==================== design 1
`src/rtl/imem_fetch_ctrl_pkg.sv`:
```
// Shared encodings and constants for the instruction fetch controller and
// the next-PC unit reused by the core's PC logic.
package imem_fetch_ctrl_pkg;

  typedef enum logic [1:0] {
    FS_BOOT   = 2'd0,
    FS_RUN    = 2'd1,
    FS_HALTED = 2'd2
  } fetch_state_e;

  localparam int          PC_STEP   = 4;
  localparam logic [31:0] INSTR_NOP = 32'h0000_0000;

endpackage

```
`src/rtl/imem_pc_next.sv`:
```
// Combinational next-PC selection: jump over branch over sequential, with every
// result word aligned and folded into the DEPTH-word address space.
module imem_pc_next
  import imem_fetch_ctrl_pkg::*;
#(
  parameter int DEPTH = 32,
  parameter int PC_W  = 8
) (
  input  logic [PC_W-1:0] cur_pc,
  input  logic            jmp,
  input  logic [PC_W-1:0] jmp_target,
  input  logic            br_taken,
  input  logic [PC_W-1:0] br_target,
  output logic [PC_W-1:0] next_pc,
  output logic            redirect
);

  // Keeps only the word-index bits, which both aligns and wraps the address.
  localparam logic [PC_W-1:0] ADDR_MASK =
    PC_W'(DEPTH * PC_STEP - 32'sd1) & ~PC_W'(2'b11);

  // Priority mux for the next fetch address.
  always_comb begin
    next_pc  = {PC_W{1'b0}};
    redirect = 1'b0;
    if (jmp) begin
      next_pc  = jmp_target & ADDR_MASK;
      redirect = 1'b1;
    end else if (br_taken) begin
      next_pc  = br_target & ADDR_MASK;
      redirect = 1'b1;
    end else begin
      next_pc  = (cur_pc + PC_W'(PC_STEP)) & ADDR_MASK;
      redirect = 1'b0;
    end
  end

endmodule

```
`src/rtl/imem_fetch_ctrl.sv`:
```
// Instruction memory sequencer: boot-time program load, then PC-driven fetch
// with stall, branch/jump squash and halt, presenting a registered instruction.
module imem_fetch_ctrl
  import imem_fetch_ctrl_pkg::*;
#(
  parameter int              DEPTH    = 32,
  parameter int              PC_W     = 8,
  parameter logic [PC_W-1:0] RESET_PC = 8'h00
) (
  input  logic            clk,
  input  logic            reset,
  input  logic            ld_valid,
  input  logic [31:0]     ld_data,
  output logic            ld_ready,
  input  logic            ld_done,
  output logic            mem_we,
  output logic [PC_W-1:0] mem_addr,
  output logic [31:0]     mem_wdata,
  input  logic [31:0]     mem_rdata,
  input  logic            stall,
  input  logic            br_taken,
  input  logic [PC_W-1:0] br_target,
  input  logic            jmp,
  input  logic [PC_W-1:0] jmp_target,
  input  logic            halt,
  output logic [PC_W-1:0] pc,
  output logic [31:0]     instr,
  output logic            instr_valid,
  output logic [1:0]      state
);

  localparam int IDX_W = $clog2(DEPTH);
  localparam int PTR_W = IDX_W + 1;

  fetch_state_e     state_r, state_nxt_s;
  logic [PTR_W-1:0] ptr_r, ptr_nxt_s;
  logic [PC_W-1:0]  fetch_pc_r, fetch_pc_nxt_s;
  logic [PC_W-1:0]  pc_r, pc_nxt_s;
  logic [31:0]      instr_r, instr_nxt_s;
  logic             instr_valid_r, instr_valid_nxt_s;
  logic [PC_W-1:0]  next_pc_s;
  logic             redirect_s;
  logic             xfer_s;

  imem_pc_next #(
    .DEPTH (DEPTH),
    .PC_W  (PC_W)
  ) u_pc_next (
    .cur_pc     (fetch_pc_r),
    .jmp        (jmp),
    .jmp_target (jmp_target),
    .br_taken   (br_taken),
    .br_target  (br_target),
    .next_pc    (next_pc_s),
    .redirect   (redirect_s)
  );

  // Next-state and memory-port decode for the boot/run/halted sequencer.
  always_comb begin
    state_nxt_s       = state_r;
    ptr_nxt_s         = ptr_r;
    fetch_pc_nxt_s    = fetch_pc_r;
    pc_nxt_s          = pc_r;
    instr_nxt_s       = instr_r;
    instr_valid_nxt_s = instr_valid_r;
    xfer_s            = 1'b0;
    ld_ready          = 1'b0;
    mem_we            = 1'b0;
    mem_addr          = fetch_pc_r;
    mem_wdata         = 32'h0000_0000;
    case (state_r)
      FS_BOOT: begin
        // Reset gating keeps the loader handshake quiet while reset is held.
        ld_ready          = (ptr_r < PTR_W'(DEPTH)) && !reset;
        xfer_s            = ld_valid && ld_ready;
        mem_we            = xfer_s;
        mem_addr          = PC_W'({ptr_r[IDX_W-1:0], 2'b00});
        mem_wdata         = ld_data;
        instr_valid_nxt_s = 1'b0;
        if (xfer_s) begin
          ptr_nxt_s = ptr_r + PTR_W'(1);
        end else begin
          ptr_nxt_s = ptr_r;
        end
        if (ld_done) begin
          state_nxt_s    = FS_RUN;
          fetch_pc_nxt_s = RESET_PC;
        end else begin
          state_nxt_s = FS_BOOT;
        end
      end
      FS_RUN: begin
        if (halt) begin
          state_nxt_s       = FS_HALTED;
          instr_valid_nxt_s = 1'b0;
        end else if (redirect_s) begin
          // The word fetched this cycle belongs to the abandoned path.
          fetch_pc_nxt_s    = next_pc_s;
          instr_nxt_s       = INSTR_NOP;
          instr_valid_nxt_s = 1'b0;
        end else if (stall) begin
          fetch_pc_nxt_s    = fetch_pc_r;
          instr_valid_nxt_s = instr_valid_r;
        end else begin
          instr_nxt_s       = mem_rdata;
          pc_nxt_s          = fetch_pc_r;
          instr_valid_nxt_s = 1'b1;
          fetch_pc_nxt_s    = next_pc_s;
        end
      end
      FS_HALTED: begin
        state_nxt_s       = FS_HALTED;
        instr_valid_nxt_s = 1'b0;
      end
      default: begin
        state_nxt_s       = FS_BOOT;
        instr_valid_nxt_s = 1'b0;
      end
    endcase
  end

  // Sequencer registers with synchronous reset.
  always_ff @(posedge clk) begin
    if (reset) begin
      state_r       <= FS_BOOT;
      ptr_r         <= {PTR_W{1'b0}};
      fetch_pc_r    <= RESET_PC;
      pc_r          <= RESET_PC;
      instr_r       <= INSTR_NOP;
      instr_valid_r <= 1'b0;
    end else begin
      state_r       <= state_nxt_s;
      ptr_r         <= ptr_nxt_s;
      fetch_pc_r    <= fetch_pc_nxt_s;
      pc_r          <= pc_nxt_s;
      instr_r       <= instr_nxt_s;
      instr_valid_r <= instr_valid_nxt_s;
    end
  end

  assign pc          = pc_r;
  assign instr       = instr_r;
  assign instr_valid = instr_valid_r;
  assign state       = state_r;

endmodule

```
`config.mk`:
```
export PLATFORM = sky130hd
export DESIGN_NAME = imem_fetch_ctrl
export DESIGN_NICKNAME = d
export VERILOG_FILES = /design/src/rtl/imem_fetch_ctrl_pkg.sv /design/src/rtl/imem_pc_next.sv /design/src/rtl/imem_fetch_ctrl.sv
export SDC_FILE = /design/constraint.sdc
export NUM_CORES = 1
export LEC_CHECK = 0
export ABC_AREA = 1
export CAP_MARGIN = 5
export CORE_MARGIN = 5
export CORE_UTILIZATION = 30
export CTS_CLUSTER_DIAMETER = 200
export DETAILED_ROUTE_END_ITERATION = 7
export PLACE_DENSITY = 0.74
export SLEW_MARGIN = 20
export SYNTH_ARGS = -nofsm -noshare
export SYNTH_HDL_FRONTEND = slang
export SYNTH_SLANG_ARGS = --single-unit
```
`constraint.sdc`:
```
create_clock -name clk -period 1.7 [get_ports clk]
set_clock_uncertainty 0.2 [all_clocks]
set_input_delay 0.17 -clock clk [delete_from_list [all_inputs] [get_ports clk]]
set_output_delay 0.17 -clock clk [all_outputs]
set_load 0.03 [all_outputs]
```
### Gate-type map, design 1

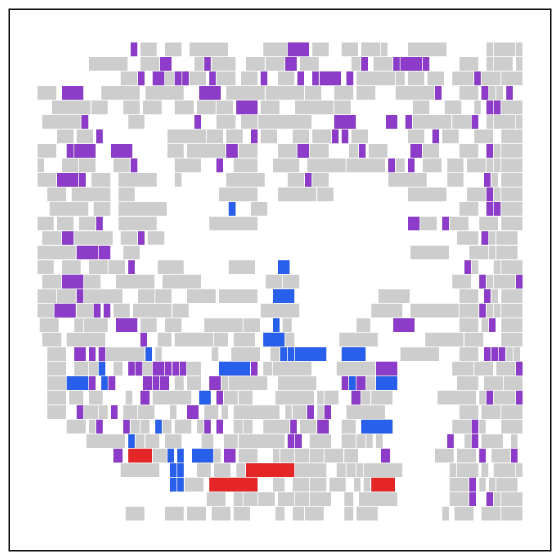
legend:
  NAND gates:
    color: purple
    cells: 133
    most_used: nand2_1
    where: all over the die
  adder and majority cells:
    color: red
    cells: 4
    where: south
  NOR gates:
    color: blue
    cells: 27
    most_used: nor2_1

### Met2 routing, design 1

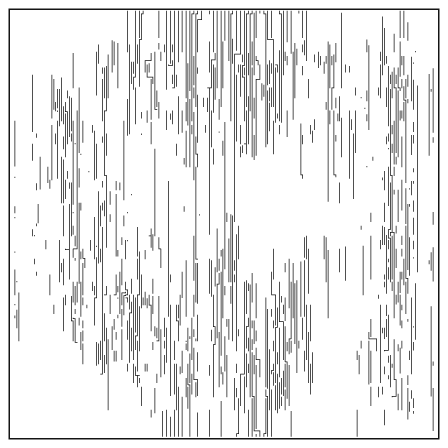
share of all routed wire: 52%
nets with wire on the layer: 543
wire length on this layer: 4820 microns
main direction: vertical
total wire length: 9282 microns
vias: 2973
GRT met2 Usage: 30.03%

## flip-flops by register name, summed over array words and instances, names as in the netlist
signal / count
pc: 5
ptr_r: 6
fetch_pc_r: 5
instr_valid: 1
instr: 32
state: 2
## metal layers
layer / up-vias / global-route usage, %
met2: 127 / 30.03
met1: 1357 / 16.90
met5: - / 0
met3: 10 / 5.303
met4: 0 / 4.397
li1: 1479 / -
## tightest hold or removal path, cell delays in order
cell	delay (ps)
buf_2	160
a21oi_1	60
o21a_1	100
==> changes_impl.md <==
### Implementation results

- Syn_area_per_cell: 6.820 sq um
- CP Max Fanout: 6
- Seq area share: between 20 and 25%
- MI comb cells: 242
- Fin Hold WS: 30.70 ps
- Design area: a little under 5000 sq um
- Hold path cells: 3
- XORs/XNORs by Area: less than 1%
- # hold bufs at CTS: 1
- Synthesis area per yosys: ~2500 sq um
- Average wire per standard cell: 14.21 microns
- Switch share: a little under two fifths
- Reg2Reg Depth: 11
- Max Slew Vio Count: 0
- TritonCTS Buffers: 5
- Max_cap viols: 0
- Period minus WS final: 1773 ps
- Worst R2R Setup Slack: -70 ps
- Final WS setup: -72.58 ps
- First-pass GRT wire length: around 13000 microns
- WHS Endpoint: ptr_r[3]
- Chip area: between 10000 and 15000 sq um
- Crit path DAT: 1780 ps
- H-Tree Depth: 2
- Worst Setup SP: state[1]
- Antenna Nets Post-Route: 0
- Initial antenna violation count: 0
- Share of cells above drive strength 1: 33.21%
- Failing checks: setup timing
- Wire length on met3: 987 microns
- RD Place Congestion: 0.8370
- DR vias/cell: between 4 and 5
- Fillers: 702
- IO Count: between 150 and 200
- Port buffer count: around 160
- Die width: approximately 100 microns
- Most used cell, CP: inv_4
- Signal buffers: 193
- Number of cells in Yosys stat: 366
- Sequential cell area fraction in the yosys report: between 40% and 50%
- Ys async rst share: 0%
- Clk latency of the worst-skew pair: 300 ps
- Comb pwr share: between 40% and 50%
- Commonest non-fill, non-tap cell in the layout: nand2_1
- Post-cts resize count: 98
- AND/OR/NAND/NOR Cells, Area Fraction: about a quarter
- Rows: 33
- Slew @ Worst Pin: approximately 540 ps
- Tap cells: between 100 and 150
- Status: complete, but fails checks
- Endpoints failing setup: about 66
- Comb. pwr: around 0.0017 W
- RSZ-0062 raised after global routing: yes
- Layout Nets: roughly 640

==================== design 2
### Met1 routing, design 2

Supply wires on this layer in gray.
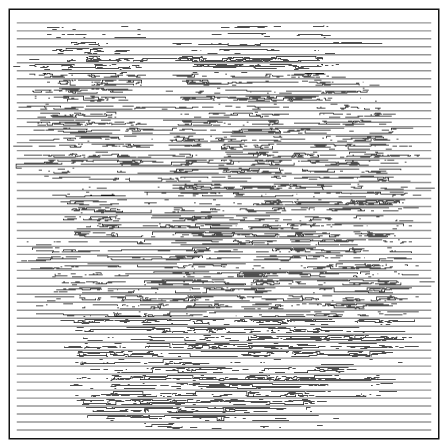
### Met2 routing, design 2

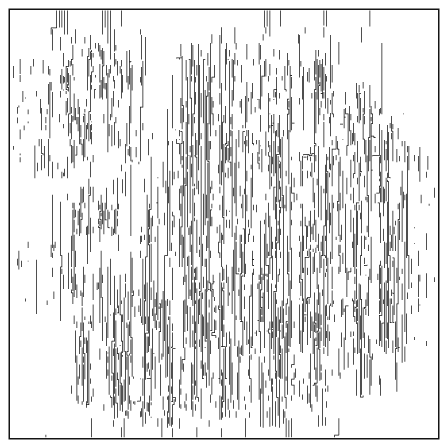
### The metal 3 layer, design 2

The bar under the picture is 50 microns long.
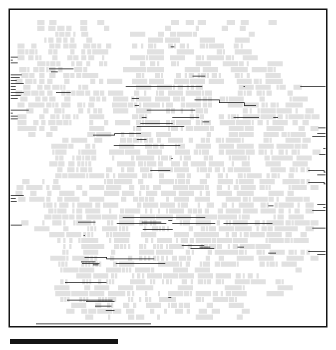
===== src/rtl/conv_pixel_pack.sv =====
// Output stage after the convolution accumulator: normalise each sum to an
// 8-bit pixel, pack four pixels per word and buffer the words in a show-ahead FIFO.
module conv_pixel_pack #(
    parameter int SHIFT      = 8,
    parameter int ROUND      = 1,
    parameter int FIFO_DEPTH = 4
) (
    input  logic        clk,
    input  logic        rst,
    input  logic        sum_valid,
    input  logic [31:0] sum_data,
    input  logic        flush,
    output logic [31:0] word_data,
    output logic        word_valid,
    input  logic        word_ready,
    output logic        word_last,
    output logic        overflow
);

    localparam int AW = (FIFO_DEPTH > 1) ? $clog2(FIFO_DEPTH) : 1;
    localparam int RSH = (SHIFT > 0) ? SHIFT - 1 : 0;
    localparam logic signed [32:0] RND =
        (ROUND != 0 && SHIFT > 0) ? (33'sd1 <<< RSH) : 33'sd0;
    localparam logic [AW:0] FULL_CNT = (AW + 1)'(FIFO_DEPTH);

    // Stage 1: normalise
    logic              pix_valid_q, pix_valid_d;
    logic [7:0]        pix_q, pix_d;
    logic              flush_q, flush_d;
    logic signed [32:0] sum_ext, sum_rnd, sum_shr;

    always_comb begin
        sum_ext     = $signed({sum_data[31], sum_data});
        sum_rnd     = sum_ext + RND;
        sum_shr     = sum_rnd >>> SHIFT;
        pix_valid_d = sum_valid;
        flush_d     = flush;
        if (sum_shr < 33'sd0) begin
            pix_d = 8'h00;
        end else if (sum_shr > 33'sd255) begin
            pix_d = 8'hFF;
        end else begin
            pix_d = sum_shr[7:0];
        end
    end

    // Stage 2: pack
    logic [1:0]       lane_q, lane_d;
    logic [2:0][7:0]  hold_q, hold_d;
    logic [31:0]      word_cur;
    logic             push;

    always_comb begin
        push = (pix_valid_q && (lane_q == 2'd3 || flush_q)) ||
               (!pix_valid_q && flush_q && lane_q != 2'd0);

        // Lanes at or above lane_q may hold stale bytes; mask them out.
        word_cur = '0;
        for (int i = 0; i < 3; i++) begin
            if (2'(i) < lane_q) word_cur[8*i +: 8] = hold_q[i];
        end
        if (pix_valid_q) begin
            case (lane_q)
                2'd0:    word_cur[7:0]   = pix_q;
                2'd1:    word_cur[15:8]  = pix_q;
                2'd2:    word_cur[23:16] = pix_q;
                default: word_cur[31:24] = pix_q;
            endcase
        end

        lane_d = lane_q;
        hold_d = hold_q;
        if (push) begin
            lane_d = 2'd0;
        end else if (pix_valid_q) begin
            lane_d = lane_q + 2'd1;
            case (lane_q)
                2'd0:    hold_d[0] = pix_q;
                2'd1:    hold_d[1] = pix_q;
                default: hold_d[2] = pix_q;
            endcase
        end
    end

    // Word FIFO; each entry is {last, word}
    logic [32:0]   mem_q [FIFO_DEPTH];
    logic [32:0]   mem_d [FIFO_DEPTH];
    logic [AW-1:0] wr_ptr_q, wr_ptr_d, rd_ptr_q, rd_ptr_d;
    logic [AW:0]   count_q, count_d;
    logic          overflow_q, overflow_d;
    logic          pop, full, push_ok;

    always_comb begin
        pop        = (count_q != '0) && word_ready;
        full       = (count_q == FULL_CNT);
        // A pop on the same edge frees the slot the push needs.
        push_ok    = push && (!full || pop);
        overflow_d = overflow_q | (push && full && !pop);

        mem_d    = mem_q;
        wr_ptr_d = wr_ptr_q;
        rd_ptr_d = rd_ptr_q;
        if (push_ok) begin
            mem_d[wr_ptr_q] = {flush_q, word_cur};
            wr_ptr_d        = wr_ptr_q + AW'(1);
        end
        if (pop) rd_ptr_d = rd_ptr_q + AW'(1);

        case ({push_ok, pop})
            2'b10:   count_d = count_q + (AW + 1)'(1);
            2'b01:   count_d = count_q - (AW + 1)'(1);
            default: count_d = count_q;
        endcase
    end

    always_ff @(posedge clk) begin
        if (rst) begin
            pix_valid_q <= 1'b0;
            pix_q       <= '0;
            flush_q     <= 1'b0;
            lane_q      <= '0;
            hold_q      <= '0;
            wr_ptr_q    <= '0;
            rd_ptr_q    <= '0;
            count_q     <= '0;
            overflow_q  <= 1'b0;
            for (int i = 0; i < FIFO_DEPTH; i++) mem_q[i] <= '0;
        end else begin
            pix_valid_q <= pix_valid_d;
            pix_q       <= pix_d;
            flush_q     <= flush_d;
            lane_q      <= lane_d;
            hold_q      <= hold_d;
            wr_ptr_q    <= wr_ptr_d;
            rd_ptr_q    <= rd_ptr_d;
            count_q     <= count_d;
            overflow_q  <= overflow_d;
            for (int i = 0; i < FIFO_DEPTH; i++) mem_q[i] <= mem_d[i];
        end
    end

    always_comb begin
        word_valid = (count_q != '0);
        word_data  = word_valid ? mem_q[rd_ptr_q][31:0] : 32'h0;
        word_last  = word_valid ? mem_q[rd_ptr_q][32] : 1'b0;
        overflow   = overflow_q;
    end

endmodule


===== config.mk =====
export PLATFORM = sky130hd
export DESIGN_NAME = conv_pixel_pack
export DESIGN_NICKNAME = d
export VERILOG_FILES = /design/src/rtl/conv_pixel_pack.sv
export SDC_FILE = /design/constraint.sdc
export NUM_CORES = 1
export LEC_CHECK = 0
export CAP_MARGIN = 0
export CORE_MARGIN = 2
export CORE_UTILIZATION = 40
export CTS_BUF_LIST = sky130_fd_sc_hd__clkbuf_2
export DETAILED_ROUTE_END_ITERATION = 10
export HOLD_SLACK_MARGIN = 0.12
export PLACE_DENSITY_LB_ADDON = 0.2
export SETUP_SLACK_MARGIN = 0.15
export SLEW_MARGIN = 10
export SYNTH_ARGS = -nofsm -noshare
export SYNTH_HDL_FRONTEND = slang
export SYNTH_SLANG_ARGS = --single-unit

===== constraint.sdc =====
create_clock -name clk -period 2.4 [get_ports clk]
set_clock_uncertainty 0.1 [all_clocks]
set_input_delay 0.48 -clock clk [delete_from_list [all_inputs] [get_ports clk]]
set_output_delay 0.48 -clock clk [all_outputs]
set_load 0.01 [all_outputs]

==> changes_impl.md <==
### Implementation results

- Cycle use final: 118.0%
- Failing checks: setup timing
- Final WS setup: -430.8 ps
- Largest net degree at the start of global routing: 60
- FF-to-FF Start: lane_q[0]
- Net Count, Synth: slightly above 900
- Number of enable flip-flop cells: 0
- Syn_area_per_cell: around 9.2 sq um
- Syn. warnings: 0
- Overall routing resource usage: between 10% and 20%
- WHS Endpoint: pix_q[2]
- Status: complete, but fails checks
- Flop area: about 3500 sq um
- Design area: a little over 10000 sq um
- Clock root buffer: clkbuf_2
- Count leader, synth: dfxtp_1
- Total leakage power: roughly 3.8 nW
- Endpoints failing setup: 34
- Cell family with the largest share of critical-path delay: multiplexers
- Levels on crit path: 5
- First-pass GRT wire length: 33720 microns
- Crit path DAT: ~2300 ps
- Largest cell class: logic gates
- Worst Setup SP: rd_ptr_q[0]
- Iter 0 DRT Violations: approximately 390
- Max-area cell share: between 40% and 50%
- Average wire per standard cell: about 17 microns
- Vias in the first global route: roughly 6.4k
- # hold bufs at CTS: 3
- Synthesis area per yosys: between 8000 and 9000 sq um
- Worst path slowest cell: mux4_2
- Cells after Synth: 872
- Clock slew at reported path FFs: around 220 ps
- Cell Int Power: 0.004026 W
Notes on 'Met1 routing' of design 2 above:
share of all routed wire: 47%
nets with wire on the layer: 958
wire length on this layer: 10000 microns
main direction: horizontal
vias: 6756
GRT met1 Usage: 27.22%

Notes on 'Met2 routing' of design 2 above:
main direction: vertical
nets with wire on the layer: 809
GRT met2 Usage: 31.58%
total wire length: 21150 microns

Notes on 'The metal 3 layer' of design 2 above:
wire length on this layer: 754 microns
longest straight run: 52.7 microns
nets with wire on the layer: 69
main direction: horizontal
share of all routed wire: 3.6%

==> logic make-up (layout without fill, tap and decap cells) <==
group           Yosys count  count (layout)
compound gates          190             190
mux                      61              61
simple gates            346             346
xor+xnor                 13              13
fa+ha+maj                10              10
buf+inv                  76             205
flops                   176             176
other cells               0               1
==> routing by layer <==
layer  part of all wire, %  wire [microns]  vias to the layer above  track usage [%]
met3                   3.6             753                       19            3.699
met5                     0               0                        -                0
met2                    48           10180                      124            31.58
met1                    47           10020                     3222            27.22
met4                  0.95             200                        0            5.245
li1                      -               -                     3391                -

==================== design 3
### Met1 routing, design 3

Supply wires on this layer in gray.
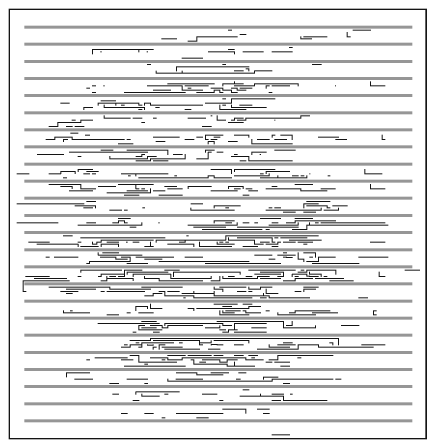
### Met2 routing, design 3

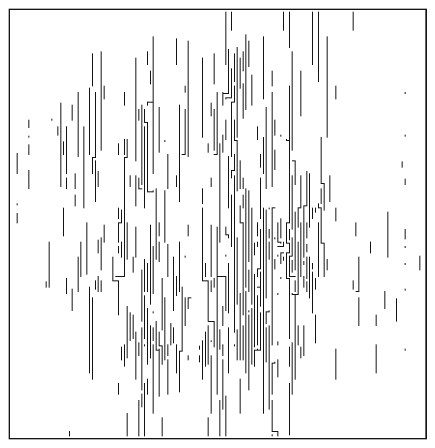
File: src/rtl/systolic_seq_ctrl_pkg.sv
// acc_ctrl_pkg: shared types and constants for the systolic compute-pass sequencer.
//   state_e    : sequencer states (IDLE / RUN / DONE)
//   DATA_SET_W : width of the data-set index
//   CYCLE_W    : width of the per-set cycle index
//   set_len()  : cycles per data set (accumulate + drain + write-stage output register)
package acc_ctrl_pkg;

    localparam int DATA_SET_W = 6;
    localparam int CYCLE_W    = 9;

    typedef enum logic [1:0] {
        ST_IDLE = 2'd0,
        ST_RUN  = 2'd1,
        ST_DONE = 2'd2
    } state_e;

    // The +2 covers the write stage's output register, so the last drained row
    // is committed before the set ends.
    function automatic int unsigned set_len(input int unsigned k_accum_depth,
                                            input int unsigned array_size);
        return k_accum_depth + array_size + 2;
    endfunction

endpackage

File: src/rtl/systolic_seq_ctrl_if.sv
// systolic_seq_ctrl_if: start/control inputs and array/SRAM/write-stage outputs of the sequencer.
//   master : host side (drives start, num_sets, hold; observes everything else)
//   slave  : sequencer side
// With PERF_CNT_EN defined, perf_cycles / perf_stall are added.
interface systolic_seq_ctrl_if;
    import acc_ctrl_pkg::*;

    logic                  start;
    logic [DATA_SET_W-1:0] num_sets;
    logic                  hold;
    logic                  busy;
    logic                  done;
    logic [DATA_SET_W-1:0] data_set;
    logic [CYCLE_W-1:0]    cycle_num;
    logic                  sram_write_enable;
    logic                  in_sram_rd_en;
    logic [5:0]            in_sram_raddr;
    logic                  array_clear;
    logic                  array_acc_en;
`ifdef PERF_CNT_EN
    logic [31:0]           perf_cycles;
    logic [31:0]           perf_stall;
`endif

    modport master (
        output start, num_sets, hold,
        input  busy, done, data_set, cycle_num, sram_write_enable,
               in_sram_rd_en, in_sram_raddr, array_clear, array_acc_en
`ifdef PERF_CNT_EN
        , input perf_cycles, perf_stall
`endif
    );

    modport slave (
        input  start, num_sets, hold,
        output busy, done, data_set, cycle_num, sram_write_enable,
               in_sram_rd_en, in_sram_raddr, array_clear, array_acc_en
`ifdef PERF_CNT_EN
        , output perf_cycles, perf_stall
`endif
    );

endinterface

File: src/rtl/systolic_seq_ctrl_set_cycle_counter.sv
// set_cycle_counter: nested cycle_num / data_set counter for the sequencer.
//   clk, srstn     : clock, synchronous active-low reset
//   clr_i          : force both counters to 0 on the next edge
//   adv_i          : advance by one cycle (wraps cycle_num and bumps data_set at set end)
//   last_set_i     : index of the final data set of the run
//   cycle_num_o    : registered cycle index; cycle_next_o is its next-edge value
//   data_set_o     : registered set index
//   run_end_o      : last cycle of the last set
module set_cycle_counter
    import acc_ctrl_pkg::*;
#(
    parameter int unsigned SET_LEN = 18
)(
    input  logic                  clk,
    input  logic                  srstn,
    input  logic                  clr_i,
    input  logic                  adv_i,
    input  logic [DATA_SET_W-1:0] last_set_i,
    output logic [CYCLE_W-1:0]    cycle_num_o,
    output logic [CYCLE_W-1:0]    cycle_next_o,
    output logic [DATA_SET_W-1:0] data_set_o,
    output logic                  run_end_o
);

    localparam logic [CYCLE_W-1:0] LAST_CYCLE = CYCLE_W'(SET_LEN - 1);

    logic [CYCLE_W-1:0]    cycle_q, cycle_d;
    logic [DATA_SET_W-1:0] set_q, set_d;
    logic                  set_end;

    assign set_end   = (cycle_q == LAST_CYCLE);
    assign run_end_o = set_end && (set_q == last_set_i);

    always_comb begin
        cycle_d = cycle_q;
        set_d   = set_q;
        if (clr_i) begin
            cycle_d = '0;
            set_d   = '0;
        end else if (adv_i) begin
            if (set_end) begin
                cycle_d = '0;
                set_d   = set_q + 1'b1;
            end else begin
                cycle_d = cycle_q + 1'b1;
            end
        end
    end

    always_ff @(posedge clk) begin
        if (!srstn) begin
            cycle_q <= '0;
            set_q   <= '0;
        end else begin
            cycle_q <= cycle_d;
            set_q   <= set_d;
        end
    end

    assign cycle_num_o  = cycle_q;
    assign cycle_next_o = cycle_d;
    assign data_set_o   = set_q;

endmodule

File: src/rtl/systolic_seq_ctrl.sv
// systolic_seq_ctrl: compute-pass sequencer for the matrix co-accelerator.
// Steps through num_sets data sets; each set is an accumulate window (input SRAM
// reads + array accumulate) followed by the drain into the output write stage.
//   clk, srstn : clock, synchronous active-low reset
//   bus        : systolic_seq_ctrl_if.slave (start/num_sets/hold in; status, SRAM,
//                array and write-stage controls out; all outputs registered)
// Optional: define PERF_CNT_EN to add perf_cycles / perf_stall counters.
//
// state   | meaning
// IDLE    | waiting for start; counters at 0
// RUN     | sequencing sets; cycle_num/data_set advance when hold=0
// DONE    | one-cycle done pulse, then back to IDLE
module systolic_seq_ctrl
    import acc_ctrl_pkg::*;
#(
    parameter int unsigned ARRAY_SIZE    = 8,
    parameter int unsigned K_ACCUM_DEPTH = 8
)(
    input  logic               clk,
    input  logic               srstn,
    systolic_seq_ctrl_if.slave bus
);

    localparam int unsigned        SET_LEN = set_len(K_ACCUM_DEPTH, ARRAY_SIZE);
    localparam logic [CYCLE_W-1:0] K_CYC   = CYCLE_W'(K_ACCUM_DEPTH);

    state_e                state_q, state_d;
    logic [DATA_SET_W-1:0] last_set_q, last_set_d;
    logic                  busy_q, busy_d;
    logic                  done_q, done_d;
    logic                  we_q, we_d;
    logic                  rd_q, rd_d;
    logic                  acc_q, acc_d;
    logic                  clear_q, clear_d;
    logic [5:0]            raddr_q, raddr_d;

    logic                  held, adv, run_end, win;
    logic [CYCLE_W-1:0]    cycle_cur, cycle_next;
    logic [DATA_SET_W-1:0] set_cur;

    assign held = (state_q == ST_RUN) && bus.hold;
    assign adv  = (state_q == ST_RUN) && !bus.hold && !run_end;

    // Counters sit at 0 in IDLE and entering RUN; in DONE they still show the final cycle.
    set_cycle_counter #(.SET_LEN(SET_LEN)) u_cnt (
        .clk          (clk),
        .srstn        (srstn),
        .clr_i        (state_q != ST_RUN),
        .adv_i        (adv),
        .last_set_i   (last_set_q),
        .cycle_num_o  (cycle_cur),
        .cycle_next_o (cycle_next),
        .data_set_o   (set_cur),
        .run_end_o    (run_end)
    );

    always_ff @(posedge clk) begin
        if (!srstn) begin
            state_q    <= ST_IDLE;
            last_set_q <= '0;
            busy_q     <= 1'b0;
            done_q     <= 1'b0;
            we_q       <= 1'b0;
            rd_q       <= 1'b0;
            acc_q      <= 1'b0;
            clear_q    <= 1'b0;
            raddr_q    <= '0;
        end else begin
            state_q    <= state_d;
            last_set_q <= last_set_d;
            busy_q     <= busy_d;
            done_q     <= done_d;
            we_q       <= we_d;
            rd_q       <= rd_d;
            acc_q      <= acc_d;
            clear_q    <= clear_d;
            raddr_q    <= raddr_d;
        end
    end

    always_comb begin
        state_d    = state_q;
        last_set_d = last_set_q;
        unique case (state_q)
            ST_IDLE: begin
                if (bus.start) begin
                    if (bus.num_sets != '0) begin
                        state_d    = ST_RUN;
                        last_set_d = bus.num_sets - 1'b1;
                    end else begin
                        state_d = ST_DONE;
                    end
                end
            end
            ST_RUN:  if (!bus.hold && run_end) state_d = ST_DONE;
            ST_DONE: state_d = ST_IDLE;
            default: state_d = ST_IDLE;
        endcase
    end

    // Outputs are computed for the next cycle. A cycle that repeats a frozen
    // cycle_num (the previous RUN cycle was held) gets no read/accumulate/clear,
    // so each accumulate step happens exactly once however long the stall.
    always_comb begin
        win     = (state_d == ST_RUN) && (cycle_next < K_CYC);
        busy_d  = (state_d != ST_IDLE);
        done_d  = (state_d == ST_DONE);
        we_d    = (state_d == ST_RUN);
        rd_d    = win && !held;
        acc_d   = win && !held;
        clear_d = (state_d == ST_RUN) && !held && (cycle_next == '0);
        raddr_d = win ? cycle_next[5:0] : 6'd0;
    end

    assign bus.busy              = busy_q;
    assign bus.done              = done_q;
    assign bus.data_set          = set_cur;
    assign bus.cycle_num         = cycle_cur;
    assign bus.sram_write_enable = we_q;
    assign bus.in_sram_rd_en     = rd_q;
    assign bus.in_sram_raddr     = raddr_q;
    assign bus.array_clear       = clear_q;
    assign bus.array_acc_en      = acc_q;

`ifdef PERF_CNT_EN
    logic [31:0] perf_cycles_q, perf_stall_q;

    always_ff @(posedge clk) begin
        if (!srstn) begin
            perf_cycles_q <= '0;
            perf_stall_q  <= '0;
        end else if (state_q == ST_IDLE && bus.start) begin
            perf_cycles_q <= '0;
            perf_stall_q  <= '0;
        end else if (state_q == ST_RUN) begin
            perf_cycles_q <= perf_cycles_q + 32'd1;
            if (bus.hold) perf_stall_q <= perf_stall_q + 32'd1;
        end
    end

    assign bus.perf_cycles = perf_cycles_q;
    assign bus.perf_stall  = perf_stall_q;
`endif

endmodule

File: src/flat_wrapper.sv
// flat-port wrapper written by rule: the top's interface ports become plain ports
module systolic_seq_ctrl_flat import acc_ctrl_pkg::*;
#(
    parameter int unsigned ARRAY_SIZE    = 8,
    parameter int unsigned K_ACCUM_DEPTH = 8
)
  (clk, srstn, bus_start, bus_num_sets, bus_hold, bus_busy, bus_done, bus_data_set, bus_cycle_num, bus_sram_write_enable, bus_in_sram_rd_en, bus_in_sram_raddr, bus_array_clear, bus_array_acc_en);
  systolic_seq_ctrl_if bus_i ();
  input  logic clk;
  input  logic srstn;
  input wire logic [$bits(bus_i.start)-1:0] bus_start;
  input wire logic [$bits(bus_i.num_sets)-1:0] bus_num_sets;
  input wire logic [$bits(bus_i.hold)-1:0] bus_hold;
  output wire logic [$bits(bus_i.busy)-1:0] bus_busy;
  output wire logic [$bits(bus_i.done)-1:0] bus_done;
  output wire logic [$bits(bus_i.data_set)-1:0] bus_data_set;
  output wire logic [$bits(bus_i.cycle_num)-1:0] bus_cycle_num;
  output wire logic [$bits(bus_i.sram_write_enable)-1:0] bus_sram_write_enable;
  output wire logic [$bits(bus_i.in_sram_rd_en)-1:0] bus_in_sram_rd_en;
  output wire logic [$bits(bus_i.in_sram_raddr)-1:0] bus_in_sram_raddr;
  output wire logic [$bits(bus_i.array_clear)-1:0] bus_array_clear;
  output wire logic [$bits(bus_i.array_acc_en)-1:0] bus_array_acc_en;
  assign bus_i.start = bus_start;
  assign bus_i.num_sets = bus_num_sets;
  assign bus_i.hold = bus_hold;
  assign bus_busy = bus_i.busy;
  assign bus_done = bus_i.done;
  assign bus_data_set = bus_i.data_set;
  assign bus_cycle_num = bus_i.cycle_num;
  assign bus_sram_write_enable = bus_i.sram_write_enable;
  assign bus_in_sram_rd_en = bus_i.in_sram_rd_en;
  assign bus_in_sram_raddr = bus_i.in_sram_raddr;
  assign bus_array_clear = bus_i.array_clear;
  assign bus_array_acc_en = bus_i.array_acc_en;
  systolic_seq_ctrl #(.ARRAY_SIZE(ARRAY_SIZE), .K_ACCUM_DEPTH(K_ACCUM_DEPTH)) u_core (.clk(clk), .srstn(srstn), .bus(bus_i));
endmodule
File: config.mk
export PLATFORM = sky130hd
export DESIGN_NAME = systolic_seq_ctrl_flat
export DESIGN_NICKNAME = d
export VERILOG_FILES = /design/src/rtl/systolic_seq_ctrl_pkg.sv /design/src/rtl/systolic_seq_ctrl_if.sv /design/src/rtl/systolic_seq_ctrl_set_cycle_counter.sv /design/src/rtl/systolic_seq_ctrl.sv /design/src/flat_wrapper.sv
export SDC_FILE = /design/constraint.sdc
export NUM_CORES = 1
export LEC_CHECK = 0
export CORE_AREA = 2 2 64 66
export CTS_CLUSTER_DIAMETER = 40
export DETAILED_ROUTE_END_ITERATION = 10
export DIE_AREA = 0 0 66 68
export GPL_TIMING_DRIVEN = 0
export PLACE_DENSITY = 0.71
export SYNTH_ARGS = -nofsm -noshare
export SYNTH_HDL_FRONTEND = slang
export SYNTH_SLANG_ARGS = --single-unit
File: constraint.sdc
create_clock -name clk -period 1.9 [get_ports clk]
set_input_delay 0.38 -clock clk [delete_from_list [all_inputs] [get_ports clk]]
set_output_delay 0.38 -clock clk [all_outputs]
set_load 0.02 [all_outputs]
==> changes_impl.md <==
### Implementation results

- Mux share: ~1.2%
- Total leakage power: 0.8793 nW
- Clock Sinks: 34
- Vias in the first global route: 1323
- Status: complete, no violations
- AO/OA Area Share: 15.44%
- Antenna Nets Post-Route: 0
- Combinational share of cell area: about 41%
- Die width: 66 microns
- Final non-clock buffer share: about 22%
- Tap cells: approximately 50
- Clock Path Buffers: 2
- Switch share: roughly a quarter
- Cells after Synth: roughly 180
- Max FFs per register: 9
- Worst Setup SP: u_core.u_cnt.cycle_num_o[1]
Notes on 'Met1 routing' of design 3 above:
share of all routed wire: 45%
main direction: horizontal
nets with wire on the layer: 224
wire length on this layer: 1650 microns
longest straight run: 29.9 microns
vias: 1462
GRT met1 Usage: 22.12%
total wire length: 3695 microns

Notes on 'Met2 routing' of design 3 above:
longest straight run: 32.6 microns
share of all routed wire: 48%
wire length on this layer: 1780 microns
GRT met2 Usage: 28.28%

power by group through the flow:
stage / Sequential, W / Combinational (W) / Clock (W)
floorplan: 0.000784 / 0.000115 / 0
global placement: 0.000769 / 0.000202 / 0
detailed placement: 0.000770 / 0.000205 / 0
CTS: 0.000755 / 0.000216 / 0.000625
global route: 0.000757 / 0.000239 / 0.000659
finish: 0.000754 / 0.000219 / 0.000612
worst max-delay path, delay by kind of cell, from the launching register on:
family	cells	cell delay [ps]
adder cells (fa/ha/maj)	1	110
AND/OR/NAND/NOR	3	540
flip-flops	1	380
buffers and inverters	2	250
AND-OR/OR-AND	2	460

==================== design 4
### src/rtl/tick_monitor_if.sv
`default_nettype none
// +----------------------------------------------------------------------+
// | tick_monitor_if : strobe-under-test and health status bundle.        |
// | Rev 1.0                                                              |
// +----------------------------------------------------------------------+
interface tick_monitor_if #(
  parameter int CNT_W = 16
);
  logic             en_in;
  logic             clear_err;
  logic             locked;
  logic             early;
  logic             late;
  logic             err_sticky;
  logic [7:0]       err_count;
  logic [CNT_W-1:0] last_period;

  modport master (
    output en_in, clear_err,
    input  locked, early, late, err_sticky, err_count, last_period
  );

  modport slave (
    input  en_in, clear_err,
    output locked, early, late, err_sticky, err_count, last_period
  );
endinterface
`default_nettype wire

### src/rtl/tick_monitor.sv
`default_nettype none
// +----------------------------------------------------------------------+
// | tick_monitor : measures strobe intervals, locks after LOCK_N good    |
// | intervals, flags early/late strobes while locked. Rev 1.0            |
// +----------------------------------------------------------------------+
module tick_monitor #(
  parameter int PERIOD = 10001,
  parameter int TOL    = 2,
  parameter int LOCK_N = 4,
  parameter int CNT_W  = 16
) (
  input  wire            mclk,
  input  wire            reset,
  tick_monitor_if.slave  bus
);

  localparam int GOOD_W = $clog2(LOCK_N + 1);
  localparam logic [CNT_W-1:0]  c_win_hi   = CNT_W'(PERIOD + TOL);
  localparam logic [CNT_W-1:0]  c_win_lo   = CNT_W'(PERIOD - TOL);
  localparam logic [GOOD_W-1:0] c_good_top = GOOD_W'(LOCK_N - 1);

  typedef enum logic [1:0] {
    S_IDLE = 2'd0,
    S_ACQ  = 2'd1,
    S_LOCK = 2'd2
  } state_t;

  state_t           state_q, state_d;
  logic [CNT_W-1:0] cnt_q, cnt_d;
  logic [GOOD_W-1:0] good_q, good_d;
  logic [CNT_W-1:0] last_q, last_d;
  logic             locked_q, locked_d;
  logic             early_q, early_d;
  logic             late_q, late_d;
  logic             sticky_q, sticky_d;
  logic [7:0]       count_q, count_d;

  logic             w_err_ev;
  logic             w_in_win;
  logic             w_timeout;
  logic [CNT_W-1:0] w_cnt_inc;

  // Upper bound needs no test: a timeout always precedes any longer interval.
  assign w_in_win  = (cnt_q >= c_win_lo);
  assign w_timeout = (cnt_q == c_win_hi);
  assign w_cnt_inc = (cnt_q == {CNT_W{1'b1}}) ? cnt_q : cnt_q + CNT_W'(1);

  always_comb begin
    state_d  = state_q;
    cnt_d    = w_cnt_inc;
    good_d   = good_q;
    last_d   = last_q;
    early_d  = 1'b0;
    late_d   = 1'b0;
    w_err_ev = 1'b0;
    sticky_d = sticky_q;
    count_d  = count_q;

    case (state_q)
      S_IDLE: begin
        if (bus.en_in) begin
          cnt_d   = CNT_W'(1);
          good_d  = '0;
          state_d = S_ACQ;
        end
      end
      S_ACQ: begin
        if (bus.en_in) begin
          cnt_d  = CNT_W'(1);
          last_d = cnt_q;
          if (w_in_win) begin
            good_d = good_q + GOOD_W'(1);
            if (good_q == c_good_top) state_d = S_LOCK;
          end else begin
            good_d = '0;
          end
        end else if (w_timeout) begin
          state_d = S_IDLE;
        end
      end
      S_LOCK: begin
        if (bus.en_in) begin
          cnt_d  = CNT_W'(1);
          last_d = cnt_q;
          if (!w_in_win) begin
            early_d  = 1'b1;
            w_err_ev = 1'b1;
            good_d   = '0;
            state_d  = S_ACQ;
          end
        end else if (w_timeout) begin
          late_d   = 1'b1;
          w_err_ev = 1'b1;
          state_d  = S_IDLE;
        end
      end
      default: state_d = S_IDLE;
    endcase

    // Clear is applied before a coincident error so the new event survives.
    if (bus.clear_err) begin
      sticky_d = 1'b0;
      count_d  = 8'd0;
    end
    if (w_err_ev) begin
      sticky_d = 1'b1;
      if (count_d != 8'hFF) count_d = count_d + 8'd1;
    end

    locked_d = (state_d == S_LOCK);
  end

  always_ff @(posedge mclk) begin
    if (reset) begin
      state_q  <= S_IDLE;
      cnt_q    <= '0;
      good_q   <= '0;
      last_q   <= '0;
      locked_q <= 1'b0;
      early_q  <= 1'b0;
      late_q   <= 1'b0;
      sticky_q <= 1'b0;
      count_q  <= 8'd0;
    end else begin
      state_q  <= state_d;
      cnt_q    <= cnt_d;
      good_q   <= good_d;
      last_q   <= last_d;
      locked_q <= locked_d;
      early_q  <= early_d;
      late_q   <= late_d;
      sticky_q <= sticky_d;
      count_q  <= count_d;
    end
  end

  assign bus.locked      = locked_q;
  assign bus.early       = early_q;
  assign bus.late        = late_q;
  assign bus.err_sticky  = sticky_q;
  assign bus.err_count   = count_q;
  assign bus.last_period = last_q;

endmodule
`default_nettype wire

### src/flat_wrapper.sv
// flat-port wrapper written by rule: the top's interface ports become plain ports
module tick_monitor_flat 
#(
  parameter int PERIOD = 10001,
  parameter int TOL    = 2,
  parameter int LOCK_N = 4,
  parameter int CNT_W  = 16
)
  (mclk, reset, bus_en_in, bus_clear_err, bus_locked, bus_early, bus_late, bus_err_sticky, bus_err_count, bus_last_period);
  tick_monitor_if #(.CNT_W(CNT_W)) bus_i ();
  input  wire mclk;
  input  wire reset;
  input wire logic [$bits(bus_i.en_in)-1:0] bus_en_in;
  input wire logic [$bits(bus_i.clear_err)-1:0] bus_clear_err;
  output wire logic [$bits(bus_i.locked)-1:0] bus_locked;
  output wire logic [$bits(bus_i.early)-1:0] bus_early;
  output wire logic [$bits(bus_i.late)-1:0] bus_late;
  output wire logic [$bits(bus_i.err_sticky)-1:0] bus_err_sticky;
  output wire logic [$bits(bus_i.err_count)-1:0] bus_err_count;
  output wire logic [$bits(bus_i.last_period)-1:0] bus_last_period;
  assign bus_i.en_in = bus_en_in;
  assign bus_i.clear_err = bus_clear_err;
  assign bus_locked = bus_i.locked;
  assign bus_early = bus_i.early;
  assign bus_late = bus_i.late;
  assign bus_err_sticky = bus_i.err_sticky;
  assign bus_err_count = bus_i.err_count;
  assign bus_last_period = bus_i.last_period;
  tick_monitor #(.PERIOD(PERIOD), .TOL(TOL), .LOCK_N(LOCK_N), .CNT_W(CNT_W)) u_core (.mclk(mclk), .reset(reset), .bus(bus_i));
endmodule
### config.mk
export PLATFORM = sky130hd
export DESIGN_NAME = tick_monitor_flat
export DESIGN_NICKNAME = d
export VERILOG_FILES = /design/src/rtl/tick_monitor_if.sv /design/src/rtl/tick_monitor.sv /design/src/flat_wrapper.sv
export SDC_FILE = /design/constraint.sdc
export NUM_CORES = 1
export LEC_CHECK = 0
export CORE_AREA = 2 2 82 84
export DETAILED_ROUTE_END_ITERATION = 10
export DIE_AREA = 0 0 84 86
export GPL_TIMING_DRIVEN = 1
export PLACE_DENSITY = 0.55
export SLEW_MARGIN = 20
export SYNTH_ARGS = -nofsm -noshare
export SYNTH_HDL_FRONTEND = slang
export SYNTH_SLANG_ARGS = --single-unit
### constraint.sdc
create_clock -name mclk -period 4.2 [get_ports mclk]
set_input_delay 1.26 -clock mclk [delete_from_list [all_inputs] [get_ports mclk]]
set_output_delay 1.26 -clock mclk [all_outputs]
set_load 0.02 [all_outputs]
### Met1 routing, design 4

Supply wires on this layer in gray.
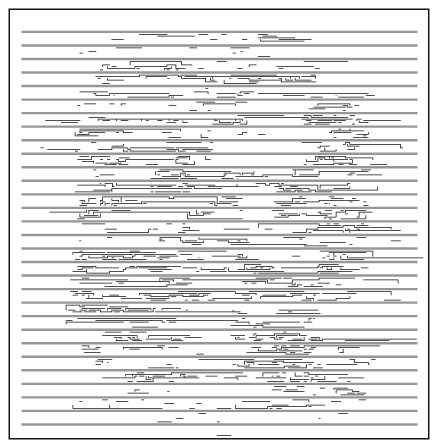
share of all routed wire: 48%
main direction: horizontal
nets with wire on the layer: 291
longest straight run: 29.0 microns
GRT met1 Usage: 20.74%
total wire length: 5557 microns
vias: 2112

### Met2 routing, design 4

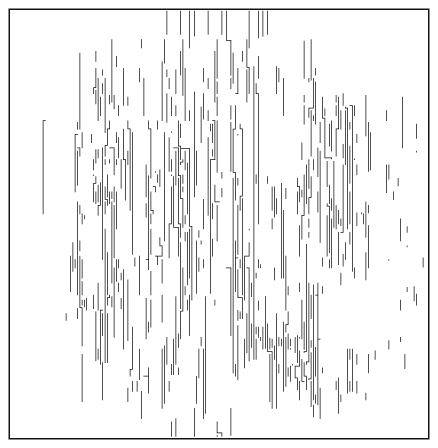
wire length on this layer: 2630 microns
longest straight run: 58.8 microns
share of all routed wire: 47%
main direction: vertical
nets with wire on the layer: 268

==> changes_impl.md <==
### Implementation results

- Status: complete, no violations
- Fillers: between 600 and 700
- Overall routing resource usage: 15.98%
- Cell family with the largest share of critical-path delay: simple AND/OR/NAND/NOR gates
- Vias in the first global route: 1974
- Cell Int Power: between 0.0005 and 0.0006 W
- Commonest flop: dfxtp_1
- Combinational share of cell area: between 40% and 50%
- Hold Startpoint: u_core.bus.last_period[12]
- Post-cts resize count: 0
- Flop pwr share: 59.7%
- Final non-clock buffer share: a little under an eighth
- Grt ovf: 0
- GR peak layer: met2
- Registers, synthesis: 49
- Post-CTS Repair Setup Buffers: 0
- DP Wirelength: just over 4000 microns
- DRT Pass-1 Iters: 4
- Dominant combinational family: simple AND/OR/NAND/NOR gates
- CP Max Fanout: 4
- Final hold viol count: 0
- Top Layer Used: met4
- RR Endpoint: u_core.bus.locked
- Comb. pwr: ~0.000042 W
- Syn. warnings: 0
- Power density cells: ~280 nW/um^2
- Hold crit path type: flop to flop
- Reg2Reg Depth: 6
- RD Place Congestion: roughly 0.77
- Levels on crit path: 6
- Net Count, Synth: 296
- Seq pwr: roughly 0.00047 W
- Synth cell count leaders: 49 x dfxtp_1, 49 x nand2_1, 34 x a21oi_1, 16 x nor2_1, 11 x nand3_1
- Util after Layout: between 40% and 50%
- Flop area: roughly 980 sq um
- Post-synth design cell area: about 2400 sq um
- Cycle use final: around three quarters
- Clock buffers: 5
- Cell area leaders: dfxtp_1 41%, nand2_1 7.6%, a21oi_1 7.1%, ha_1 4.2%, xnor2_1 3.3%
- Number of enable flip-flop cells: 0
- WP buf/inv: 1
- P_clk: 0.000275 W
- Average wire per standard cell: approximately 14 microns
- Critical path type: primary input to flop
- Initial antenna violation count: 0
- Placed cells: between 300 and 400
- Total negative setup slack: 0 ps
- Placed Area: 2745 sq um
- AO/OA Area Share: a little under a fifth
- Drt drc: 0
- Seq area share: between 30% and 40%
- Rows: 29
- Hold path cells: 2
- Endpoints failing setup: 0
- Clock Sinks: roughly 49
- Share of cells above drive strength 1: roughly 9%
- Critical Path Source Type: primary input
## sequential cells by signal (all words and copies together) (netlist names)
name                    flops
u_core.bus.err_sticky       1
u_core.bus.last_period     16
u_core.cnt_q               16
u_core.good_q               3
u_core.bus.err_count        8
u_core.bus.late             1
u_core.bus.early            1
u_core.state_q              2
u_core.bus.locked           1
## cell usage in the layout, fill, tap and decap left out, drive strengths merged, types with 5 or more instances in the layout
master	count
nand3	11
dfxtp	49
clkbuf	5
o21ai	6
nor2	16
nor3	5
a21oi	34
nand2	49
xnor2	9
and3	8
inv	9
ha	8
clkdlybuf4s50	31

==================== design 5
### Met1 routing, design 5

Supply wires on this layer in gray.
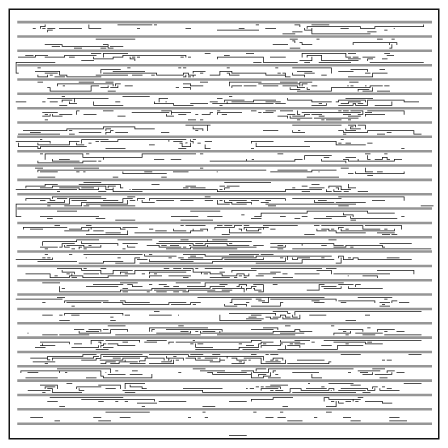
**src/rtl/unidade_busca_pkg.sv**
```systemverilog
// Shared widths, FSM state codes and step-counter codes for the fetch unit.
package unidade_busca_pkg;
  localparam int WORD_W  = 16;
  localparam int INSTR_W = 9;

  localparam logic [0:0] IDLE = 1'b0;
  localparam logic [0:0] EXEC = 1'b1;

  localparam logic [1:0] T0 = 2'b00;
  localparam logic [1:0] T1 = 2'b01;
  localparam logic [1:0] T2 = 2'b10;
  localparam logic [1:0] T3 = 2'b11;
endpackage

```
**src/rtl/contador_2bits.sv**
```systemverilog
// Two-bit step counter: synchronous clear wins over enable, wraps 3 -> 0.
module contador_2bits
  import unidade_busca_pkg::*;
(
  input  logic       Clock,
  input  logic       Resetn,
  input  logic       Clear,
  input  logic       En,
  output logic [1:0] Q
);

  always_ff @(posedge Clock) begin
    if (!Resetn) begin
      Q <= T0;
    end else if (Clear) begin
      Q <= T0;
    end else if (En) begin
      Q <= Q + 2'd1;
    end
  end

endmodule

```
**src/rtl/unidade_busca.sv**
```systemverilog
// Instruction fetch unit: IDLE/EXEC sequencer, PC/ADDR/IR registers,
// retired-instruction counter and sticky step-overflow flag.
module unidade_busca
  import unidade_busca_pkg::*;
(
  input  logic                 Clock,
  input  logic                 Resetn,
  input  logic                 Run,
  input  logic                 Clear,
  input  logic                 Done,
  input  logic                 IncrPc,
  input  logic                 ADDRin,
  input  logic                 IRin,
  input  logic                 PCin,
  input  logic [WORD_W-1:0]    BusWires,
  input  logic [WORD_W-1:0]    DIN,
  output logic [INSTR_W-1:0]   Instrucao,
  output logic [1:0]           Tstep,
  output logic [WORD_W-1:0]    PC,
  output logic [WORD_W-1:0]    ADDR,
  output logic                 Busy,
  output logic [WORD_W-1:0]    InstrCount,
  output logic                 StepOvf
);

  logic [0:0]         state;
  logic [0:0]         state_next;
  logic               run_prev;
  logic               run_armed;
  logic               exec;
  logic               start;
  logic               cnt_clear;
  logic [INSTR_W-1:0] ir;
  logic               unused_din;

  assign exec = (state == EXEC);

  // run_armed stays low after reset until Run is seen low, so a Run held
  // high through reset cannot masquerade as a rising edge.
  assign start = Run & ~run_prev & run_armed;

  always_comb begin
    state_next = state;
    if (!exec) begin
      if (start) state_next = EXEC;
    end else if (Done && !Run) begin
      state_next = IDLE;
    end
  end

  // Counter is held at T0 whenever the next state is IDLE.
  assign cnt_clear = ~exec | Clear | (Done & ~Run);

  contador_2bits u_step (
    .Clock  (Clock),
    .Resetn (Resetn),
    .Clear  (cnt_clear),
    .En     (exec),
    .Q      (Tstep)
  );

  always_ff @(posedge Clock) begin
    if (!Resetn) begin
      state      <= IDLE;
      Busy       <= 1'b0;
      run_prev   <= 1'b0;
      run_armed  <= 1'b0;
      PC         <= '0;
      ADDR       <= '0;
      ir         <= '0;
      InstrCount <= '0;
      StepOvf    <= 1'b0;
    end else begin
      state    <= state_next;
      Busy     <= (state_next == EXEC);
      run_prev <= Run;
      if (!Run) run_armed <= 1'b1;
      if (exec) begin
        if (Done) InstrCount <= InstrCount + 16'd1;
        if (Tstep == T3 && !Clear) StepOvf <= 1'b1;
        // ADDR captures the pre-update PC.
        if (ADDRin) ADDR <= PC;
        if (PCin) begin
          PC <= BusWires;
        end else if (IncrPc) begin
          PC <= PC + 16'd1;
        end
        if (IRin) ir <= DIN[INSTR_W-1:0];
      end
    end
  end

  assign Instrucao  = ir;
  assign unused_din = ^DIN[WORD_W-1:INSTR_W];

endmodule

```
**config.mk**
```make
export PLATFORM = sky130hd
export DESIGN_NAME = unidade_busca
export DESIGN_NICKNAME = d
export VERILOG_FILES = /design/src/rtl/unidade_busca_pkg.sv /design/src/rtl/contador_2bits.sv /design/src/rtl/unidade_busca.sv
export SDC_FILE = /design/constraint.sdc
export NUM_CORES = 1
export LEC_CHECK = 0
export CAP_MARGIN = 10
export CORE_UTILIZATION = 45
export DETAILED_ROUTE_END_ITERATION = 8
export PLACE_DENSITY_LB_ADDON = 0.05
export REMOVE_ABC_BUFFERS = 1
export SLEW_MARGIN = 20
export SYNTH_ARGS = -nofsm -noshare
export SYNTH_HDL_FRONTEND = slang
export SYNTH_SLANG_ARGS = --single-unit
```
**constraint.sdc**
```tcl
create_clock -name Clock -period 1.85 [get_ports Clock]
set_input_delay 0.37 -clock Clock [delete_from_list [all_inputs] [get_ports Clock]]
set_output_delay 0.37 -clock Clock [all_outputs]
set_load 0.005 [all_outputs]
```
==> changes_impl.md <==
### Implementation results

- Clock slew at reported path FFs: roughly 70 ps
- Syn_area_per_cell: slightly below 8 sq um
- Chip height: between 80 and 90 microns
- Comb pwr share: under 10%
- RD Place Congestion: slightly below 0.9
- Commonest non-fill, non-tap cell in the layout: clkdlybuf4s50_1
- Seq area share: approximately 29%
- Chip area: between 6000 and 7000 sq um
- Design area: roughly 4300 sq um
- Worst Setup SP: PC[4]
- Syn. warnings: 0
- First-pass GRT wire length: roughly 12000 microns
- DRT Pass-1 Iters: 4
- Highest Clock Rate: about 570 MHz
- Tool warnings: 32
- Status: complete, no violations
- Antenna cells: 0
- CTS tree: done
- Clock Path Buffers: 2
- Slew @ Worst Pin: ~410 ps
- Clock Sinks: approximately 63
- Worst EP required: ~2100 ps
- Logic area: roughly 1400 sq um
- Top Layer Used: met4
- Initial Utilization: 47.10%
- Fillers: about 500
- Largest cell class: logic gates
- Fin Hold WS: 447.0 ps
- Top cells excl fill/tap: 94 x clkdlybuf4s50_1, 65 x nand2_1, 60 x dfxtp_1
- Power density cells: between 600 and 700 nW/um^2
- Placed cells: between 500 and 600
- Die width: approximately 80 microns
- Inverters: 11
- Total negative setup slack: 0 ps
- Post-synth design cell area: between 2000 and 3000 sq um
- Met2 routed WL: roughly 3400 microns
- Cycle use final: 95.61%
About 'Met1 routing' of design 5:
nets with wire on the layer: 450
share of all routed wire: 46%
GRT met1 Usage: 32.37%
total wire length: 7725 microns

==> state kept, by name, summed over array words and instances, names as in the netlist <==
register and cells:
Instrucao 9, run_prev 1, u_step.Q 2, InstrCount 16
run_armed 1, StepOvf 1, exec 1, ADDR 16
PC 16
==> worst max-delay path, stage by stage (launching register included) <==
cell and delay, ps:
dfxtp_1 340, nand4_1 170, or4_4 580, or4_1 420, a31oi_1 190
==> logic make-up after synthesis <==
kind of cell	synth area share, %
AND/OR/NAND/NOR	28.91
AND-OR/OR-AND	15.30
flip-flops	44.70
buffers and inverters	4.567
XOR/XNOR	3.415
multiplexers	1.774
adder cells (fa/ha/maj)	1.331

==================== design 6
File: src/rtl/store_align_buffer.sv
// Store alignment buffer: encodes sb/sh/sw into word address, replicated data and byte
// enables, queues them and issues over req/ack with a head timeout. Optional: STORE_ADES_EN.
module store_align_buffer #(
  parameter int DEPTH    = 2,
  parameter int WAIT_MAX = 15
) (
  input  logic        clk,
  input  logic        reset,
  input  logic        st_valid,
  input  logic [2:0]  st_type,
  input  logic [31:0] st_addr,
  input  logic [31:0] st_data,
  output logic        st_ready,
  output logic        mem_req,
  output logic [31:0] mem_addr,
  output logic [31:0] mem_wdata,
  output logic [3:0]  mem_be,
  input  logic        mem_ack,
  output logic        bus_err,
  output logic        exc_ades,
  output logic        busy
);

  localparam int AW = $clog2(DEPTH);
  localparam int CW = AW + 1;
  localparam int WW = (WAIT_MAX > 1) ? $clog2(WAIT_MAX) : 1;
  localparam bit WAIT_EN = (WAIT_MAX > 0);
  localparam logic [WW-1:0] WAIT_LAST = WAIT_EN ? WW'(WAIT_MAX - 1) : '0;

  logic [29:0]   r_addr_q  [DEPTH];
  logic [31:0]   r_wdata_q [DEPTH];
  logic [3:0]    r_be_q    [DEPTH];
  logic [AW-1:0] r_wr_ptr;
  logic [AW-1:0] r_rd_ptr;
  logic [CW-1:0] r_count;
  logic [WW-1:0] r_wait;
  logic          r_bus_err;

  logic [3:0]    w_be;
  logic [31:0]   w_wdata;
  logic          w_push;
  logic          w_pop;
  logic          w_tmo;
  logic          w_deq;

  // Misaligned sh/sw fall out naturally here: the be pattern ignores the offending
  // address bits, and invalid types take the sw encoding.
  always_comb begin
    w_be    = 4'b1111;
    w_wdata = st_data;
    case (st_type)
      3'b000: begin
        w_be    = 4'b0001 << st_addr[1:0];
        w_wdata = {4{st_data[7:0]}};
      end
      3'b001: begin
        w_be    = st_addr[1] ? 4'b1100 : 4'b0011;
        w_wdata = {2{st_data[15:0]}};
      end
      default: begin
        w_be    = 4'b1111;
        w_wdata = st_data;
      end
    endcase
  end

  assign st_ready = (r_count < CW'(DEPTH));
  assign mem_req  = (r_count != '0);
  assign busy     = mem_req;
  assign bus_err  = r_bus_err;

`ifdef STORE_ADES_EN
  logic w_misalign;
  logic w_ades;
  logic r_ades;

  always_comb begin
    case (st_type)
      3'b000:  w_misalign = 1'b0;
      3'b001:  w_misalign = st_addr[0];
      3'b011:  w_misalign = |st_addr[1:0];
      default: w_misalign = 1'b1;
    endcase
  end

  assign w_push   = st_valid & st_ready & ~w_misalign;
  assign w_ades   = st_valid & st_ready & w_misalign;
  assign exc_ades = r_ades;

  always_ff @(posedge clk) begin
    if (reset) r_ades <= 1'b0;
    else       r_ades <= w_ades;
  end
`else
  assign w_push   = st_valid & st_ready;
  assign exc_ades = 1'b0;
`endif

  assign w_pop = mem_req & mem_ack;
  // Expiry and ack in the same cycle is a normal pop.
  assign w_tmo = WAIT_EN & mem_req & ~mem_ack & (r_wait == WAIT_LAST);
  assign w_deq = w_pop | w_tmo;

  assign mem_addr  = {r_addr_q[r_rd_ptr], 2'b00};
  assign mem_wdata = r_wdata_q[r_rd_ptr];
  assign mem_be    = r_be_q[r_rd_ptr];

  always_ff @(posedge clk) begin
    if (w_push) begin
      r_addr_q[r_wr_ptr]  <= st_addr[31:2];
      r_wdata_q[r_wr_ptr] <= w_wdata;
      r_be_q[r_wr_ptr]    <= w_be;
    end
  end

  always_ff @(posedge clk) begin
    if (reset) begin
      r_wr_ptr  <= '0;
      r_rd_ptr  <= '0;
      r_count   <= '0;
      r_wait    <= '0;
      r_bus_err <= 1'b0;
    end else begin
      r_bus_err <= w_tmo;
      if (w_push) r_wr_ptr <= r_wr_ptr + AW'(1);
      if (w_deq)  r_rd_ptr <= r_rd_ptr + AW'(1);
      case ({w_push, w_deq})
        2'b10:   r_count <= r_count + CW'(1);
        2'b01:   r_count <= r_count - CW'(1);
        default: r_count <= r_count;
      endcase
      if (!mem_req || w_deq) r_wait <= '0;
      else if (WAIT_EN)      r_wait <= r_wait + WW'(1);
    end
  end

endmodule

File: config.mk
export PLATFORM = sky130hd
export DESIGN_NAME = store_align_buffer
export DESIGN_NICKNAME = d
export VERILOG_FILES = /design/src/rtl/store_align_buffer.sv
export SDC_FILE = /design/constraint.sdc
export NUM_CORES = 1
export LEC_CHECK = 0
export ABC_AREA = 1
export CORE_UTILIZATION = 53
export CTS_CLUSTER_SIZE = 16
export DETAILED_ROUTE_END_ITERATION = 8
export GPL_TIMING_DRIVEN = 0
export PLACE_DENSITY = 0.87
export SLEW_MARGIN = 25
export SYNTH_ARGS = -nofsm -noshare
export SYNTH_HDL_FRONTEND = slang
export SYNTH_SLANG_ARGS = --single-unit
File: constraint.sdc
create_clock -name clk -period 8.89 [get_ports clk]
set_clock_uncertainty 0.2 [all_clocks]
set_input_delay 0.889 -clock clk [delete_from_list [all_inputs] [get_ports clk]]
set_output_delay 0.889 -clock clk [all_outputs]
set_load 0.01 [all_outputs]
==> changes_impl.md <==
### Implementation results

- Share of cells above drive strength 1: about 22%
- Design area: roughly 8000 sq um
- Rows: 37
- Dominant combinational family: multiplexers
- Tap cells: between 100 and 150
- Hold crit path type: flop to flop
- AND/OR/NAND/NOR Cells, Area Fraction: under 10%
- Core area: roughly 10000 sq um
- AO/OA Area Share: 1.496%
- Clk latency of the worst-skew pair: around 510 ps
- Clock buffers: 21
- VDD IR-drop max: around 170 uV
- GR peak layer: met2
- Status: complete, no violations
- WHS Endpoint: r_wait[0]
- Sequential cell area fraction in the yosys report: 72.14%
- Flop area: 4164 sq um
[per-stage QoR]
stage | cells | power [W] | hold slack [ps]
6_report | 665 | 0.002029 | 264.3
4_1_cts | 665 | 0.002042 | 272.6
2_1_floorplan | 355 | 0.001147 | 229.7
3_3_place_gp | 631 | 0.001383 | 239.0
3_5_place_dp | 635 | 0.001410 | 259.5
5_1_grt | 665 | 0.002104 | 304.7
[worst max-delay path, cell delays in order (launching register included)]
cell and delay, ps:
dfxtp_1 390, buf_6 200, buf_6 200, mux2_4 320, clkdlybuf4s50_1 530
### Met1 routing, design 6

Supply wires on this layer in gray.
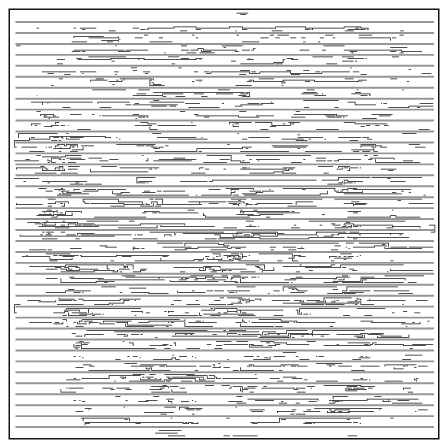
nets with wire on the layer: 528
main direction: horizontal
wire length on this layer: 4700 microns
longest straight run: 35.9 microns

### Met2 routing, design 6

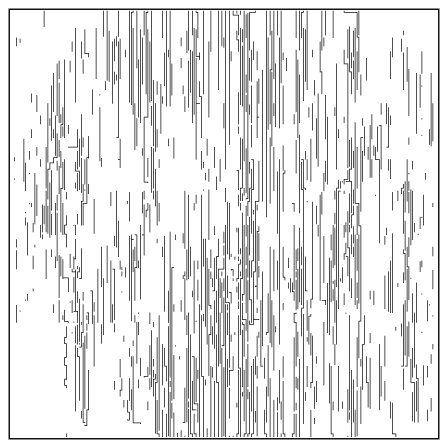
share of all routed wire: 54%
nets with wire on the layer: 542
GRT met2 Usage: 40.17%
vias: 3415
total wire length: 12110 microns


==================== design 7
`config.mk`:
```
export PLATFORM = sky130hd
export DESIGN_NAME = uart_rx_cfg
export DESIGN_NICKNAME = d
export VERILOG_FILES = /design/src/rtl/uart_rx_cfg.sv
export SDC_FILE = /design/constraint.sdc
export NUM_CORES = 1
export LEC_CHECK = 0
export CAP_MARGIN = 15
export CELL_PAD_IN_SITES_DETAIL_PLACEMENT = 1
export CELL_PAD_IN_SITES_GLOBAL_PLACEMENT = 1
export CORE_MARGIN = 8
export CORE_UTILIZATION = 42
export CTS_CLUSTER_SIZE = 14
export DETAILED_ROUTE_END_ITERATION = 10
export GPL_TIMING_DRIVEN = 0
export PLACE_DENSITY_LB_ADDON = 0.1
export REMOVE_ABC_BUFFERS = 1
export SLEW_MARGIN = 20
export SYNTH_ARGS = -nofsm -noshare
export SYNTH_HDL_FRONTEND = slang
export SYNTH_SLANG_ARGS = --single-unit
```
`constraint.sdc`:
```
create_clock -name clk_rx -period 1.6 [get_ports clk_rx]
set_input_delay 0.24 -clock clk_rx [delete_from_list [all_inputs] [get_ports clk_rx]]
set_output_delay 0.24 -clock clk_rx [all_outputs]
set_load 0.02 [all_outputs]
```
`src/rtl/uart_rx_cfg.sv`:
```
// uart_rx_cfg: 16x-oversampling UART receiver with configurable frame format,
// parity/framing error flags and break detection.
module uart_rx_cfg #(
  parameter int CLOCK_RATE = 50_000_000,
  parameter int BAUD_RATE  = 115_200,
  parameter int DATA_BITS  = 8,
  parameter int PARITY     = 0,
  parameter int STOP_BITS  = 1
) (
  input  logic                 clk_rx,
  input  logic                 rst_clk_rx_n,
  input  logic                 rxd_i,
  output logic [DATA_BITS-1:0] rx_data,
  output logic                 rx_data_rdy,
  output logic                 par_err,
  output logic                 frm_err,
  output logic                 brk_det
);
  localparam int DIVIDER = CLOCK_RATE / (BAUD_RATE * 16);
  localparam int BW = DIVIDER > 1 ? $clog2(DIVIDER) : 1;
  localparam logic [BW-1:0] DIV_MAX = BW'(DIVIDER - 1);
  localparam logic [3:0] LAST_D = 4'(DATA_BITS - 1);
  localparam logic [3:0] LAST_S = 4'(STOP_BITS - 1);
  typedef enum logic [2:0] {S_IDLE, S_START, S_DATA, S_PAR, S_STOP, S_BRK} state_t;
  state_t state_q, state_d;
  logic [1:0] sync_q;
  logic [BW-1:0] baud_q;
  logic [3:0] os_q, os_d, cnt_q, cnt_d;
  logic [DATA_BITS-1:0] sh_q, sh_d;
  logic perr_q, perr_d, ferr_q, ferr_d, done_q, done_d;
  logic rxd_s, tick, mid;
  assign rxd_s = sync_q[1];
  assign tick = baud_q == DIV_MAX;
  // os_q is zeroed at the start-bit centre, so each wrap to 15 lands on a bit centre
  assign mid = tick && os_q == 4'd15;
  assign brk_det = state_q == S_BRK;
  always_ff @(posedge clk_rx or negedge rst_clk_rx_n)
    if (!rst_clk_rx_n) begin
      sync_q      <= 2'b11;
      baud_q      <= '0;
      state_q     <= S_IDLE;
      os_q        <= '0;
      cnt_q       <= '0;
      sh_q        <= '0;
      perr_q      <= 1'b0;
      ferr_q      <= 1'b0;
      done_q      <= 1'b0;
      rx_data     <= '0;
      rx_data_rdy <= 1'b0;
      par_err     <= 1'b0;
      frm_err     <= 1'b0;
    end else begin
      sync_q      <= {sync_q[0], rxd_i};
      baud_q      <= tick ? '0 : baud_q + 1'b1;
      state_q     <= state_d;
      os_q        <= os_d;
      cnt_q       <= cnt_d;
      sh_q        <= sh_d;
      perr_q      <= perr_d;
      ferr_q      <= ferr_d;
      done_q      <= done_d;
      rx_data_rdy <= done_q;
      if (done_q) begin
        rx_data <= sh_q;
        par_err <= perr_q;
        frm_err <= ferr_q;
      end
    end
  always_comb begin
    state_d = state_q;
    os_d    = tick ? os_q + 4'd1 : os_q;
    cnt_d   = cnt_q;
    sh_d    = sh_q;
    perr_d  = perr_q;
    ferr_d  = ferr_q;
    done_d  = 1'b0;
    case (state_q)
      S_IDLE:
        if (tick && !rxd_s) begin
          state_d = S_START;
          os_d    = '0;
          cnt_d   = '0;
          perr_d  = 1'b0;
          ferr_d  = 1'b0;
        end
      S_START:
        if (tick && os_q == 4'd7) begin
          state_d = rxd_s ? S_IDLE : S_DATA;
          os_d    = '0;
        end
      S_DATA:
        if (mid) begin
          sh_d    = {rxd_s, sh_q[DATA_BITS-1:1]};
          cnt_d   = cnt_q == LAST_D ? '0 : cnt_q + 4'd1;
          state_d = cnt_q != LAST_D ? S_DATA : PARITY != 0 ? S_PAR : S_STOP;
        end
      S_PAR:
        if (mid) begin
          perr_d  = ^{sh_q, rxd_s} ^ (PARITY == 1);
          state_d = S_STOP;
        end
      S_STOP:
        if (mid) begin
          ferr_d = ferr_q | ~rxd_s;
          cnt_d  = cnt_q + 4'd1;
          if (cnt_q == LAST_S) begin
            done_d  = 1'b1;
            state_d = ferr_d && sh_q == '0 ? S_BRK : S_IDLE;
          end
        end
      S_BRK:
        if (tick && rxd_s) state_d = S_IDLE;
      default: state_d = S_IDLE;
    endcase
  end
endmodule

```
### Met1 routing, design 7

Supply wires on this layer in gray.
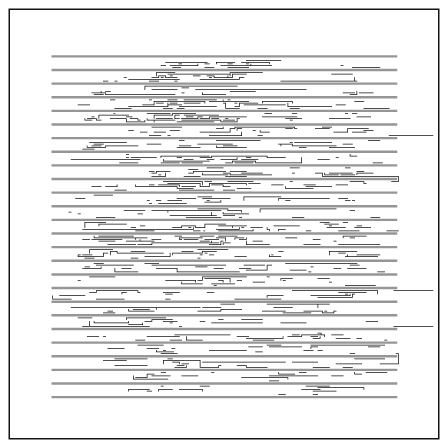
longest straight run: 25.8 microns
wire length on this layer: 2080 microns
share of all routed wire: 43%
vias: 1471
total wire length: 4860 microns
GRT met1 Usage: 14.52%

==> changes_impl.md <==
### Implementation results

- Initial Utilization: between 40% and 50%
- Syn. warnings: 0
- # hold bufs at CTS: 1
- Post-cts resize count: 26
- Drt drc: 0
- Highest Clock Rate: about 570 MHz
- Antenna Nets Post-Route: 0
- Comb pwr share: a little over a quarter
- Rows: 25
- Wire length on met3: between 100 and 150 microns
- Count leader, synth: dfrtp_1
- Reg2Reg Depth: 8
- Max power group: registers
- Vias in the first global route: 1576
- Synthesis area per yosys: 2023 sq um
- WHS Endpoint: sync_q[0]
- Registers, synthesis: around 40
- CP endpoint: cnt_q[2]
- Slew @ Worst Pin: 480.1 ps
- Total power: between 0.002 and 0.003 W
- Tool warnings: 30
- Clk latency of the worst-skew pair: about 300 ps
- Final WS setup: -153.6 ps
- Util after Layout: roughly 55%
- RR Endpoint: cnt_q[2]
- Cell Int Power: 0.001841 W
- Clock buffers: 5
- Comb. pwr: 0.000750 W
- Initial antenna violation count: 0
- Endpoints failing setup: 20
- Critical path type: flop to flop
- TritonCTS Buffers: 5
- Mux share: roughly a tenth
- Post-synth top area cell: dfrtp_1
- MI comb cells: ~130
- CP Max Fanout: 8
- Levels on crit path: 8
- Worst R2R Setup Slack: -150 ps
- Failing checks: setup timing
- Grt ovf: 0
- VDD IR-drop max: about 570 uV
- Placed Area: 2215 sq um
- AND/OR/NAND/NOR Cells, Area Fraction: between 10% and 20%
- Post-CTS Repair Setup Buffers: 5
- Ys async rst share: 100.0%
- Clock Sinks: around 40
- Fillers: between 400 and 500
- Hold Startpoint: rxd_i
- Status: complete, but fails checks
- IO Count: 15
- Critical Path Source Type: flop
- Period minus WS final: 1754 ps
- Crit-path cells: inv_2 > ha_4 > nand4b_4 > buf_4 > nor4_4 > o21ai_4 > o21ai_1 > o21ai_1
-- per-stage QoR --
stage,setup TNS [ps],std cells
after global routing,-3887,269
after CTS,-1679,258
final,-1925,269
after floorplan,-793.4,175
after detailed placement,-5992,244
after global placement,-30430,243
-- flip-flops by register name, summed over array words and instances, names as in the netlist --
name and cells:
rx_data 8, done_q 1, sync_q 2, ferr_q 1
cnt_q 4, sh_q 8, state_q 3, os_q 4
par_err 1, baud_q 5, rx_data_rdy 1, perr_q 1
frm_err 1

==================== design 8
`src/rtl/vsi_pkg.sv`:
```
// rtl/vsi_pkg.sv - shared types and defaults for the inverter-leg dead-time block
package vsi_pkg;

   localparam int VSI_DT_W = 8;

   typedef enum logic [2:0] {
      ST_OFF     = 3'd0,
      ST_DT_TO_H = 3'd1,
      ST_H_ON    = 3'd2,
      ST_DT_TO_L = 3'd3,
      ST_L_ON    = 3'd4,
      ST_FAULT   = 3'd5
   } vsi_state_e;

endpackage

```
`src/rtl/sync2.sv`:
```
// rtl/sync2.sv - two-flop synchronizer with selectable reset value
module sync2 #(
   parameter logic RST_VAL = 1'b1
) (
   input  logic clk,
   input  logic rst_n,
   input  logic d,
   output logic q
);

   logic meta;

   always_ff @(posedge clk or negedge rst_n) begin
      if (!rst_n) begin
         meta <= RST_VAL;
         q    <= RST_VAL;
      end else begin
         meta <= d;
         q    <= meta;
      end
   end

endmodule

```
`src/rtl/vsi_deadtime.sv`:
```
// rtl/vsi_deadtime.sv - complementary gate drive for one bridge leg with dead time and fault latch
module vsi_deadtime
   import vsi_pkg::*;
#(
   parameter int DT_W = VSI_DT_W
) (
   input  logic            clk,
   input  logic            rst_n,
   input  logic            en,
   input  logic            pwm_in,
   input  logic [DT_W-1:0] dt,
   input  logic            fault_n,
   input  logic            clr_fault,
   output logic            gate_h,
   output logic            gate_l,
   output logic            fault_latched,
   output logic            dt_active
);

   vsi_state_e      state, state_nxt;
   logic [DT_W-1:0] cnt, cnt_nxt;
   logic [DT_W-1:0] dt_eff;
   logic            fault_s;

   sync2 #(.RST_VAL(1'b1)) u_fault_sync (
      .clk   (clk),
      .rst_n (rst_n),
      .d     (fault_n),
      .q     (fault_s)
   );

   // A zero dead time would let both gates switch in the same edge.
   assign dt_eff = (dt == '0) ? DT_W'(1) : dt;

   always_comb begin
      state_nxt = state;
      cnt_nxt   = '0;
      if (!fault_s) begin
         state_nxt = ST_FAULT;
      end else begin
         case (state)
            ST_FAULT: begin
               if (clr_fault) state_nxt = ST_OFF;
            end
            ST_OFF: begin
               if (en) begin
                  state_nxt = pwm_in ? ST_DT_TO_H : ST_DT_TO_L;
                  cnt_nxt   = dt_eff;
               end
            end
            ST_DT_TO_H: begin
               if (!en) begin
                  state_nxt = ST_OFF;
               end else if (!pwm_in) begin
                  state_nxt = ST_DT_TO_L;
                  cnt_nxt   = dt_eff;
               end else if (cnt <= DT_W'(1)) begin
                  state_nxt = ST_H_ON;
               end else begin
                  cnt_nxt = cnt - DT_W'(1);
               end
            end
            ST_DT_TO_L: begin
               if (!en) begin
                  state_nxt = ST_OFF;
               end else if (pwm_in) begin
                  state_nxt = ST_DT_TO_H;
                  cnt_nxt   = dt_eff;
               end else if (cnt <= DT_W'(1)) begin
                  state_nxt = ST_L_ON;
               end else begin
                  cnt_nxt = cnt - DT_W'(1);
               end
            end
            ST_H_ON: begin
               if (!en) begin
                  state_nxt = ST_OFF;
               end else if (!pwm_in) begin
                  state_nxt = ST_DT_TO_L;
                  cnt_nxt   = dt_eff;
               end
            end
            ST_L_ON: begin
               if (!en) begin
                  state_nxt = ST_OFF;
               end else if (pwm_in) begin
                  state_nxt = ST_DT_TO_H;
                  cnt_nxt   = dt_eff;
               end
            end
            default: state_nxt = ST_OFF;
         endcase
      end
   end

   // Outputs are decoded from the next state so they register alongside it.
   always_ff @(posedge clk or negedge rst_n) begin
      if (!rst_n) begin
         state         <= ST_OFF;
         cnt           <= '0;
         gate_h        <= 1'b0;
         gate_l        <= 1'b0;
         dt_active     <= 1'b0;
         fault_latched <= 1'b0;
      end else begin
         state         <= state_nxt;
         cnt           <= cnt_nxt;
         gate_h        <= (state_nxt == ST_H_ON);
         gate_l        <= (state_nxt == ST_L_ON);
         dt_active     <= (state_nxt == ST_DT_TO_H) || (state_nxt == ST_DT_TO_L);
         fault_latched <= (state_nxt == ST_FAULT);
      end
   end

endmodule

```
`config.mk`:
```
export PLATFORM = sky130hd
export DESIGN_NAME = vsi_deadtime
export DESIGN_NICKNAME = d
export VERILOG_FILES = /design/src/rtl/vsi_pkg.sv /design/src/rtl/sync2.sv /design/src/rtl/vsi_deadtime.sv
export SDC_FILE = /design/constraint.sdc
export NUM_CORES = 1
export LEC_CHECK = 0
export CAP_MARGIN = 25
export CORE_UTILIZATION = 50
export CTS_CLUSTER_SIZE = 10
export DETAILED_ROUTE_END_ITERATION = 6
export PLACE_DENSITY_LB_ADDON = 0.25
export SYNTH_ARGS = -nofsm -noshare
export SYNTH_HDL_FRONTEND = slang
export SYNTH_SLANG_ARGS = --single-unit
```
`constraint.sdc`:
```
create_clock -name clk -period 3 [get_ports clk]
set_clock_uncertainty 0.2 [all_clocks]
set_input_delay 0.45 -clock clk [delete_from_list [all_inputs] [get_ports clk]]
set_output_delay 0.45 -clock clk [all_outputs]
set_load 0.01 [all_outputs]
```
### Met1 routing, design 8

Supply wires on this layer in gray.
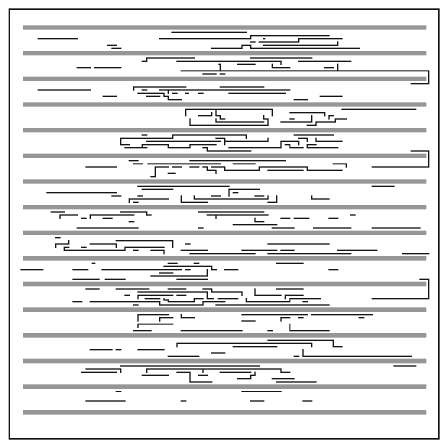
longest straight run: 26.2 microns
share of all routed wire: 48%
nets with wire on the layer: 102
GRT met1 Usage: 26.55%
total wire length: 1756 microns
vias: 705

### Met2 routing, design 8

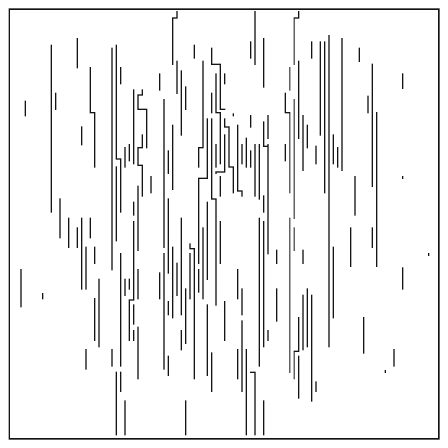
wire length on this layer: 846 microns
share of all routed wire: 48%
GRT met2 Usage: 30.57%

### The metal 3 layer, design 8

The bar under the picture is 10 microns long.
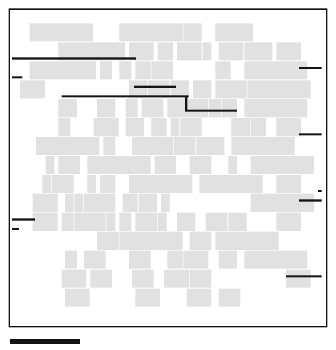
nets with wire on the layer: 10
main direction: horizontal
longest straight run: 17.9 microns
M3 GR Usage: 7.143%

==> changes_impl.md <==
### Implementation results

- Status: complete, no violations
- Cell family with the largest share of critical-path delay: simple AND/OR/NAND/NOR gates
- Period minus WS final: 2341 ps
- Worst EP required: approximately 3000 ps
- Crit end category: flop
- GR peak layer: met2
- Initial antenna violation count: 0
- First-pass GRT wire length: ~2900 microns
- Reg2Reg Depth: 4
- Synthesis area per yosys: 940.9 sq um
- DP Wirelength: 1327 microns
- Largest net degree at the start of global routing: 18
- Share of cells above drive strength 1: roughly 13%
- WP buf/inv: 0
- Placed cells: 124
- Post-synth top area cell: dfrtp_1
- Chip area: approximately 2100 sq um
- Die width: roughly 45 microns
- DR vias/cell: roughly 5.5
- CP endpoint: gate_h
- Syn. warnings: 0
- Switch share: between 20% and 30%
- Chip height: between 40 and 50 microns
- Clock Sinks: 17
- XORs/XNORs by Area: ~6.5%
- Fin Hold WS: 160.6 ps
- CP Max Fanout: 6
- Number of enable flip-flop cells: 0
- Port buffer count: 17
- Cell Int Power: ~0.00035 W
- P&R area growth vs syn: 21.81%
- Average wire per standard cell: around 14 microns
- DRT Pass-1 Iters: 4
- Core area: 1745 sq um
- Fa+ha+maj area frac: around 2.7%
- Hold Startpoint: u_fault_sync.meta
- Mux share: 0%
- RD Place Congestion: ~0.81
- AO/OA Area Share: 17.29%
- Max Slew Vio Count: 0
- Util after Layout: 65.66%
- Max power group: registers
- Cell area leaders: dfrtp_1 40%, dfstp_2 5.6%, o2bb2ai_1 5.6%, xnor2_1 4.7%, ha_1 2.7%
- FF-to-FF Start: cnt[2]
- Max-area cell share: around two fifths
- Comb. pwr: about 0.00011 W
- Met2 routed WL: roughly 850 microns
- VDD IR-drop max: between 200 and 300 uV
- Clock network power share: approximately a quarter
- Max_cap viols: 0
- AND/OR/NAND/NOR Cells, Area Fraction: 23.54%
- Rows: 15
- Number of cells in Yosys stat: 88
- Slew @ Worst Pin: roughly 720 ps
- Final hold viol count: 0
- Tool warnings: 27
- # hold bufs at CTS: 0
- Syn_area_per_cell: 10.69 sq um
- Post-CTS Repair Setup Buffers: 0
- Overall routing resource usage: 19.50%
- Critical Path Source Type: flop
- Design area: between 1000 and 1500 sq um
- CTS tree: done
- Clock Path Buffers: 2
- Worst path slowest cell: or4_1
- Cycle use final: between 70% and 80%
- Clock root buffer: clkbuf_4
- Wire length on met3: approximately 69 microns
- Count leader, synth: dfrtp_1
- Cells after Synth: a little under 90
## state kept, by name, indices dropped and copies added (netlist names)
| name | cells |
|---|---|
| state | 3 |
| gate_h | 1 |
| fault_latched | 1 |
| u_fault_sync.q | 1 |
| gate_l | 1 |
| dt_active | 1 |
| u_fault_sync.meta | 1 |
| cnt | 8 |
## cell type report
class	count	area, sq um
inverter	5	18.77
fill	155	599.3
clock buffer	3	22.52
multi-input combinational	60	470.5
timing repair buffer	17	170.2
clock inverter	1	5.005
sequential	17	427.9
tap	25	31.28

==================== design 9
### Met1 routing, design 9

Supply wires on this layer in gray.
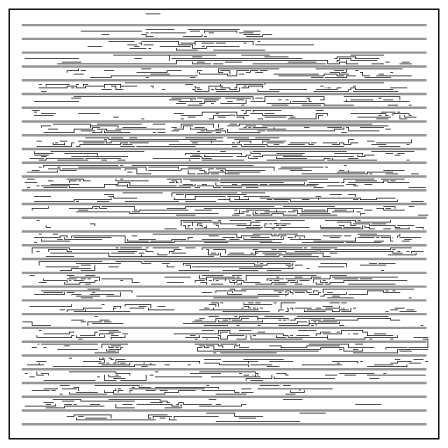
### Met2 routing, design 9

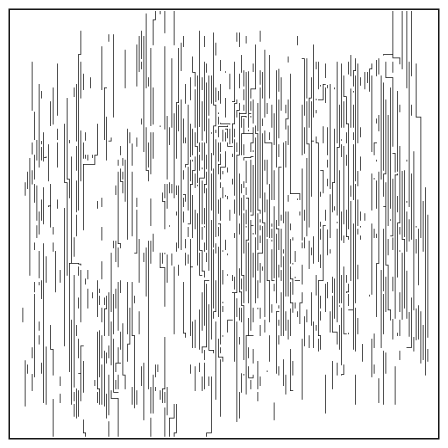
[src/rtl/seq_shift_pkg.sv]
// Shared encodings for the multi-cycle shifter.
// SEQ_SHIFTER_ROTATE_EN: when defined, OP_ROR counts as a real shift;
// otherwise it falls through to pass.
package seq_shift_pkg;

    typedef enum logic [2:0] {
        OP_PASS = 3'b000,
        OP_LSL  = 3'b001,
        OP_LSR  = 3'b010,
        OP_ASR  = 3'b011,
        OP_ROR  = 3'b100
    } op_e;

    typedef enum logic [1:0] {
        S_IDLE  = 2'd0,
        S_SHIFT = 2'd1,
        S_DONE  = 2'd2
    } state_e;

    // True when the opcode needs the SHIFT state; everything else is pass.
    function automatic logic op_is_shift(input logic [2:0] op);
        logic r;
        r = (op == OP_LSL) || (op == OP_LSR) || (op == OP_ASR);
`ifdef SEQ_SHIFTER_ROTATE_EN
        r = r || (op == OP_ROR);
`endif
        return r;
    endfunction

endpackage

[src/rtl/shift_step.sv]
// One combinational shift of i_s bit positions (1..STEP) with fill and
// carry extraction. i_s == 0 passes data through with carry 0.
// SEQ_SHIFTER_ROTATE_EN: builds the rotate-right path.
module shift_step
    import seq_shift_pkg::*;
#(
    parameter int WIDTH = 16,
    parameter int AMT_W = $clog2(WIDTH) + 1
) (
    input  logic [WIDTH-1:0] i_data,
    input  logic [2:0]       i_op,
    input  logic [AMT_W-1:0] i_s,
    output logic [WIDTH-1:0] o_data,
    output logic             o_carry
);

`ifdef SEQ_SHIFTER_ROTATE_EN
    localparam logic [AMT_W-1:0] W_AMT = AMT_W'(WIDTH);
`endif

    // Shifting by s-1 puts the last bit to leave at the edge, which avoids
    // variable bit-select indexing for the carry.
    logic [AMT_W-1:0] w_sm1;
    logic [WIDTH-1:0] w_lsl_pre;
    logic [WIDTH-1:0] w_rsh_pre;

    assign w_sm1     = i_s - AMT_W'(1);
    assign w_lsl_pre = i_data << w_sm1;
    assign w_rsh_pre = i_data >> w_sm1;

    // Select result and carry according to the operation.
    always_comb begin
        o_data  = i_data;
        o_carry = 1'b0;
        if (i_s != '0) begin
            case (i_op)
                OP_LSL: begin
                    o_data  = i_data << i_s;
                    o_carry = w_lsl_pre[WIDTH-1];
                end
                OP_LSR: begin
                    o_data  = i_data >> i_s;
                    o_carry = w_rsh_pre[0];
                end
                OP_ASR: begin
                    o_data  = $signed(i_data) >>> i_s;
                    o_carry = w_rsh_pre[0];
                end
`ifdef SEQ_SHIFTER_ROTATE_EN
                OP_ROR: begin
                    // s == WIDTH gives a left shift by 0, i.e. the full word.
                    o_data  = (i_data >> i_s) | (i_data << (W_AMT - i_s));
                    o_carry = w_rsh_pre[0];
                end
`endif
                default: ;
            endcase
        end
    end

endmodule

[src/rtl/seq_shifter.sv]
// Multi-cycle shifter with valid/ready on both sides: IDLE latches the
// request, SHIFT moves up to STEP bits per clock, DONE holds the result
// until out_ready.
// SEQ_SHIFTER_ROTATE_EN: enables op 100 (rotate right); otherwise pass.
module seq_shifter
    import seq_shift_pkg::*;
#(
    parameter int WIDTH = 16,
    parameter int STEP  = 1,
    parameter int AMT_W = $clog2(WIDTH) + 1
) (
    input  logic             clk,
    input  logic             reset_n,
    input  logic             in_valid,
    output logic             in_ready,
    input  logic [WIDTH-1:0] din,
    input  logic [2:0]       op,
    input  logic [AMT_W-1:0] amt,
    output logic             out_valid,
    input  logic             out_ready,
    output logic [WIDTH-1:0] dout,
    output logic             carry,
    output logic             zero
);

    localparam logic [AMT_W-1:0] W_AMT  = AMT_W'(WIDTH);
    localparam logic [AMT_W-1:0] STEP_A = AMT_W'(STEP);

    state_e           r_state;
    state_e           w_state_nxt;
    logic [2:0]       r_op;
    logic [AMT_W-1:0] r_rem;
    logic [WIDTH-1:0] r_dout;
    logic             r_carry;
    logic             r_zero;

    logic [AMT_W-1:0] w_amt_cl;
    logic [AMT_W-1:0] w_s;
    logic [AMT_W-1:0] w_rem_nxt;
    logic [WIDTH-1:0] w_step_data;
    logic             w_step_carry;

    assign w_amt_cl  = (amt > W_AMT) ? W_AMT : amt;
    assign w_s       = (r_rem > STEP_A) ? STEP_A : r_rem;
    assign w_rem_nxt = r_rem - w_s;

    shift_step #(
        .WIDTH (WIDTH),
        .AMT_W (AMT_W)
    ) u_step (
        .i_data  (r_dout),
        .i_op    (r_op),
        .i_s     (w_s),
        .o_data  (w_step_data),
        .o_carry (w_step_carry)
    );

    // State register; reset aborts any shift in progress.
    always_ff @(posedge clk or negedge reset_n) begin
        if (!reset_n) r_state <= S_IDLE;
        else          r_state <= w_state_nxt;
    end

    // Next-state and handshake outputs.
    always_comb begin
        w_state_nxt = r_state;
        in_ready    = 1'b0;
        out_valid   = 1'b0;
        case (r_state)
            S_IDLE: begin
                in_ready = 1'b1;
                if (in_valid) begin
                    if (w_amt_cl == '0 || !op_is_shift(op)) w_state_nxt = S_DONE;
                    else                                    w_state_nxt = S_SHIFT;
                end
            end
            S_SHIFT: begin
                if (w_rem_nxt == '0) w_state_nxt = S_DONE;
            end
            S_DONE: begin
                out_valid = 1'b1;
                if (out_ready) w_state_nxt = S_IDLE;
            end
            default: w_state_nxt = S_IDLE;
        endcase
    end

    // Working register doubles as the result; zero tracks it each update.
    always_ff @(posedge clk or negedge reset_n) begin
        if (!reset_n) begin
            r_op    <= OP_PASS;
            r_rem   <= '0;
            r_dout  <= '0;
            r_carry <= 1'b0;
            r_zero  <= 1'b0;
        end else begin
            case (r_state)
                S_IDLE: if (in_valid) begin
                    r_op    <= op;
                    r_rem   <= w_amt_cl;
                    r_dout  <= din;
                    r_carry <= 1'b0;
                    r_zero  <= (din == '0);
                end
                S_SHIFT: begin
                    r_rem   <= w_rem_nxt;
                    r_dout  <= w_step_data;
                    r_carry <= w_step_carry;
                    r_zero  <= (w_step_data == '0);
                end
                default: ;
            endcase
        end
    end

    assign dout  = r_dout;
    assign carry = r_carry;
    assign zero  = r_zero;

endmodule

[config.mk]
export PLATFORM = sky130hd
export DESIGN_NAME = seq_shifter
export DESIGN_NICKNAME = d
export VERILOG_FILES = /design/src/rtl/seq_shift_pkg.sv /design/src/rtl/shift_step.sv /design/src/rtl/seq_shifter.sv
export SDC_FILE = /design/constraint.sdc
export NUM_CORES = 1
export LEC_CHECK = 0
export CAP_MARGIN = 20
export CORE_MARGIN = 2
export CORE_UTILIZATION = 55
export CTS_BUF_LIST = sky130_fd_sc_hd__clkbuf_2 sky130_fd_sc_hd__clkbuf_4 sky130_fd_sc_hd__clkbuf_8
export DETAILED_ROUTE_END_ITERATION = 10
export DONT_BUFFER_PORTS = 1
export PLACE_DENSITY_LB_ADDON = 0.2
export REMOVE_ABC_BUFFERS = 1
export SLEW_MARGIN = 20
export SYNTH_ARGS = -nofsm -noshare
export SYNTH_HDL_FRONTEND = slang
export SYNTH_HIERARCHICAL = 1
export SYNTH_SLANG_ARGS = --single-unit
[constraint.sdc]
create_clock -name clk -period 7.2 [get_ports clk]
set_input_delay 1.8 -clock clk [delete_from_list [all_inputs] [get_ports clk]]
set_output_delay 1.8 -clock clk [all_outputs]
set_load 0.03 [all_outputs]
==> changes_impl.md <==
### Implementation results

- Total leakage power: about 1.4 nW
- AND/OR/NAND/NOR Cells, Area Fraction: between 10% and 20%
- Worst Setup SP: r_rem[2]
- CP endpoint: zero
- Clock slew at reported path FFs: 100 ps
- Registers, synthesis: 28
- Commonest flop: dfrtp_1
- Seq area share: between 10% and 20%
- Placed Area: approximately 3500 sq um
- Total power: between 0.0015 and 0.002 W
- Overall routing resource usage: 30.84%
- Period minus WS final: roughly 3900 ps
- Average wire per standard cell: 23.77 microns
- Clk_skew: between 4 and 5 ps
- Endpoints failing setup: 0
- Sequential cell area fraction in the yosys report: around a fifth
- Vias in the first global route: between 3k and 4k
- Status: complete, no violations
- Hold crit path type: flop to flop
- Levels on crit path: 13
- Clock Path Buffers: 2
- Fin Hold WS: about 600 ps
- # hold bufs at CTS: 0
- Reg2Reg Depth: 13
- Cycle use final: roughly 55%
- Post-place setup slack: roughly 3300 ps
- Synthesis area per yosys: approximately 3600 sq um
- Ys async rst share: 100.0%
- GR peak layer: met2
Notes on 'Met1 routing' of design 9 above:
nets with wire on the layer: 378
wire length on this layer: 4850 microns
share of all routed wire: 45%
longest straight run: 51.1 microns
main direction: horizontal

Notes on 'Met2 routing' of design 9 above:
main direction: vertical
nets with wire on the layer: 330
GRT met2 Usage: 47.17%
vias: 3286

[sequential cells by signal (all words and copies together), names as in the netlist]
signal / flops
r_rem: 5
r_state: 2
dout: 16
r_op: 3
zero: 1
carry: 1
[report_power, final]
part / internal (W) / leakage, nW / switching, W
clock: 0.0000490 / 0.0288 / 0.0000503
sequential: 0.000226 / 0.346 / 0.000303
combinational: 0.000516 / 1.00 / 0.000588
total: 0.000791 / 1.38 / 0.000941

==================== design 10
[src/rtl/salt_pkg.sv]
// Shared opcode, register-enable and source-select encodings for the 4-bit micro.
`default_nettype none

package salt_pkg;

  localparam logic       OP_MOVE  = 1'b0;
  localparam logic [2:0] OP_ALU   = 3'b100;
  localparam logic [3:0] OP_LDI_I = 4'hA;
  localparam logic [3:0] OP_LDI_M = 4'hB;
  localparam logic [3:0] OP_JMP   = 4'hC;
  localparam logic [3:0] OP_JZ    = 4'hD;
  localparam logic [3:0] OP_CALL  = 4'hE;
  localparam logic [3:0] OP_MISC  = 4'hF;

  localparam logic [3:0] MISC_RET   = 4'h0;
  localparam logic [3:0] MISC_INC_I = 4'h1;

  localparam int REN_X0 = 0;
  localparam int REN_X1 = 1;
  localparam int REN_Y0 = 2;
  localparam int REN_Y1 = 3;
  localparam int REN_R  = 4;
  localparam int REN_M  = 5;
  localparam int REN_I  = 6;
  localparam int REN_DM = 7;
  localparam int REN_O  = 8;

  localparam logic [3:0] SRC_IMM = 4'd8;

  // Move destination field order differs from reg_en bit order (o_reg sits at bit 8).
  function automatic int dest_to_ren(input logic [2:0] ddd);
    case (ddd)
      3'd0:    return REN_X0;
      3'd1:    return REN_X1;
      3'd2:    return REN_Y0;
      3'd3:    return REN_Y1;
      3'd4:    return REN_O;
      3'd5:    return REN_M;
      3'd6:    return REN_I;
      default: return REN_DM;
    endcase
  endfunction

endpackage

`default_nettype wire

[src/rtl/return_stack.sv]
// LIFO of return addresses; push and pop are ignored when full / empty respectively.
`default_nettype none

module return_stack #(
  parameter int DEPTH = 4,
  parameter int W     = 8
) (
  input  logic         clk,
  input  logic         reset_n,
  input  logic         push,
  input  logic         pop,
  input  logic [W-1:0] din,
  output logic [W-1:0] dout,
  output logic         full,
  output logic         empty
);

  localparam int SPW = $clog2(DEPTH + 1);
  localparam int AW  = (DEPTH > 1) ? $clog2(DEPTH) : 1;

  logic [W-1:0]   mem_q [DEPTH];
  logic [SPW-1:0] sp_q;
  logic [SPW-1:0] top_idx;

  assign top_idx = sp_q - SPW'(1);
  assign dout    = mem_q[top_idx[AW-1:0]];
  assign full    = (sp_q == SPW'(DEPTH));
  assign empty   = (sp_q == '0);

  always_ff @(posedge clk or negedge reset_n) begin
    if (!reset_n) begin
      sp_q <= '0;
      for (int i = 0; i < DEPTH; i++) mem_q[i] <= '0;
    end else if (push && !full) begin
      mem_q[sp_q[AW-1:0]] <= din;
      sp_q                <= sp_q + SPW'(1);
    end else if (pop && !empty) begin
      sp_q <= sp_q - SPW'(1);
    end
  end

endmodule

`default_nettype wire

[src/rtl/program_sequencer.sv]
// Fetch/decode/flow-control front end: owns the PC, page jumps, jz and call/ret.
`default_nettype none

module program_sequencer
  import salt_pkg::*;
#(
  parameter int PC_W        = 8,
  parameter int STACK_DEPTH = 4
) (
  input  logic            clk,
  input  logic            reset_n,
  input  logic            hold,
  input  logic [7:0]      pm_data,
  input  logic            r_eq_0,
  output logic [PC_W-1:0] pm_addr,
  output logic [3:0]      nibble_ir,
  output logic [3:0]      source_sel,
  output logic [8:0]      reg_en,
  output logic            x_sel,
  output logic            y_sel,
  output logic            i_sel,
  output logic            sync_reset,
  output logic            stack_err
);

  logic [PC_W-1:0] pc_q, pc_d, pc_inc, tgt, stk_dout;
  logic            sync_reset_q;
  logic            stack_err_q, stack_err_d;
  logic            push, pop, stk_full, stk_empty;
  logic            suppress;
  logic [8:0]      reg_en_raw;
  logic [3:0]      op_hi, op_lo;

  assign op_hi      = pm_data[7:4];
  assign op_lo      = pm_data[3:0];
  assign suppress   = sync_reset_q | hold;
  assign pc_inc     = pc_q + PC_W'(1);
  assign tgt        = {pc_q[PC_W-1:4], op_lo};
  assign pm_addr    = pc_q;
  assign nibble_ir  = op_lo;
  assign sync_reset = sync_reset_q;
  assign stack_err  = stack_err_q;
  assign reg_en     = suppress ? 9'd0 : reg_en_raw;

  always_comb begin
    reg_en_raw = '0;
    source_sel = '0;
    x_sel      = 1'b0;
    y_sel      = 1'b0;
    i_sel      = 1'b0;
    if (pm_data[7] == OP_MOVE) begin
      source_sel                           = op_lo;
      reg_en_raw[dest_to_ren(pm_data[6:4])] = 1'b1;
    end else if (pm_data[7:5] == OP_ALU) begin
      x_sel             = pm_data[4];
      y_sel             = pm_data[3];
      reg_en_raw[REN_R] = 1'b1;
    end else begin
      case (op_hi)
        OP_LDI_I: begin
          source_sel        = SRC_IMM;
          reg_en_raw[REN_I] = 1'b1;
        end
        OP_LDI_M: begin
          source_sel        = SRC_IMM;
          reg_en_raw[REN_M] = 1'b1;
        end
        OP_MISC: begin
          if (op_lo == MISC_INC_I) begin
            reg_en_raw[REN_I] = 1'b1;
            i_sel             = 1'b1;
          end
        end
        default: ;
      endcase
    end
  end

  // Flow control; a stalled cycle leaves every piece of state untouched.
  always_comb begin
    pc_d        = pc_inc;
    push        = 1'b0;
    pop         = 1'b0;
    stack_err_d = stack_err_q;
    case (op_hi)
      OP_JMP: pc_d = tgt;
      OP_JZ:  if (r_eq_0) pc_d = tgt;
      OP_CALL: begin
        if (!stk_full) begin
          push = 1'b1;
          pc_d = tgt;
        end else begin
          stack_err_d = 1'b1;
        end
      end
      OP_MISC: begin
        if (op_lo == MISC_RET) begin
          if (!stk_empty) begin
            pop  = 1'b1;
            pc_d = stk_dout;
          end else begin
            stack_err_d = 1'b1;
          end
        end
      end
      default: ;
    endcase
    if (suppress) begin
      push        = 1'b0;
      pop         = 1'b0;
      pc_d        = sync_reset_q ? '0 : pc_q;
      stack_err_d = stack_err_q;
    end
  end

  always_ff @(posedge clk or negedge reset_n) begin
    if (!reset_n) begin
      pc_q         <= '0;
      sync_reset_q <= 1'b1;
      stack_err_q  <= 1'b0;
    end else begin
      pc_q         <= pc_d;
      sync_reset_q <= 1'b0;
      stack_err_q  <= stack_err_d;
    end
  end

  return_stack #(
    .DEPTH (STACK_DEPTH),
    .W     (PC_W)
  ) u_stack (
    .clk     (clk),
    .reset_n (reset_n),
    .push    (push),
    .pop     (pop),
    .din     (pc_inc),
    .dout    (stk_dout),
    .full    (stk_full),
    .empty   (stk_empty)
  );

endmodule

`default_nettype wire

[config.mk]
export PLATFORM = sky130hd
export DESIGN_NAME = program_sequencer
export DESIGN_NICKNAME = d
export VERILOG_FILES = /design/src/rtl/salt_pkg.sv /design/src/rtl/return_stack.sv /design/src/rtl/program_sequencer.sv
export SDC_FILE = /design/constraint.sdc
export NUM_CORES = 1
export LEC_CHECK = 0
export CAP_MARGIN = 20
export CORE_ASPECT_RATIO = 0.8
export CORE_MARGIN = 2
export CORE_UTILIZATION = 55
export CTS_CLUSTER_SIZE = 16
export DETAILED_ROUTE_END_ITERATION = 12
export GPL_ROUTABILITY_DRIVEN = 0
export PLACE_DENSITY_LB_ADDON = 0.3
export SYNTH_ARGS = -nofsm -noshare
export SYNTH_HDL_FRONTEND = slang
export SYNTH_SLANG_ARGS = --single-unit
[constraint.sdc]
create_clock -name clk -period 4.15 [get_ports clk]
set_input_delay 1.245 -clock clk [delete_from_list [all_inputs] [get_ports clk]]
set_output_delay 1.245 -clock clk [all_outputs]
set_load 0.1 [all_outputs]
### Met1 routing, design 10

Supply wires on this layer in gray.
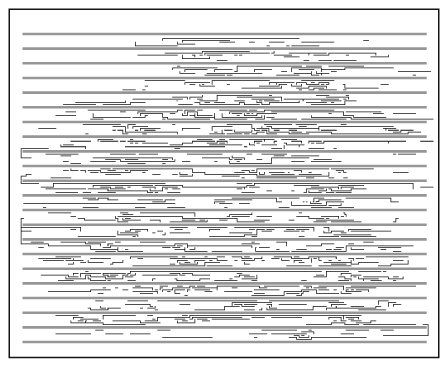
nets with wire on the layer: 282
share of all routed wire: 45%
wire length on this layer: 2790 microns
longest straight run: 35.4 microns
main direction: horizontal
vias: 2159
GRT met1 Usage: 38.86%
total wire length: 6232 microns

### Met2 routing, design 10

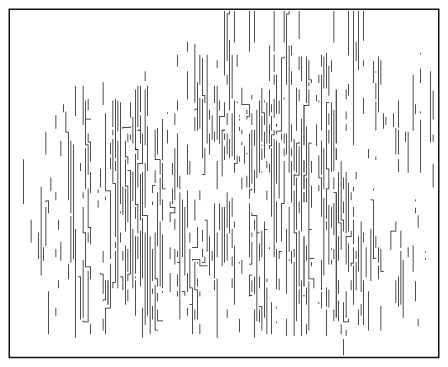
main direction: vertical
share of all routed wire: 44%
longest straight run: 27.2 microns

### The metal 3 layer, design 10

The bar under the picture is 20 microns long.
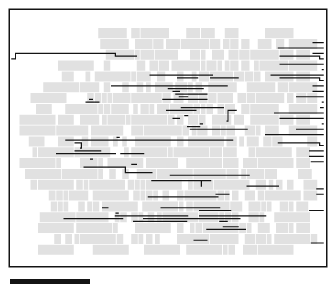
main direction: horizontal
nets with wire on the layer: 61
share of all routed wire: 9.7%
M3 GR Usage: 8.757%

==> changes_impl.md <==
### Implementation results

- Power density cells: ~330 nW/um^2
- Seq pwr: ~0.0005 W
- Status: complete, no violations
- Post-place setup slack: about 170 ps
- AO/OA Area Share: about 14%
- Reg2Reg Depth: 6
- Crit end category: output port
- Fa+ha+maj area frac: 3.005%
- Seq area share: 33.87%
- Syn_area_per_cell: a little under 10 sq um
- Clock root buffer: clkbuf_8
- # hold bufs at CTS: 0
- Levels on crit path: 7
- Largest cell class: logic gates
- WP buf/inv: 2
- Slew @ Worst Pin: 977.7 ps
- Inverters: 6
- CP Max Fanout: 6
- Sequential cell area fraction in the yosys report: 45.12%
- Hold crit path type: flop to flop
- Cells after Synth: 259
- Distinct lib cells used: 45
- Number of enable flip-flop cells: 0
- Crit path DAT: between 2000 and 3000 ps
- Switching power total: 0.0003801 W
- Top cells excl fill/tap: 44 x nand2_1, 44 x dfrtp_1, 35 x o21ai_0
- RSZ-0062 raised after global routing: no
- Util after Layout: 77.71%
- Clock Path Buffers: 2
- Combinational share of cell area: between 30% and 40%
- Chip area: ~5100 sq um
- Fin Hold WS: 476.3 ps
- Overall routing resource usage: between 20% and 30%
- Antenna Nets Post-Route: 0
- Flop area: between 1000 and 1500 sq um
- WHS Endpoint: stack_err
- Total power: 0.001113 W
- Post-synth design cell area: roughly 2500 sq um
- Critical Path Source Type: primary input
- RR Endpoint: u_stack.mem_q[1]
- VDD IR-drop max: 321.9 uV
- Period minus WS final: 4008 ps
- Tool warnings: 31
- Largest net degree at the start of global routing: roughly 46
- Worst slew margin: about a third
- TritonCTS Buffers: 5
- Fillers: 273
- P_clk: between 0.0003 and 0.0004 W
- Clock Sinks: 45
- Clock network area share: approximately 3.2%
- Dominant combinational family: simple AND/OR/NAND/NOR gates
- DR vias/cell: 6.014
- Final non-clock buffer share: 21.13%
- Synthesis area per yosys: between 2000 and 2500 sq um
- Comb. pwr: just over 0.0003 W
- Hold Startpoint: stack_err
- MI comb cells: ~190
- Max incr delay on CP: 570 ps
- Commonest flop: dfrtp_1
- Max_cap viols: 0
- Port buffer count: 41
- CTS tree: done
- Antenna cells: 0
synthesized netlist by cell type (all sizes together), types with 2 or more instances:
cell    instances  area (sq um)
a21oi           4         20.02
a22oi           3         22.52
and2            4         25.02
and3            3         18.77
buf            11         62.56
clkbuf          7         26.28
dfrtp          44          1101
ha              6         75.07
inv             6         22.52
mux2            5         56.30
mux4            8         180.2
nand2          44         165.2
nand2b          3         18.77
nand3          11         55.05
nor2           13         48.80
nor2b           7         43.79
nor3            7         46.30
nor3b           3         22.52
nor4            2         33.78
o211ai          5         37.54
o21ai          38         190.2
or2             2         12.52
xnor2           4         35.03
xor2            4         35.03

==================== design 11
File: src/rtl/muldiv_sequencer_if.sv
// Handshake and HI/LO bus between the EX stage and the multiply/divide sequencer.
interface muldiv_sequencer_if #(
  parameter int DATA_W = 32
);
  logic              start;
  logic [1:0]        op;
  logic [DATA_W-1:0] rs;
  logic [DATA_W-1:0] rt;
  logic              flush;
  logic              wr_hi;
  logic              wr_lo;
  logic [DATA_W-1:0] wr_data;
  logic              ready;
  logic              busy;
  logic              done;
  logic              div_zero;
  logic [DATA_W-1:0] hi;
  logic [DATA_W-1:0] lo;

  modport master (
    output start, op, rs, rt, flush, wr_hi, wr_lo, wr_data,
    input  ready, busy, done, div_zero, hi, lo
  );

  modport slave (
    input  start, op, rs, rt, flush, wr_hi, wr_lo, wr_data,
    output ready, busy, done, div_zero, hi, lo
  );
endinterface

File: src/rtl/muldiv_sequencer.sv
// Iterative mult/multu/div/divu sequencer owning HI/LO; one shift-add or
// restoring-divide step per cycle on magnitudes, sign fix-up in a final cycle.
module muldiv_sequencer #(
  parameter int DATA_W = 32
) (
  input  logic                clk,
  input  logic                rst_n,
  muldiv_sequencer_if.slave   bus
);

  localparam int CNT_W = $clog2(DATA_W);

  typedef enum logic [1:0] {IDLE, CALC, FIX} state_t;

  state_t            state_q, state_d;
  logic [CNT_W-1:0]  cnt_q, cnt_d;
  logic              busy_q, busy_d;
  logic              done_q, done_d;
  logic              dz_q, dz_d;
  logic [DATA_W-1:0] hi_q, hi_d;
  logic [DATA_W-1:0] lo_q, lo_d;

  logic              is_div_q, is_div_d;
  logic              neg_res_q, neg_res_d;
  logic              neg_rem_q, neg_rem_d;
  logic [DATA_W-1:0] acc_q, acc_d;
  logic [DATA_W-1:0] wrk_q, wrk_d;
  logic [DATA_W-1:0] m_q, m_d;

  logic signed [DATA_W-1:0] rs_s, rt_s;
  logic                     signed_op;
  logic [DATA_W:0]          mul_sum;
  logic [DATA_W:0]          div_shift;
  logic [DATA_W-1:0]        div_rem;
  logic                     div_ge;
  logic [2*DATA_W-1:0]      prod_fix;

  function automatic logic [DATA_W-1:0] mag(input logic signed [DATA_W-1:0] x,
                                            input logic en);
    return (en && x[DATA_W-1]) ? DATA_W'(-x) : DATA_W'(x);
  endfunction

  function automatic logic [DATA_W-1:0] neg_w(input logic [DATA_W-1:0] x, input logic en);
    return en ? (~x + 1'b1) : x;
  endfunction

  function automatic logic [2*DATA_W-1:0] neg_2w(input logic [2*DATA_W-1:0] x,
                                                 input logic en);
    return en ? (~x + 1'b1) : x;
  endfunction

  assign rs_s      = bus.rs;
  assign rt_s      = bus.rt;
  assign signed_op = ~bus.op[0];

  // Multiply: {acc,wrk} shifts right, adding the multiplicand when the LSB is set.
  // Divide: {acc,wrk} shifts left, subtracting the divisor when it fits.
  assign mul_sum   = {1'b0, acc_q} + {1'b0, (wrk_q[0] ? m_q : {DATA_W{1'b0}})};
  assign div_shift = {acc_q, wrk_q[DATA_W-1]};
  assign div_ge    = (div_shift >= {1'b0, m_q});
  assign div_rem   = div_shift[DATA_W-1:0] - m_q;
  assign prod_fix  = neg_2w({acc_q, wrk_q}, neg_res_q);

  always_comb begin
    state_d   = state_q;
    cnt_d     = cnt_q;
    busy_d    = busy_q;
    done_d    = 1'b0;
    dz_d      = dz_q;
    hi_d      = hi_q;
    lo_d      = lo_q;
    is_div_d  = is_div_q;
    neg_res_d = neg_res_q;
    neg_rem_d = neg_rem_q;
    acc_d     = acc_q;
    wrk_d     = wrk_q;
    m_d       = m_q;
    case (state_q)
      IDLE: begin
        if (bus.wr_hi) hi_d = bus.wr_data;
        if (bus.wr_lo) lo_d = bus.wr_data;
        if (bus.start) begin
          state_d   = CALC;
          busy_d    = 1'b1;
          cnt_d     = '0;
          dz_d      = 1'b0;
          is_div_d  = bus.op[1];
          neg_res_d = signed_op & (rs_s[DATA_W-1] ^ rt_s[DATA_W-1]);
          neg_rem_d = signed_op & bus.op[1] & rs_s[DATA_W-1];
          m_d       = mag(rt_s, signed_op);
          wrk_d     = mag(rs_s, signed_op);
          acc_d     = '0;
        end
      end
      CALC: begin
        if (bus.flush) begin
          state_d = IDLE;
          busy_d  = 1'b0;
        end else begin
          cnt_d = cnt_q + 1'b1;
          if (is_div_q) begin
            acc_d = div_ge ? div_rem : div_shift[DATA_W-1:0];
            wrk_d = {wrk_q[DATA_W-2:0], div_ge};
          end else begin
            acc_d = mul_sum[DATA_W:1];
            wrk_d = {mul_sum[0], wrk_q[DATA_W-1:1]};
          end
          if (cnt_q == CNT_W'(DATA_W-1)) state_d = FIX;
        end
      end
      FIX: begin
        state_d = IDLE;
        busy_d  = 1'b0;
        if (!bus.flush) begin
          done_d = 1'b1;
          if (is_div_q) begin
            // A zero divisor leaves the dividend magnitude in acc, so the
            // normal remainder sign fix-up restores rs exactly.
            dz_d = (m_q == '0);
            lo_d = (m_q == '0) ? {DATA_W{1'b1}} : neg_w(wrk_q, neg_res_q);
            hi_d = neg_w(acc_q, neg_rem_q);
          end else begin
            hi_d = prod_fix[2*DATA_W-1:DATA_W];
            lo_d = prod_fix[DATA_W-1:0];
          end
        end
      end
      default: begin
        state_d = IDLE;
        busy_d  = 1'b0;
      end
    endcase
  end

  always_ff @(posedge clk) begin
    if (!rst_n) begin
      state_q <= IDLE;
      cnt_q   <= '0;
      busy_q  <= 1'b0;
      done_q  <= 1'b0;
      dz_q    <= 1'b0;
      hi_q    <= '0;
      lo_q    <= '0;
    end else begin
      state_q <= state_d;
      cnt_q   <= cnt_d;
      busy_q  <= busy_d;
      done_q  <= done_d;
      dz_q    <= dz_d;
      hi_q    <= hi_d;
      lo_q    <= lo_d;
    end
  end

  always_ff @(posedge clk) begin
    is_div_q  <= is_div_d;
    neg_res_q <= neg_res_d;
    neg_rem_q <= neg_rem_d;
    acc_q     <= acc_d;
    wrk_q     <= wrk_d;
    m_q       <= m_d;
  end

  assign bus.ready    = ~busy_q;
  assign bus.busy     = busy_q;
  assign bus.done     = done_q;
  assign bus.div_zero = dz_q;
  assign bus.hi       = hi_q;
  assign bus.lo       = lo_q;

endmodule

File: src/flat_wrapper.sv
// flat-port wrapper written by rule: the top's interface ports become plain ports
module muldiv_sequencer_flat 
#(
  parameter int DATA_W = 32
)
  (clk, rst_n, bus_start, bus_op, bus_rs, bus_rt, bus_flush, bus_wr_hi, bus_wr_lo, bus_wr_data, bus_ready, bus_busy, bus_done, bus_div_zero, bus_hi, bus_lo);
  muldiv_sequencer_if #(.DATA_W(DATA_W)) bus_i ();
  input  logic clk;
  input  logic rst_n;
  input wire logic [$bits(bus_i.start)-1:0] bus_start;
  input wire logic [$bits(bus_i.op)-1:0] bus_op;
  input wire logic [$bits(bus_i.rs)-1:0] bus_rs;
  input wire logic [$bits(bus_i.rt)-1:0] bus_rt;
  input wire logic [$bits(bus_i.flush)-1:0] bus_flush;
  input wire logic [$bits(bus_i.wr_hi)-1:0] bus_wr_hi;
  input wire logic [$bits(bus_i.wr_lo)-1:0] bus_wr_lo;
  input wire logic [$bits(bus_i.wr_data)-1:0] bus_wr_data;
  output wire logic [$bits(bus_i.ready)-1:0] bus_ready;
  output wire logic [$bits(bus_i.busy)-1:0] bus_busy;
  output wire logic [$bits(bus_i.done)-1:0] bus_done;
  output wire logic [$bits(bus_i.div_zero)-1:0] bus_div_zero;
  output wire logic [$bits(bus_i.hi)-1:0] bus_hi;
  output wire logic [$bits(bus_i.lo)-1:0] bus_lo;
  assign bus_i.start = bus_start;
  assign bus_i.op = bus_op;
  assign bus_i.rs = bus_rs;
  assign bus_i.rt = bus_rt;
  assign bus_i.flush = bus_flush;
  assign bus_i.wr_hi = bus_wr_hi;
  assign bus_i.wr_lo = bus_wr_lo;
  assign bus_i.wr_data = bus_wr_data;
  assign bus_ready = bus_i.ready;
  assign bus_busy = bus_i.busy;
  assign bus_done = bus_i.done;
  assign bus_div_zero = bus_i.div_zero;
  assign bus_hi = bus_i.hi;
  assign bus_lo = bus_i.lo;
  muldiv_sequencer #(.DATA_W(DATA_W)) u_core (.clk(clk), .rst_n(rst_n), .bus(bus_i));
endmodule
File: config.mk
export PLATFORM = sky130hd
export DESIGN_NAME = muldiv_sequencer_flat
export DESIGN_NICKNAME = d
export VERILOG_FILES = /design/src/rtl/muldiv_sequencer_if.sv /design/src/rtl/muldiv_sequencer.sv /design/src/flat_wrapper.sv
export SDC_FILE = /design/constraint.sdc
export NUM_CORES = 1
export LEC_CHECK = 0
export CAP_MARGIN = 10
export CORE_ASPECT_RATIO = 2
export CORE_MARGIN = 4
export CORE_UTILIZATION = 40
export DETAILED_ROUTE_END_ITERATION = 6
export GPL_ROUTABILITY_DRIVEN = 1
export MAX_ROUTING_LAYER = met4
export SLEW_MARGIN = 0
export SYNTH_ARGS = -nofsm -noshare
export SYNTH_HDL_FRONTEND = slang
export SYNTH_SLANG_ARGS = --single-unit
File: constraint.sdc
create_clock -name clk -period 4.7 [get_ports clk]
set_input_delay 1.41 -clock clk [delete_from_list [all_inputs] [get_ports clk]]
set_output_delay 1.41 -clock clk [all_outputs]
set_load 0.1 [all_outputs]
### Met1 routing, design 11

Supply wires on this layer in gray.
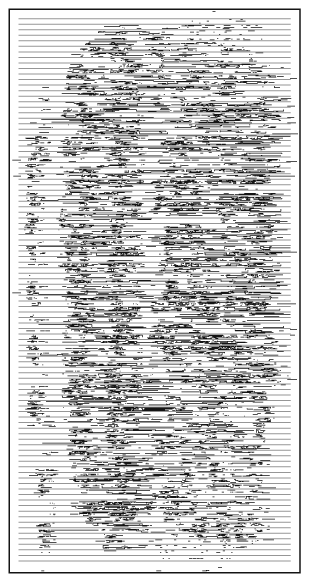
nets with wire on the layer: 1943
share of all routed wire: 33%
wire length on this layer: 17400 microns
main direction: horizontal
longest straight run: 39.6 microns

==> changes_impl.md <==
### Implementation results

- Antenna Nets Post-Route: 0
- AO/OA Area Share: roughly 25%
- Share of cells above drive strength 1: under 10%
- Endpoints failing setup: 0
- Cells after Synth: 1788
- Crit path DAT: between 4000 and 5000 ps
- GRT met2 Usage: about half
- Worst Setup SP: u_core.acc_q[9]
- Total negative setup slack: 0 ps
- Cell area leaders: edfxtp_1 21%, dfxtp_1 10%, ha_1 6.1%, xnor2_1 6.0%, a21oi_1 5.4%
- DR vias/cell: ~6.0
- Post-cts resize count: 0
- Period minus WS final: 4023 ps
- Worst path slowest cell: o21ai_0
- Commonest flop: edfxtp_1
- Slew @ Worst Pin: around 1000 ps
- Rows: between 90 and 100
- Hold Startpoint: u_core.bus.hi[0]
- Status: complete, no violations
- Worst R2R Setup Slack: slightly below 700 ps
- Commonest non-fill, non-tap cell in the layout: nor2_1
- Cycle use final: a little under nine tenths
- Distinct lib cells used: between 70 and 80
- Final WS setup: between 600 and 700 ps
- Drt drc: 0
- Hold crit path type: flop to flop
- Core area: around 36000 sq um
- Vias: ~14k
- Ys async rst share: 0%
- Initial antenna violation count: 0
- Power density cells: ~320 nW/um^2
- Met2 routed WL: about 29000 microns
- Worst slew margin: a little under a third
- Layout Cells excl Fill: 2398
- RSZ-0062 raised after global routing: no
- First-pass GRT wire length: 80160 microns
- Syn. warnings: 0
- RD Place Congestion: about 0.96
- Clock root buffer: clkbuf_16
- Levels on crit path: 12
- WP buf/inv: 2
- Reg2Reg Depth: 12
### Met2 routing, design 11

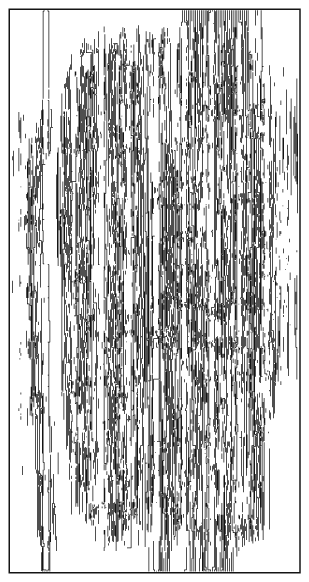
main direction: vertical
longest straight run: 80.2 microns
nets with wire on the layer: 1776

through the flow:
step	cell area, sq um	util (%)
floorplan	14400	-
global placement	16740	46.92
CTS	17340	48.59
detailed placement	16740	46.92
global route	17340	48.59
finish	17340	48.59
power breakdown:
group,switching (W),internal (W)
combinational,0.00136,0.000793
sequential,0.000173,0.00176
clock,0.000740,0.000718
final cells by class:
class                           instances  area share [%]
Clock buffer                           17           2.453
Multi-Input combinational cell       1455           53.82
Sequential cell                       173           25.69
Inverter                               63           1.364
Timing Repair Buffer                  225           12.43
Tap cell                              450           3.247
Clock inverter                         15          0.9958

==================== design 12
### Met1 routing, design 12

Supply wires on this layer in gray.
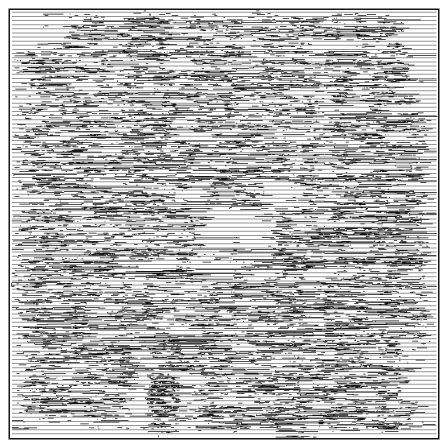
### Met2 routing, design 12

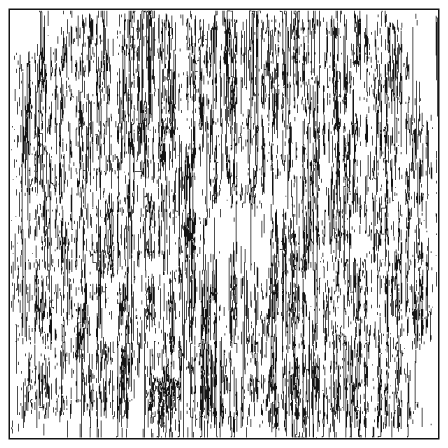
**config.mk**
```make
export PLATFORM = sky130hd
export DESIGN_NAME = fetch_queue
export DESIGN_NICKNAME = d
export VERILOG_FILES = /design/src/rtl/fetch_queue.sv
export SDC_FILE = /design/constraint.sdc
export NUM_CORES = 1
export LEC_CHECK = 0
export ABC_CLOCK_PERIOD_IN_PS = 2290
export CORE_UTILIZATION = 45
export DETAILED_ROUTE_END_ITERATION = 10
export PLACE_DENSITY_LB_ADDON = 0.05
export RECOVER_POWER = 100
export SLEW_MARGIN = 20
export SYNTH_ARGS = -nofsm -noshare
export SYNTH_HDL_FRONTEND = slang
export SYNTH_SLANG_ARGS = --single-unit
```
**constraint.sdc**
```tcl
create_clock -name clk -period 2.29 [get_ports clk]
set_input_delay 0.458 -clock clk [delete_from_list [all_inputs] [get_ports clk]]
set_output_delay 0.458 -clock clk [all_outputs]
set_load 0.01 [all_outputs]
```
**src/rtl/fetch_queue.sv**
```systemverilog
// Instruction buffer between fetch and decode: a circular FIFO with
// first-word-fall-through output, one-cycle-early stall, and flush on mispredict.
module fetch_queue #(
   parameter int DEPTH  = 8,
   parameter int ADDR_W = 32,
   localparam int PTR_W = $clog2(DEPTH)
) (
   input  logic              clk,
   input  logic              n_rst,
   input  logic              fetch_valid,
   input  logic [ADDR_W-1:0] fetch_pc,
   input  logic [31:0]       fetch_instr,
   input  logic              fetch_guesses_branch,
   input  logic [ADDR_W-1:0] fetch_prediction,
   input  logic              flush,
   input  logic              decode_ready,
   output logic              out_valid,
   output logic [ADDR_W-1:0] out_pc,
   output logic [31:0]       out_instr,
   output logic              out_guesses_branch,
   output logic [ADDR_W-1:0] out_prediction,
   output logic              fetch_stall,
   output logic [PTR_W:0]    count,
   output logic              overflow
);

   localparam int ENTRY_W = 2 * ADDR_W + 33;
   localparam logic [PTR_W:0] FULL = (PTR_W + 1)'(DEPTH);

   logic [PTR_W-1:0]   head_reg, tail_reg;
   logic [PTR_W:0]     count_reg, count_next;
   logic               overflow_reg;
   logic               push, pop, drop;
   logic [ENTRY_W-1:0] entry_q [DEPTH];
   logic [ENTRY_W-1:0] head_entry;

   assign pop  = (count_reg != '0) && decode_ready && !flush;
   assign push = fetch_valid && !flush && ((count_reg < FULL) || pop);
   assign drop = fetch_valid && !flush && (count_reg == FULL) && !pop;

   always_comb begin
      count_next = count_reg;
      case ({push, pop})
         2'b10:   count_next = count_reg + 1'b1;
         2'b01:   count_next = count_reg - 1'b1;
         default: count_next = count_reg;
      endcase
   end

   always_ff @(posedge clk or negedge n_rst) begin
      if (!n_rst) begin
         head_reg     <= '0;
         tail_reg     <= '0;
         count_reg    <= '0;
         overflow_reg <= 1'b0;
      end else begin
         // Flush rewinds pointers only; stale storage is harmless since count is 0.
         if (flush) begin
            head_reg  <= '0;
            tail_reg  <= '0;
            count_reg <= '0;
         end else begin
            if (push) tail_reg <= tail_reg + PTR_W'(1);
            if (pop)  head_reg <= head_reg + PTR_W'(1);
            count_reg <= count_next;
         end
         if (drop) overflow_reg <= 1'b1;
      end
   end

   // Storage is reset so out_* never carry X, even when the queue is empty.
   genvar gi;
   generate
      for (gi = 0; gi < DEPTH; gi++) begin : g_entry
         logic [ENTRY_W-1:0] entry_reg;
         always_ff @(posedge clk or negedge n_rst) begin
            if (!n_rst)
               entry_reg <= '0;
            else if (push && (tail_reg == PTR_W'(gi)))
               entry_reg <= {fetch_pc, fetch_instr, fetch_guesses_branch, fetch_prediction};
         end
         assign entry_q[gi] = entry_reg;
      end
   endgenerate

   assign head_entry = entry_q[head_reg];

   assign out_valid          = (count_reg != '0);
   assign out_pc             = head_entry[ENTRY_W-1 -: ADDR_W];
   assign out_instr          = head_entry[ADDR_W+32 -: 32];
   assign out_guesses_branch = head_entry[ADDR_W];
   assign out_prediction     = head_entry[ADDR_W-1:0];
   assign fetch_stall        = (count_reg >= FULL - 1'b1);
   assign count              = count_reg;
   assign overflow           = overflow_reg;

endmodule

```
==> changes_impl.md <==
### Implementation results

- Failing checks: setup timing
- GR peak layer: met2
- Max FFs per register: slightly below 800
- Number of enable flip-flop cells: 0
- H-Tree Depth: 3
- Fa+ha+maj area frac: 0.3199%
- Port buffer count: between 200 and 250
- Max_cap viols: 0
- Syn_area_per_cell: around 17 sq um
- Clock Sinks: between 700 and 800
- Total power: between 0.04 and 0.05 W
- Core area: around 77000 sq um
- Max Slew Vio Count: 0
- Post-place setup slack: -376.7 ps
- Vias in the first global route: 21.87k
- Synth cell count leaders: 787 x dfrtp_1, 783 x mux2_2, 194 x mux4_2, 96 x buf_2, 90 x mux2_1
- Worst EP required: 1830 ps
- Power density cells: 1033 nW/um^2
- P&R area growth vs syn: 24.93%
- Clock slew at reported path FFs: about 60 ps
- Worst slew margin: 32.21%
- Cell Int Power: ~0.034 W
- First-pass GRT wire length: around 130000 microns
- Largest net degree at the start of global routing: around 110
- Placed cells: 3349
- RSZ-0062 raised after global routing: yes
- Overall routing resource usage: ~22%
- Total negative setup slack: -104600 ps
- Synthesis area per yosys: 35200 sq um
- WP buf/inv: 6
- Flop pwr share: roughly two fifths
- Mux share: between 40% and 50%
- DRT Pass-1 Iters: 4
- Net Count, Synth: 2191
- Status: complete, but fails checks
- Chip area: between 70000 and 80000 sq um
- DP Wirelength: between 50000 and 60000 microns
- Syn. warnings: 0
- Highest Clock Rate: 320.8 MHz
- Switching power total: around 0.012 W
- CTS tree: done
- Clock Path Buffers: 3
- Crit end category: output port
- Antenna Nets Post-Route: 0
- Cells after Synth: around 2.1k
- IO Count: a little over 200
- Rows: ~100
- Count leader, synth: dfrtp_1
- TritonCTS Buffers: roughly 87
- Reg2Reg Depth: 8
- Switch share: 25.55%
- RD Place Congestion: roughly 0.75
- Post-cts resize count: about 140
- RR Endpoint: g_entry[6].entry_reg[23]
- Critical Path Source Type: flop
- AND/OR/NAND/NOR Cells, Area Fraction: less than 1%
- Number of cells in Yosys stat: between 2k and 2.5k
- Registers, synthesis: approximately 800
- Sequential cell area fraction in the yosys report: around 56%
- Die width: 281.7 microns
- Met1 WL: between 30000 and 40000 microns
- Commonest non-fill, non-tap cell in the layout: dfrtp_1
- P_clk: 0.0143 W
- Endpoints failing setup: roughly 440
- Final WS setup: -827.5 ps
- Crit path DAT: between 2000 and 3000 ps
- Initial Utilization: 45.43%
## Picture notes: 'Met1 routing' of design 12
wire length on this layer: 36.7 mm
share of all routed wire: 43%
GRT met1 Usage: 29.20%
vias: 19.87k
total wire length: 85400 microns

## Picture notes: 'Met2 routing' of design 12
wire length on this layer: 43.2 mm
longest straight run: 114 microns
nets with wire on the layer: 2513
main direction: vertical
share of all routed wire: 51%

==> cell type report <==
type | instances | area, sq um | area share, %
Tap cell | 1040 | 1301 | 2.959
Multi-Input combinational cell | 1144 | 14890 | 33.86
Sequential cell | 787 | 19710 | 44.82
Inverter | 6 | 22.52 | 0.05122
Antenna cell | 1 | 2.502 | 0.005691
Clock buffer | 131 | 2564 | 5.831
Timing Repair Buffer | 464 | 5132 | 11.67
Clock inverter | 26 | 355.3 | 0.8081


==> screenshots <==
Clock nets.
picture 1
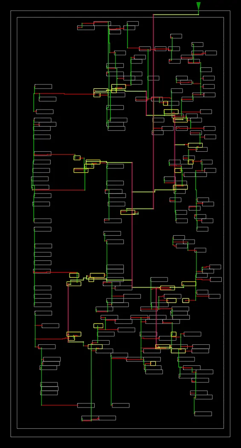
picture 2
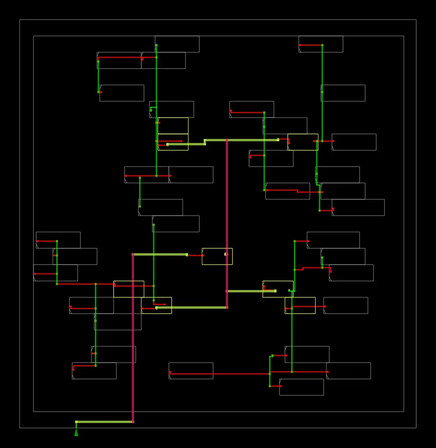
picture 3
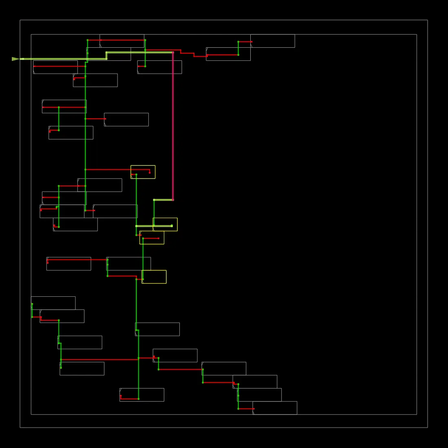
picture 4
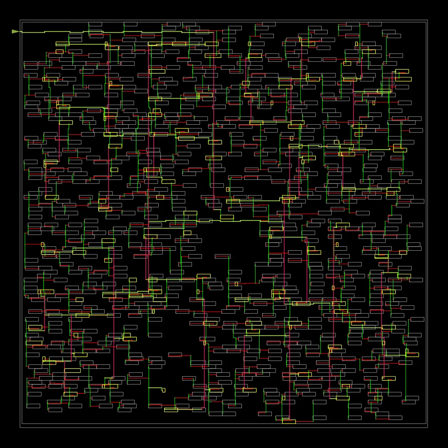
picture 5
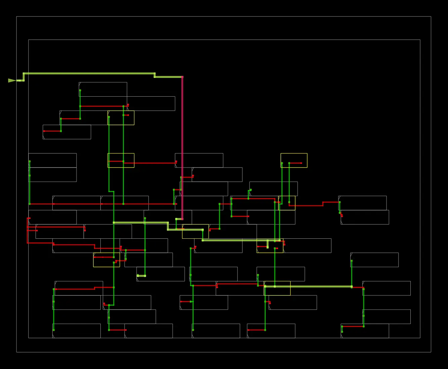
picture 6
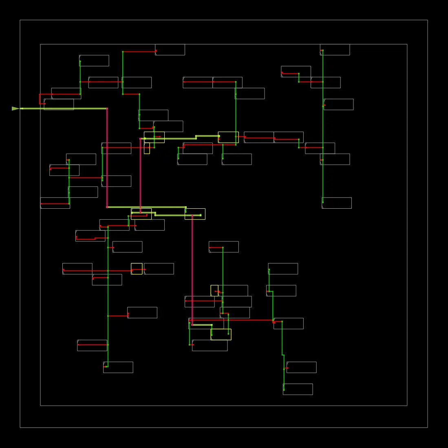
| picture | from |
|---|---|
| picture 3 | design 9 |
| picture 6 | design 1 |
| picture 1 | design 11 |
| picture 5 | design 10 |
| picture 2 | design 3 |
| picture 4 | design 12 |
The one with the most sequential cells is picture 4.
The one with the most clock buffers is picture 4.


==> notes/layouts.md <==
Pictures saved along the way, in no particular order.

The metal 3 layer.
panel A
The bar under the picture is 20 microns long.
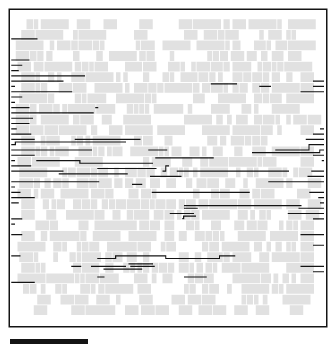
panel B
The bar under the picture is 20 microns long.
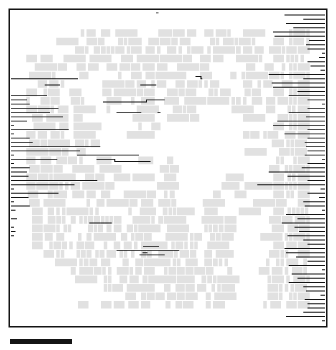
panel C
The bar under the picture is 100 microns long.
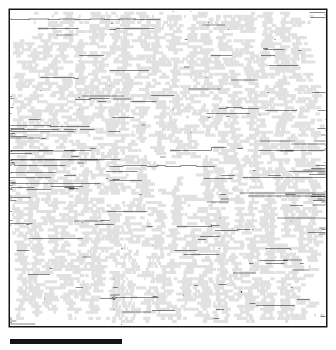
panel D
The bar under the picture is 50 microns long.
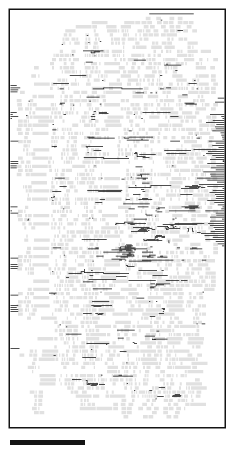
panel E
The bar under the picture is 20 microns long.
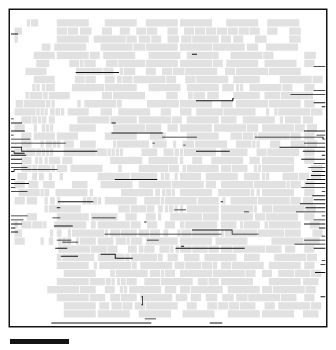
panel F
The bar under the picture is 20 microns long.
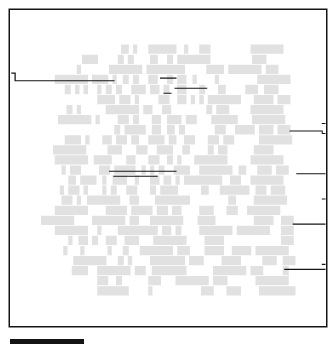
panel A: design 5
panel B: design 1
panel C: design 12
panel E: design 6
panel F: design 7
panel D: design 11
The one with the largest die is panel C.

No activity file was given, so power comes from the tool's default toggle rates.
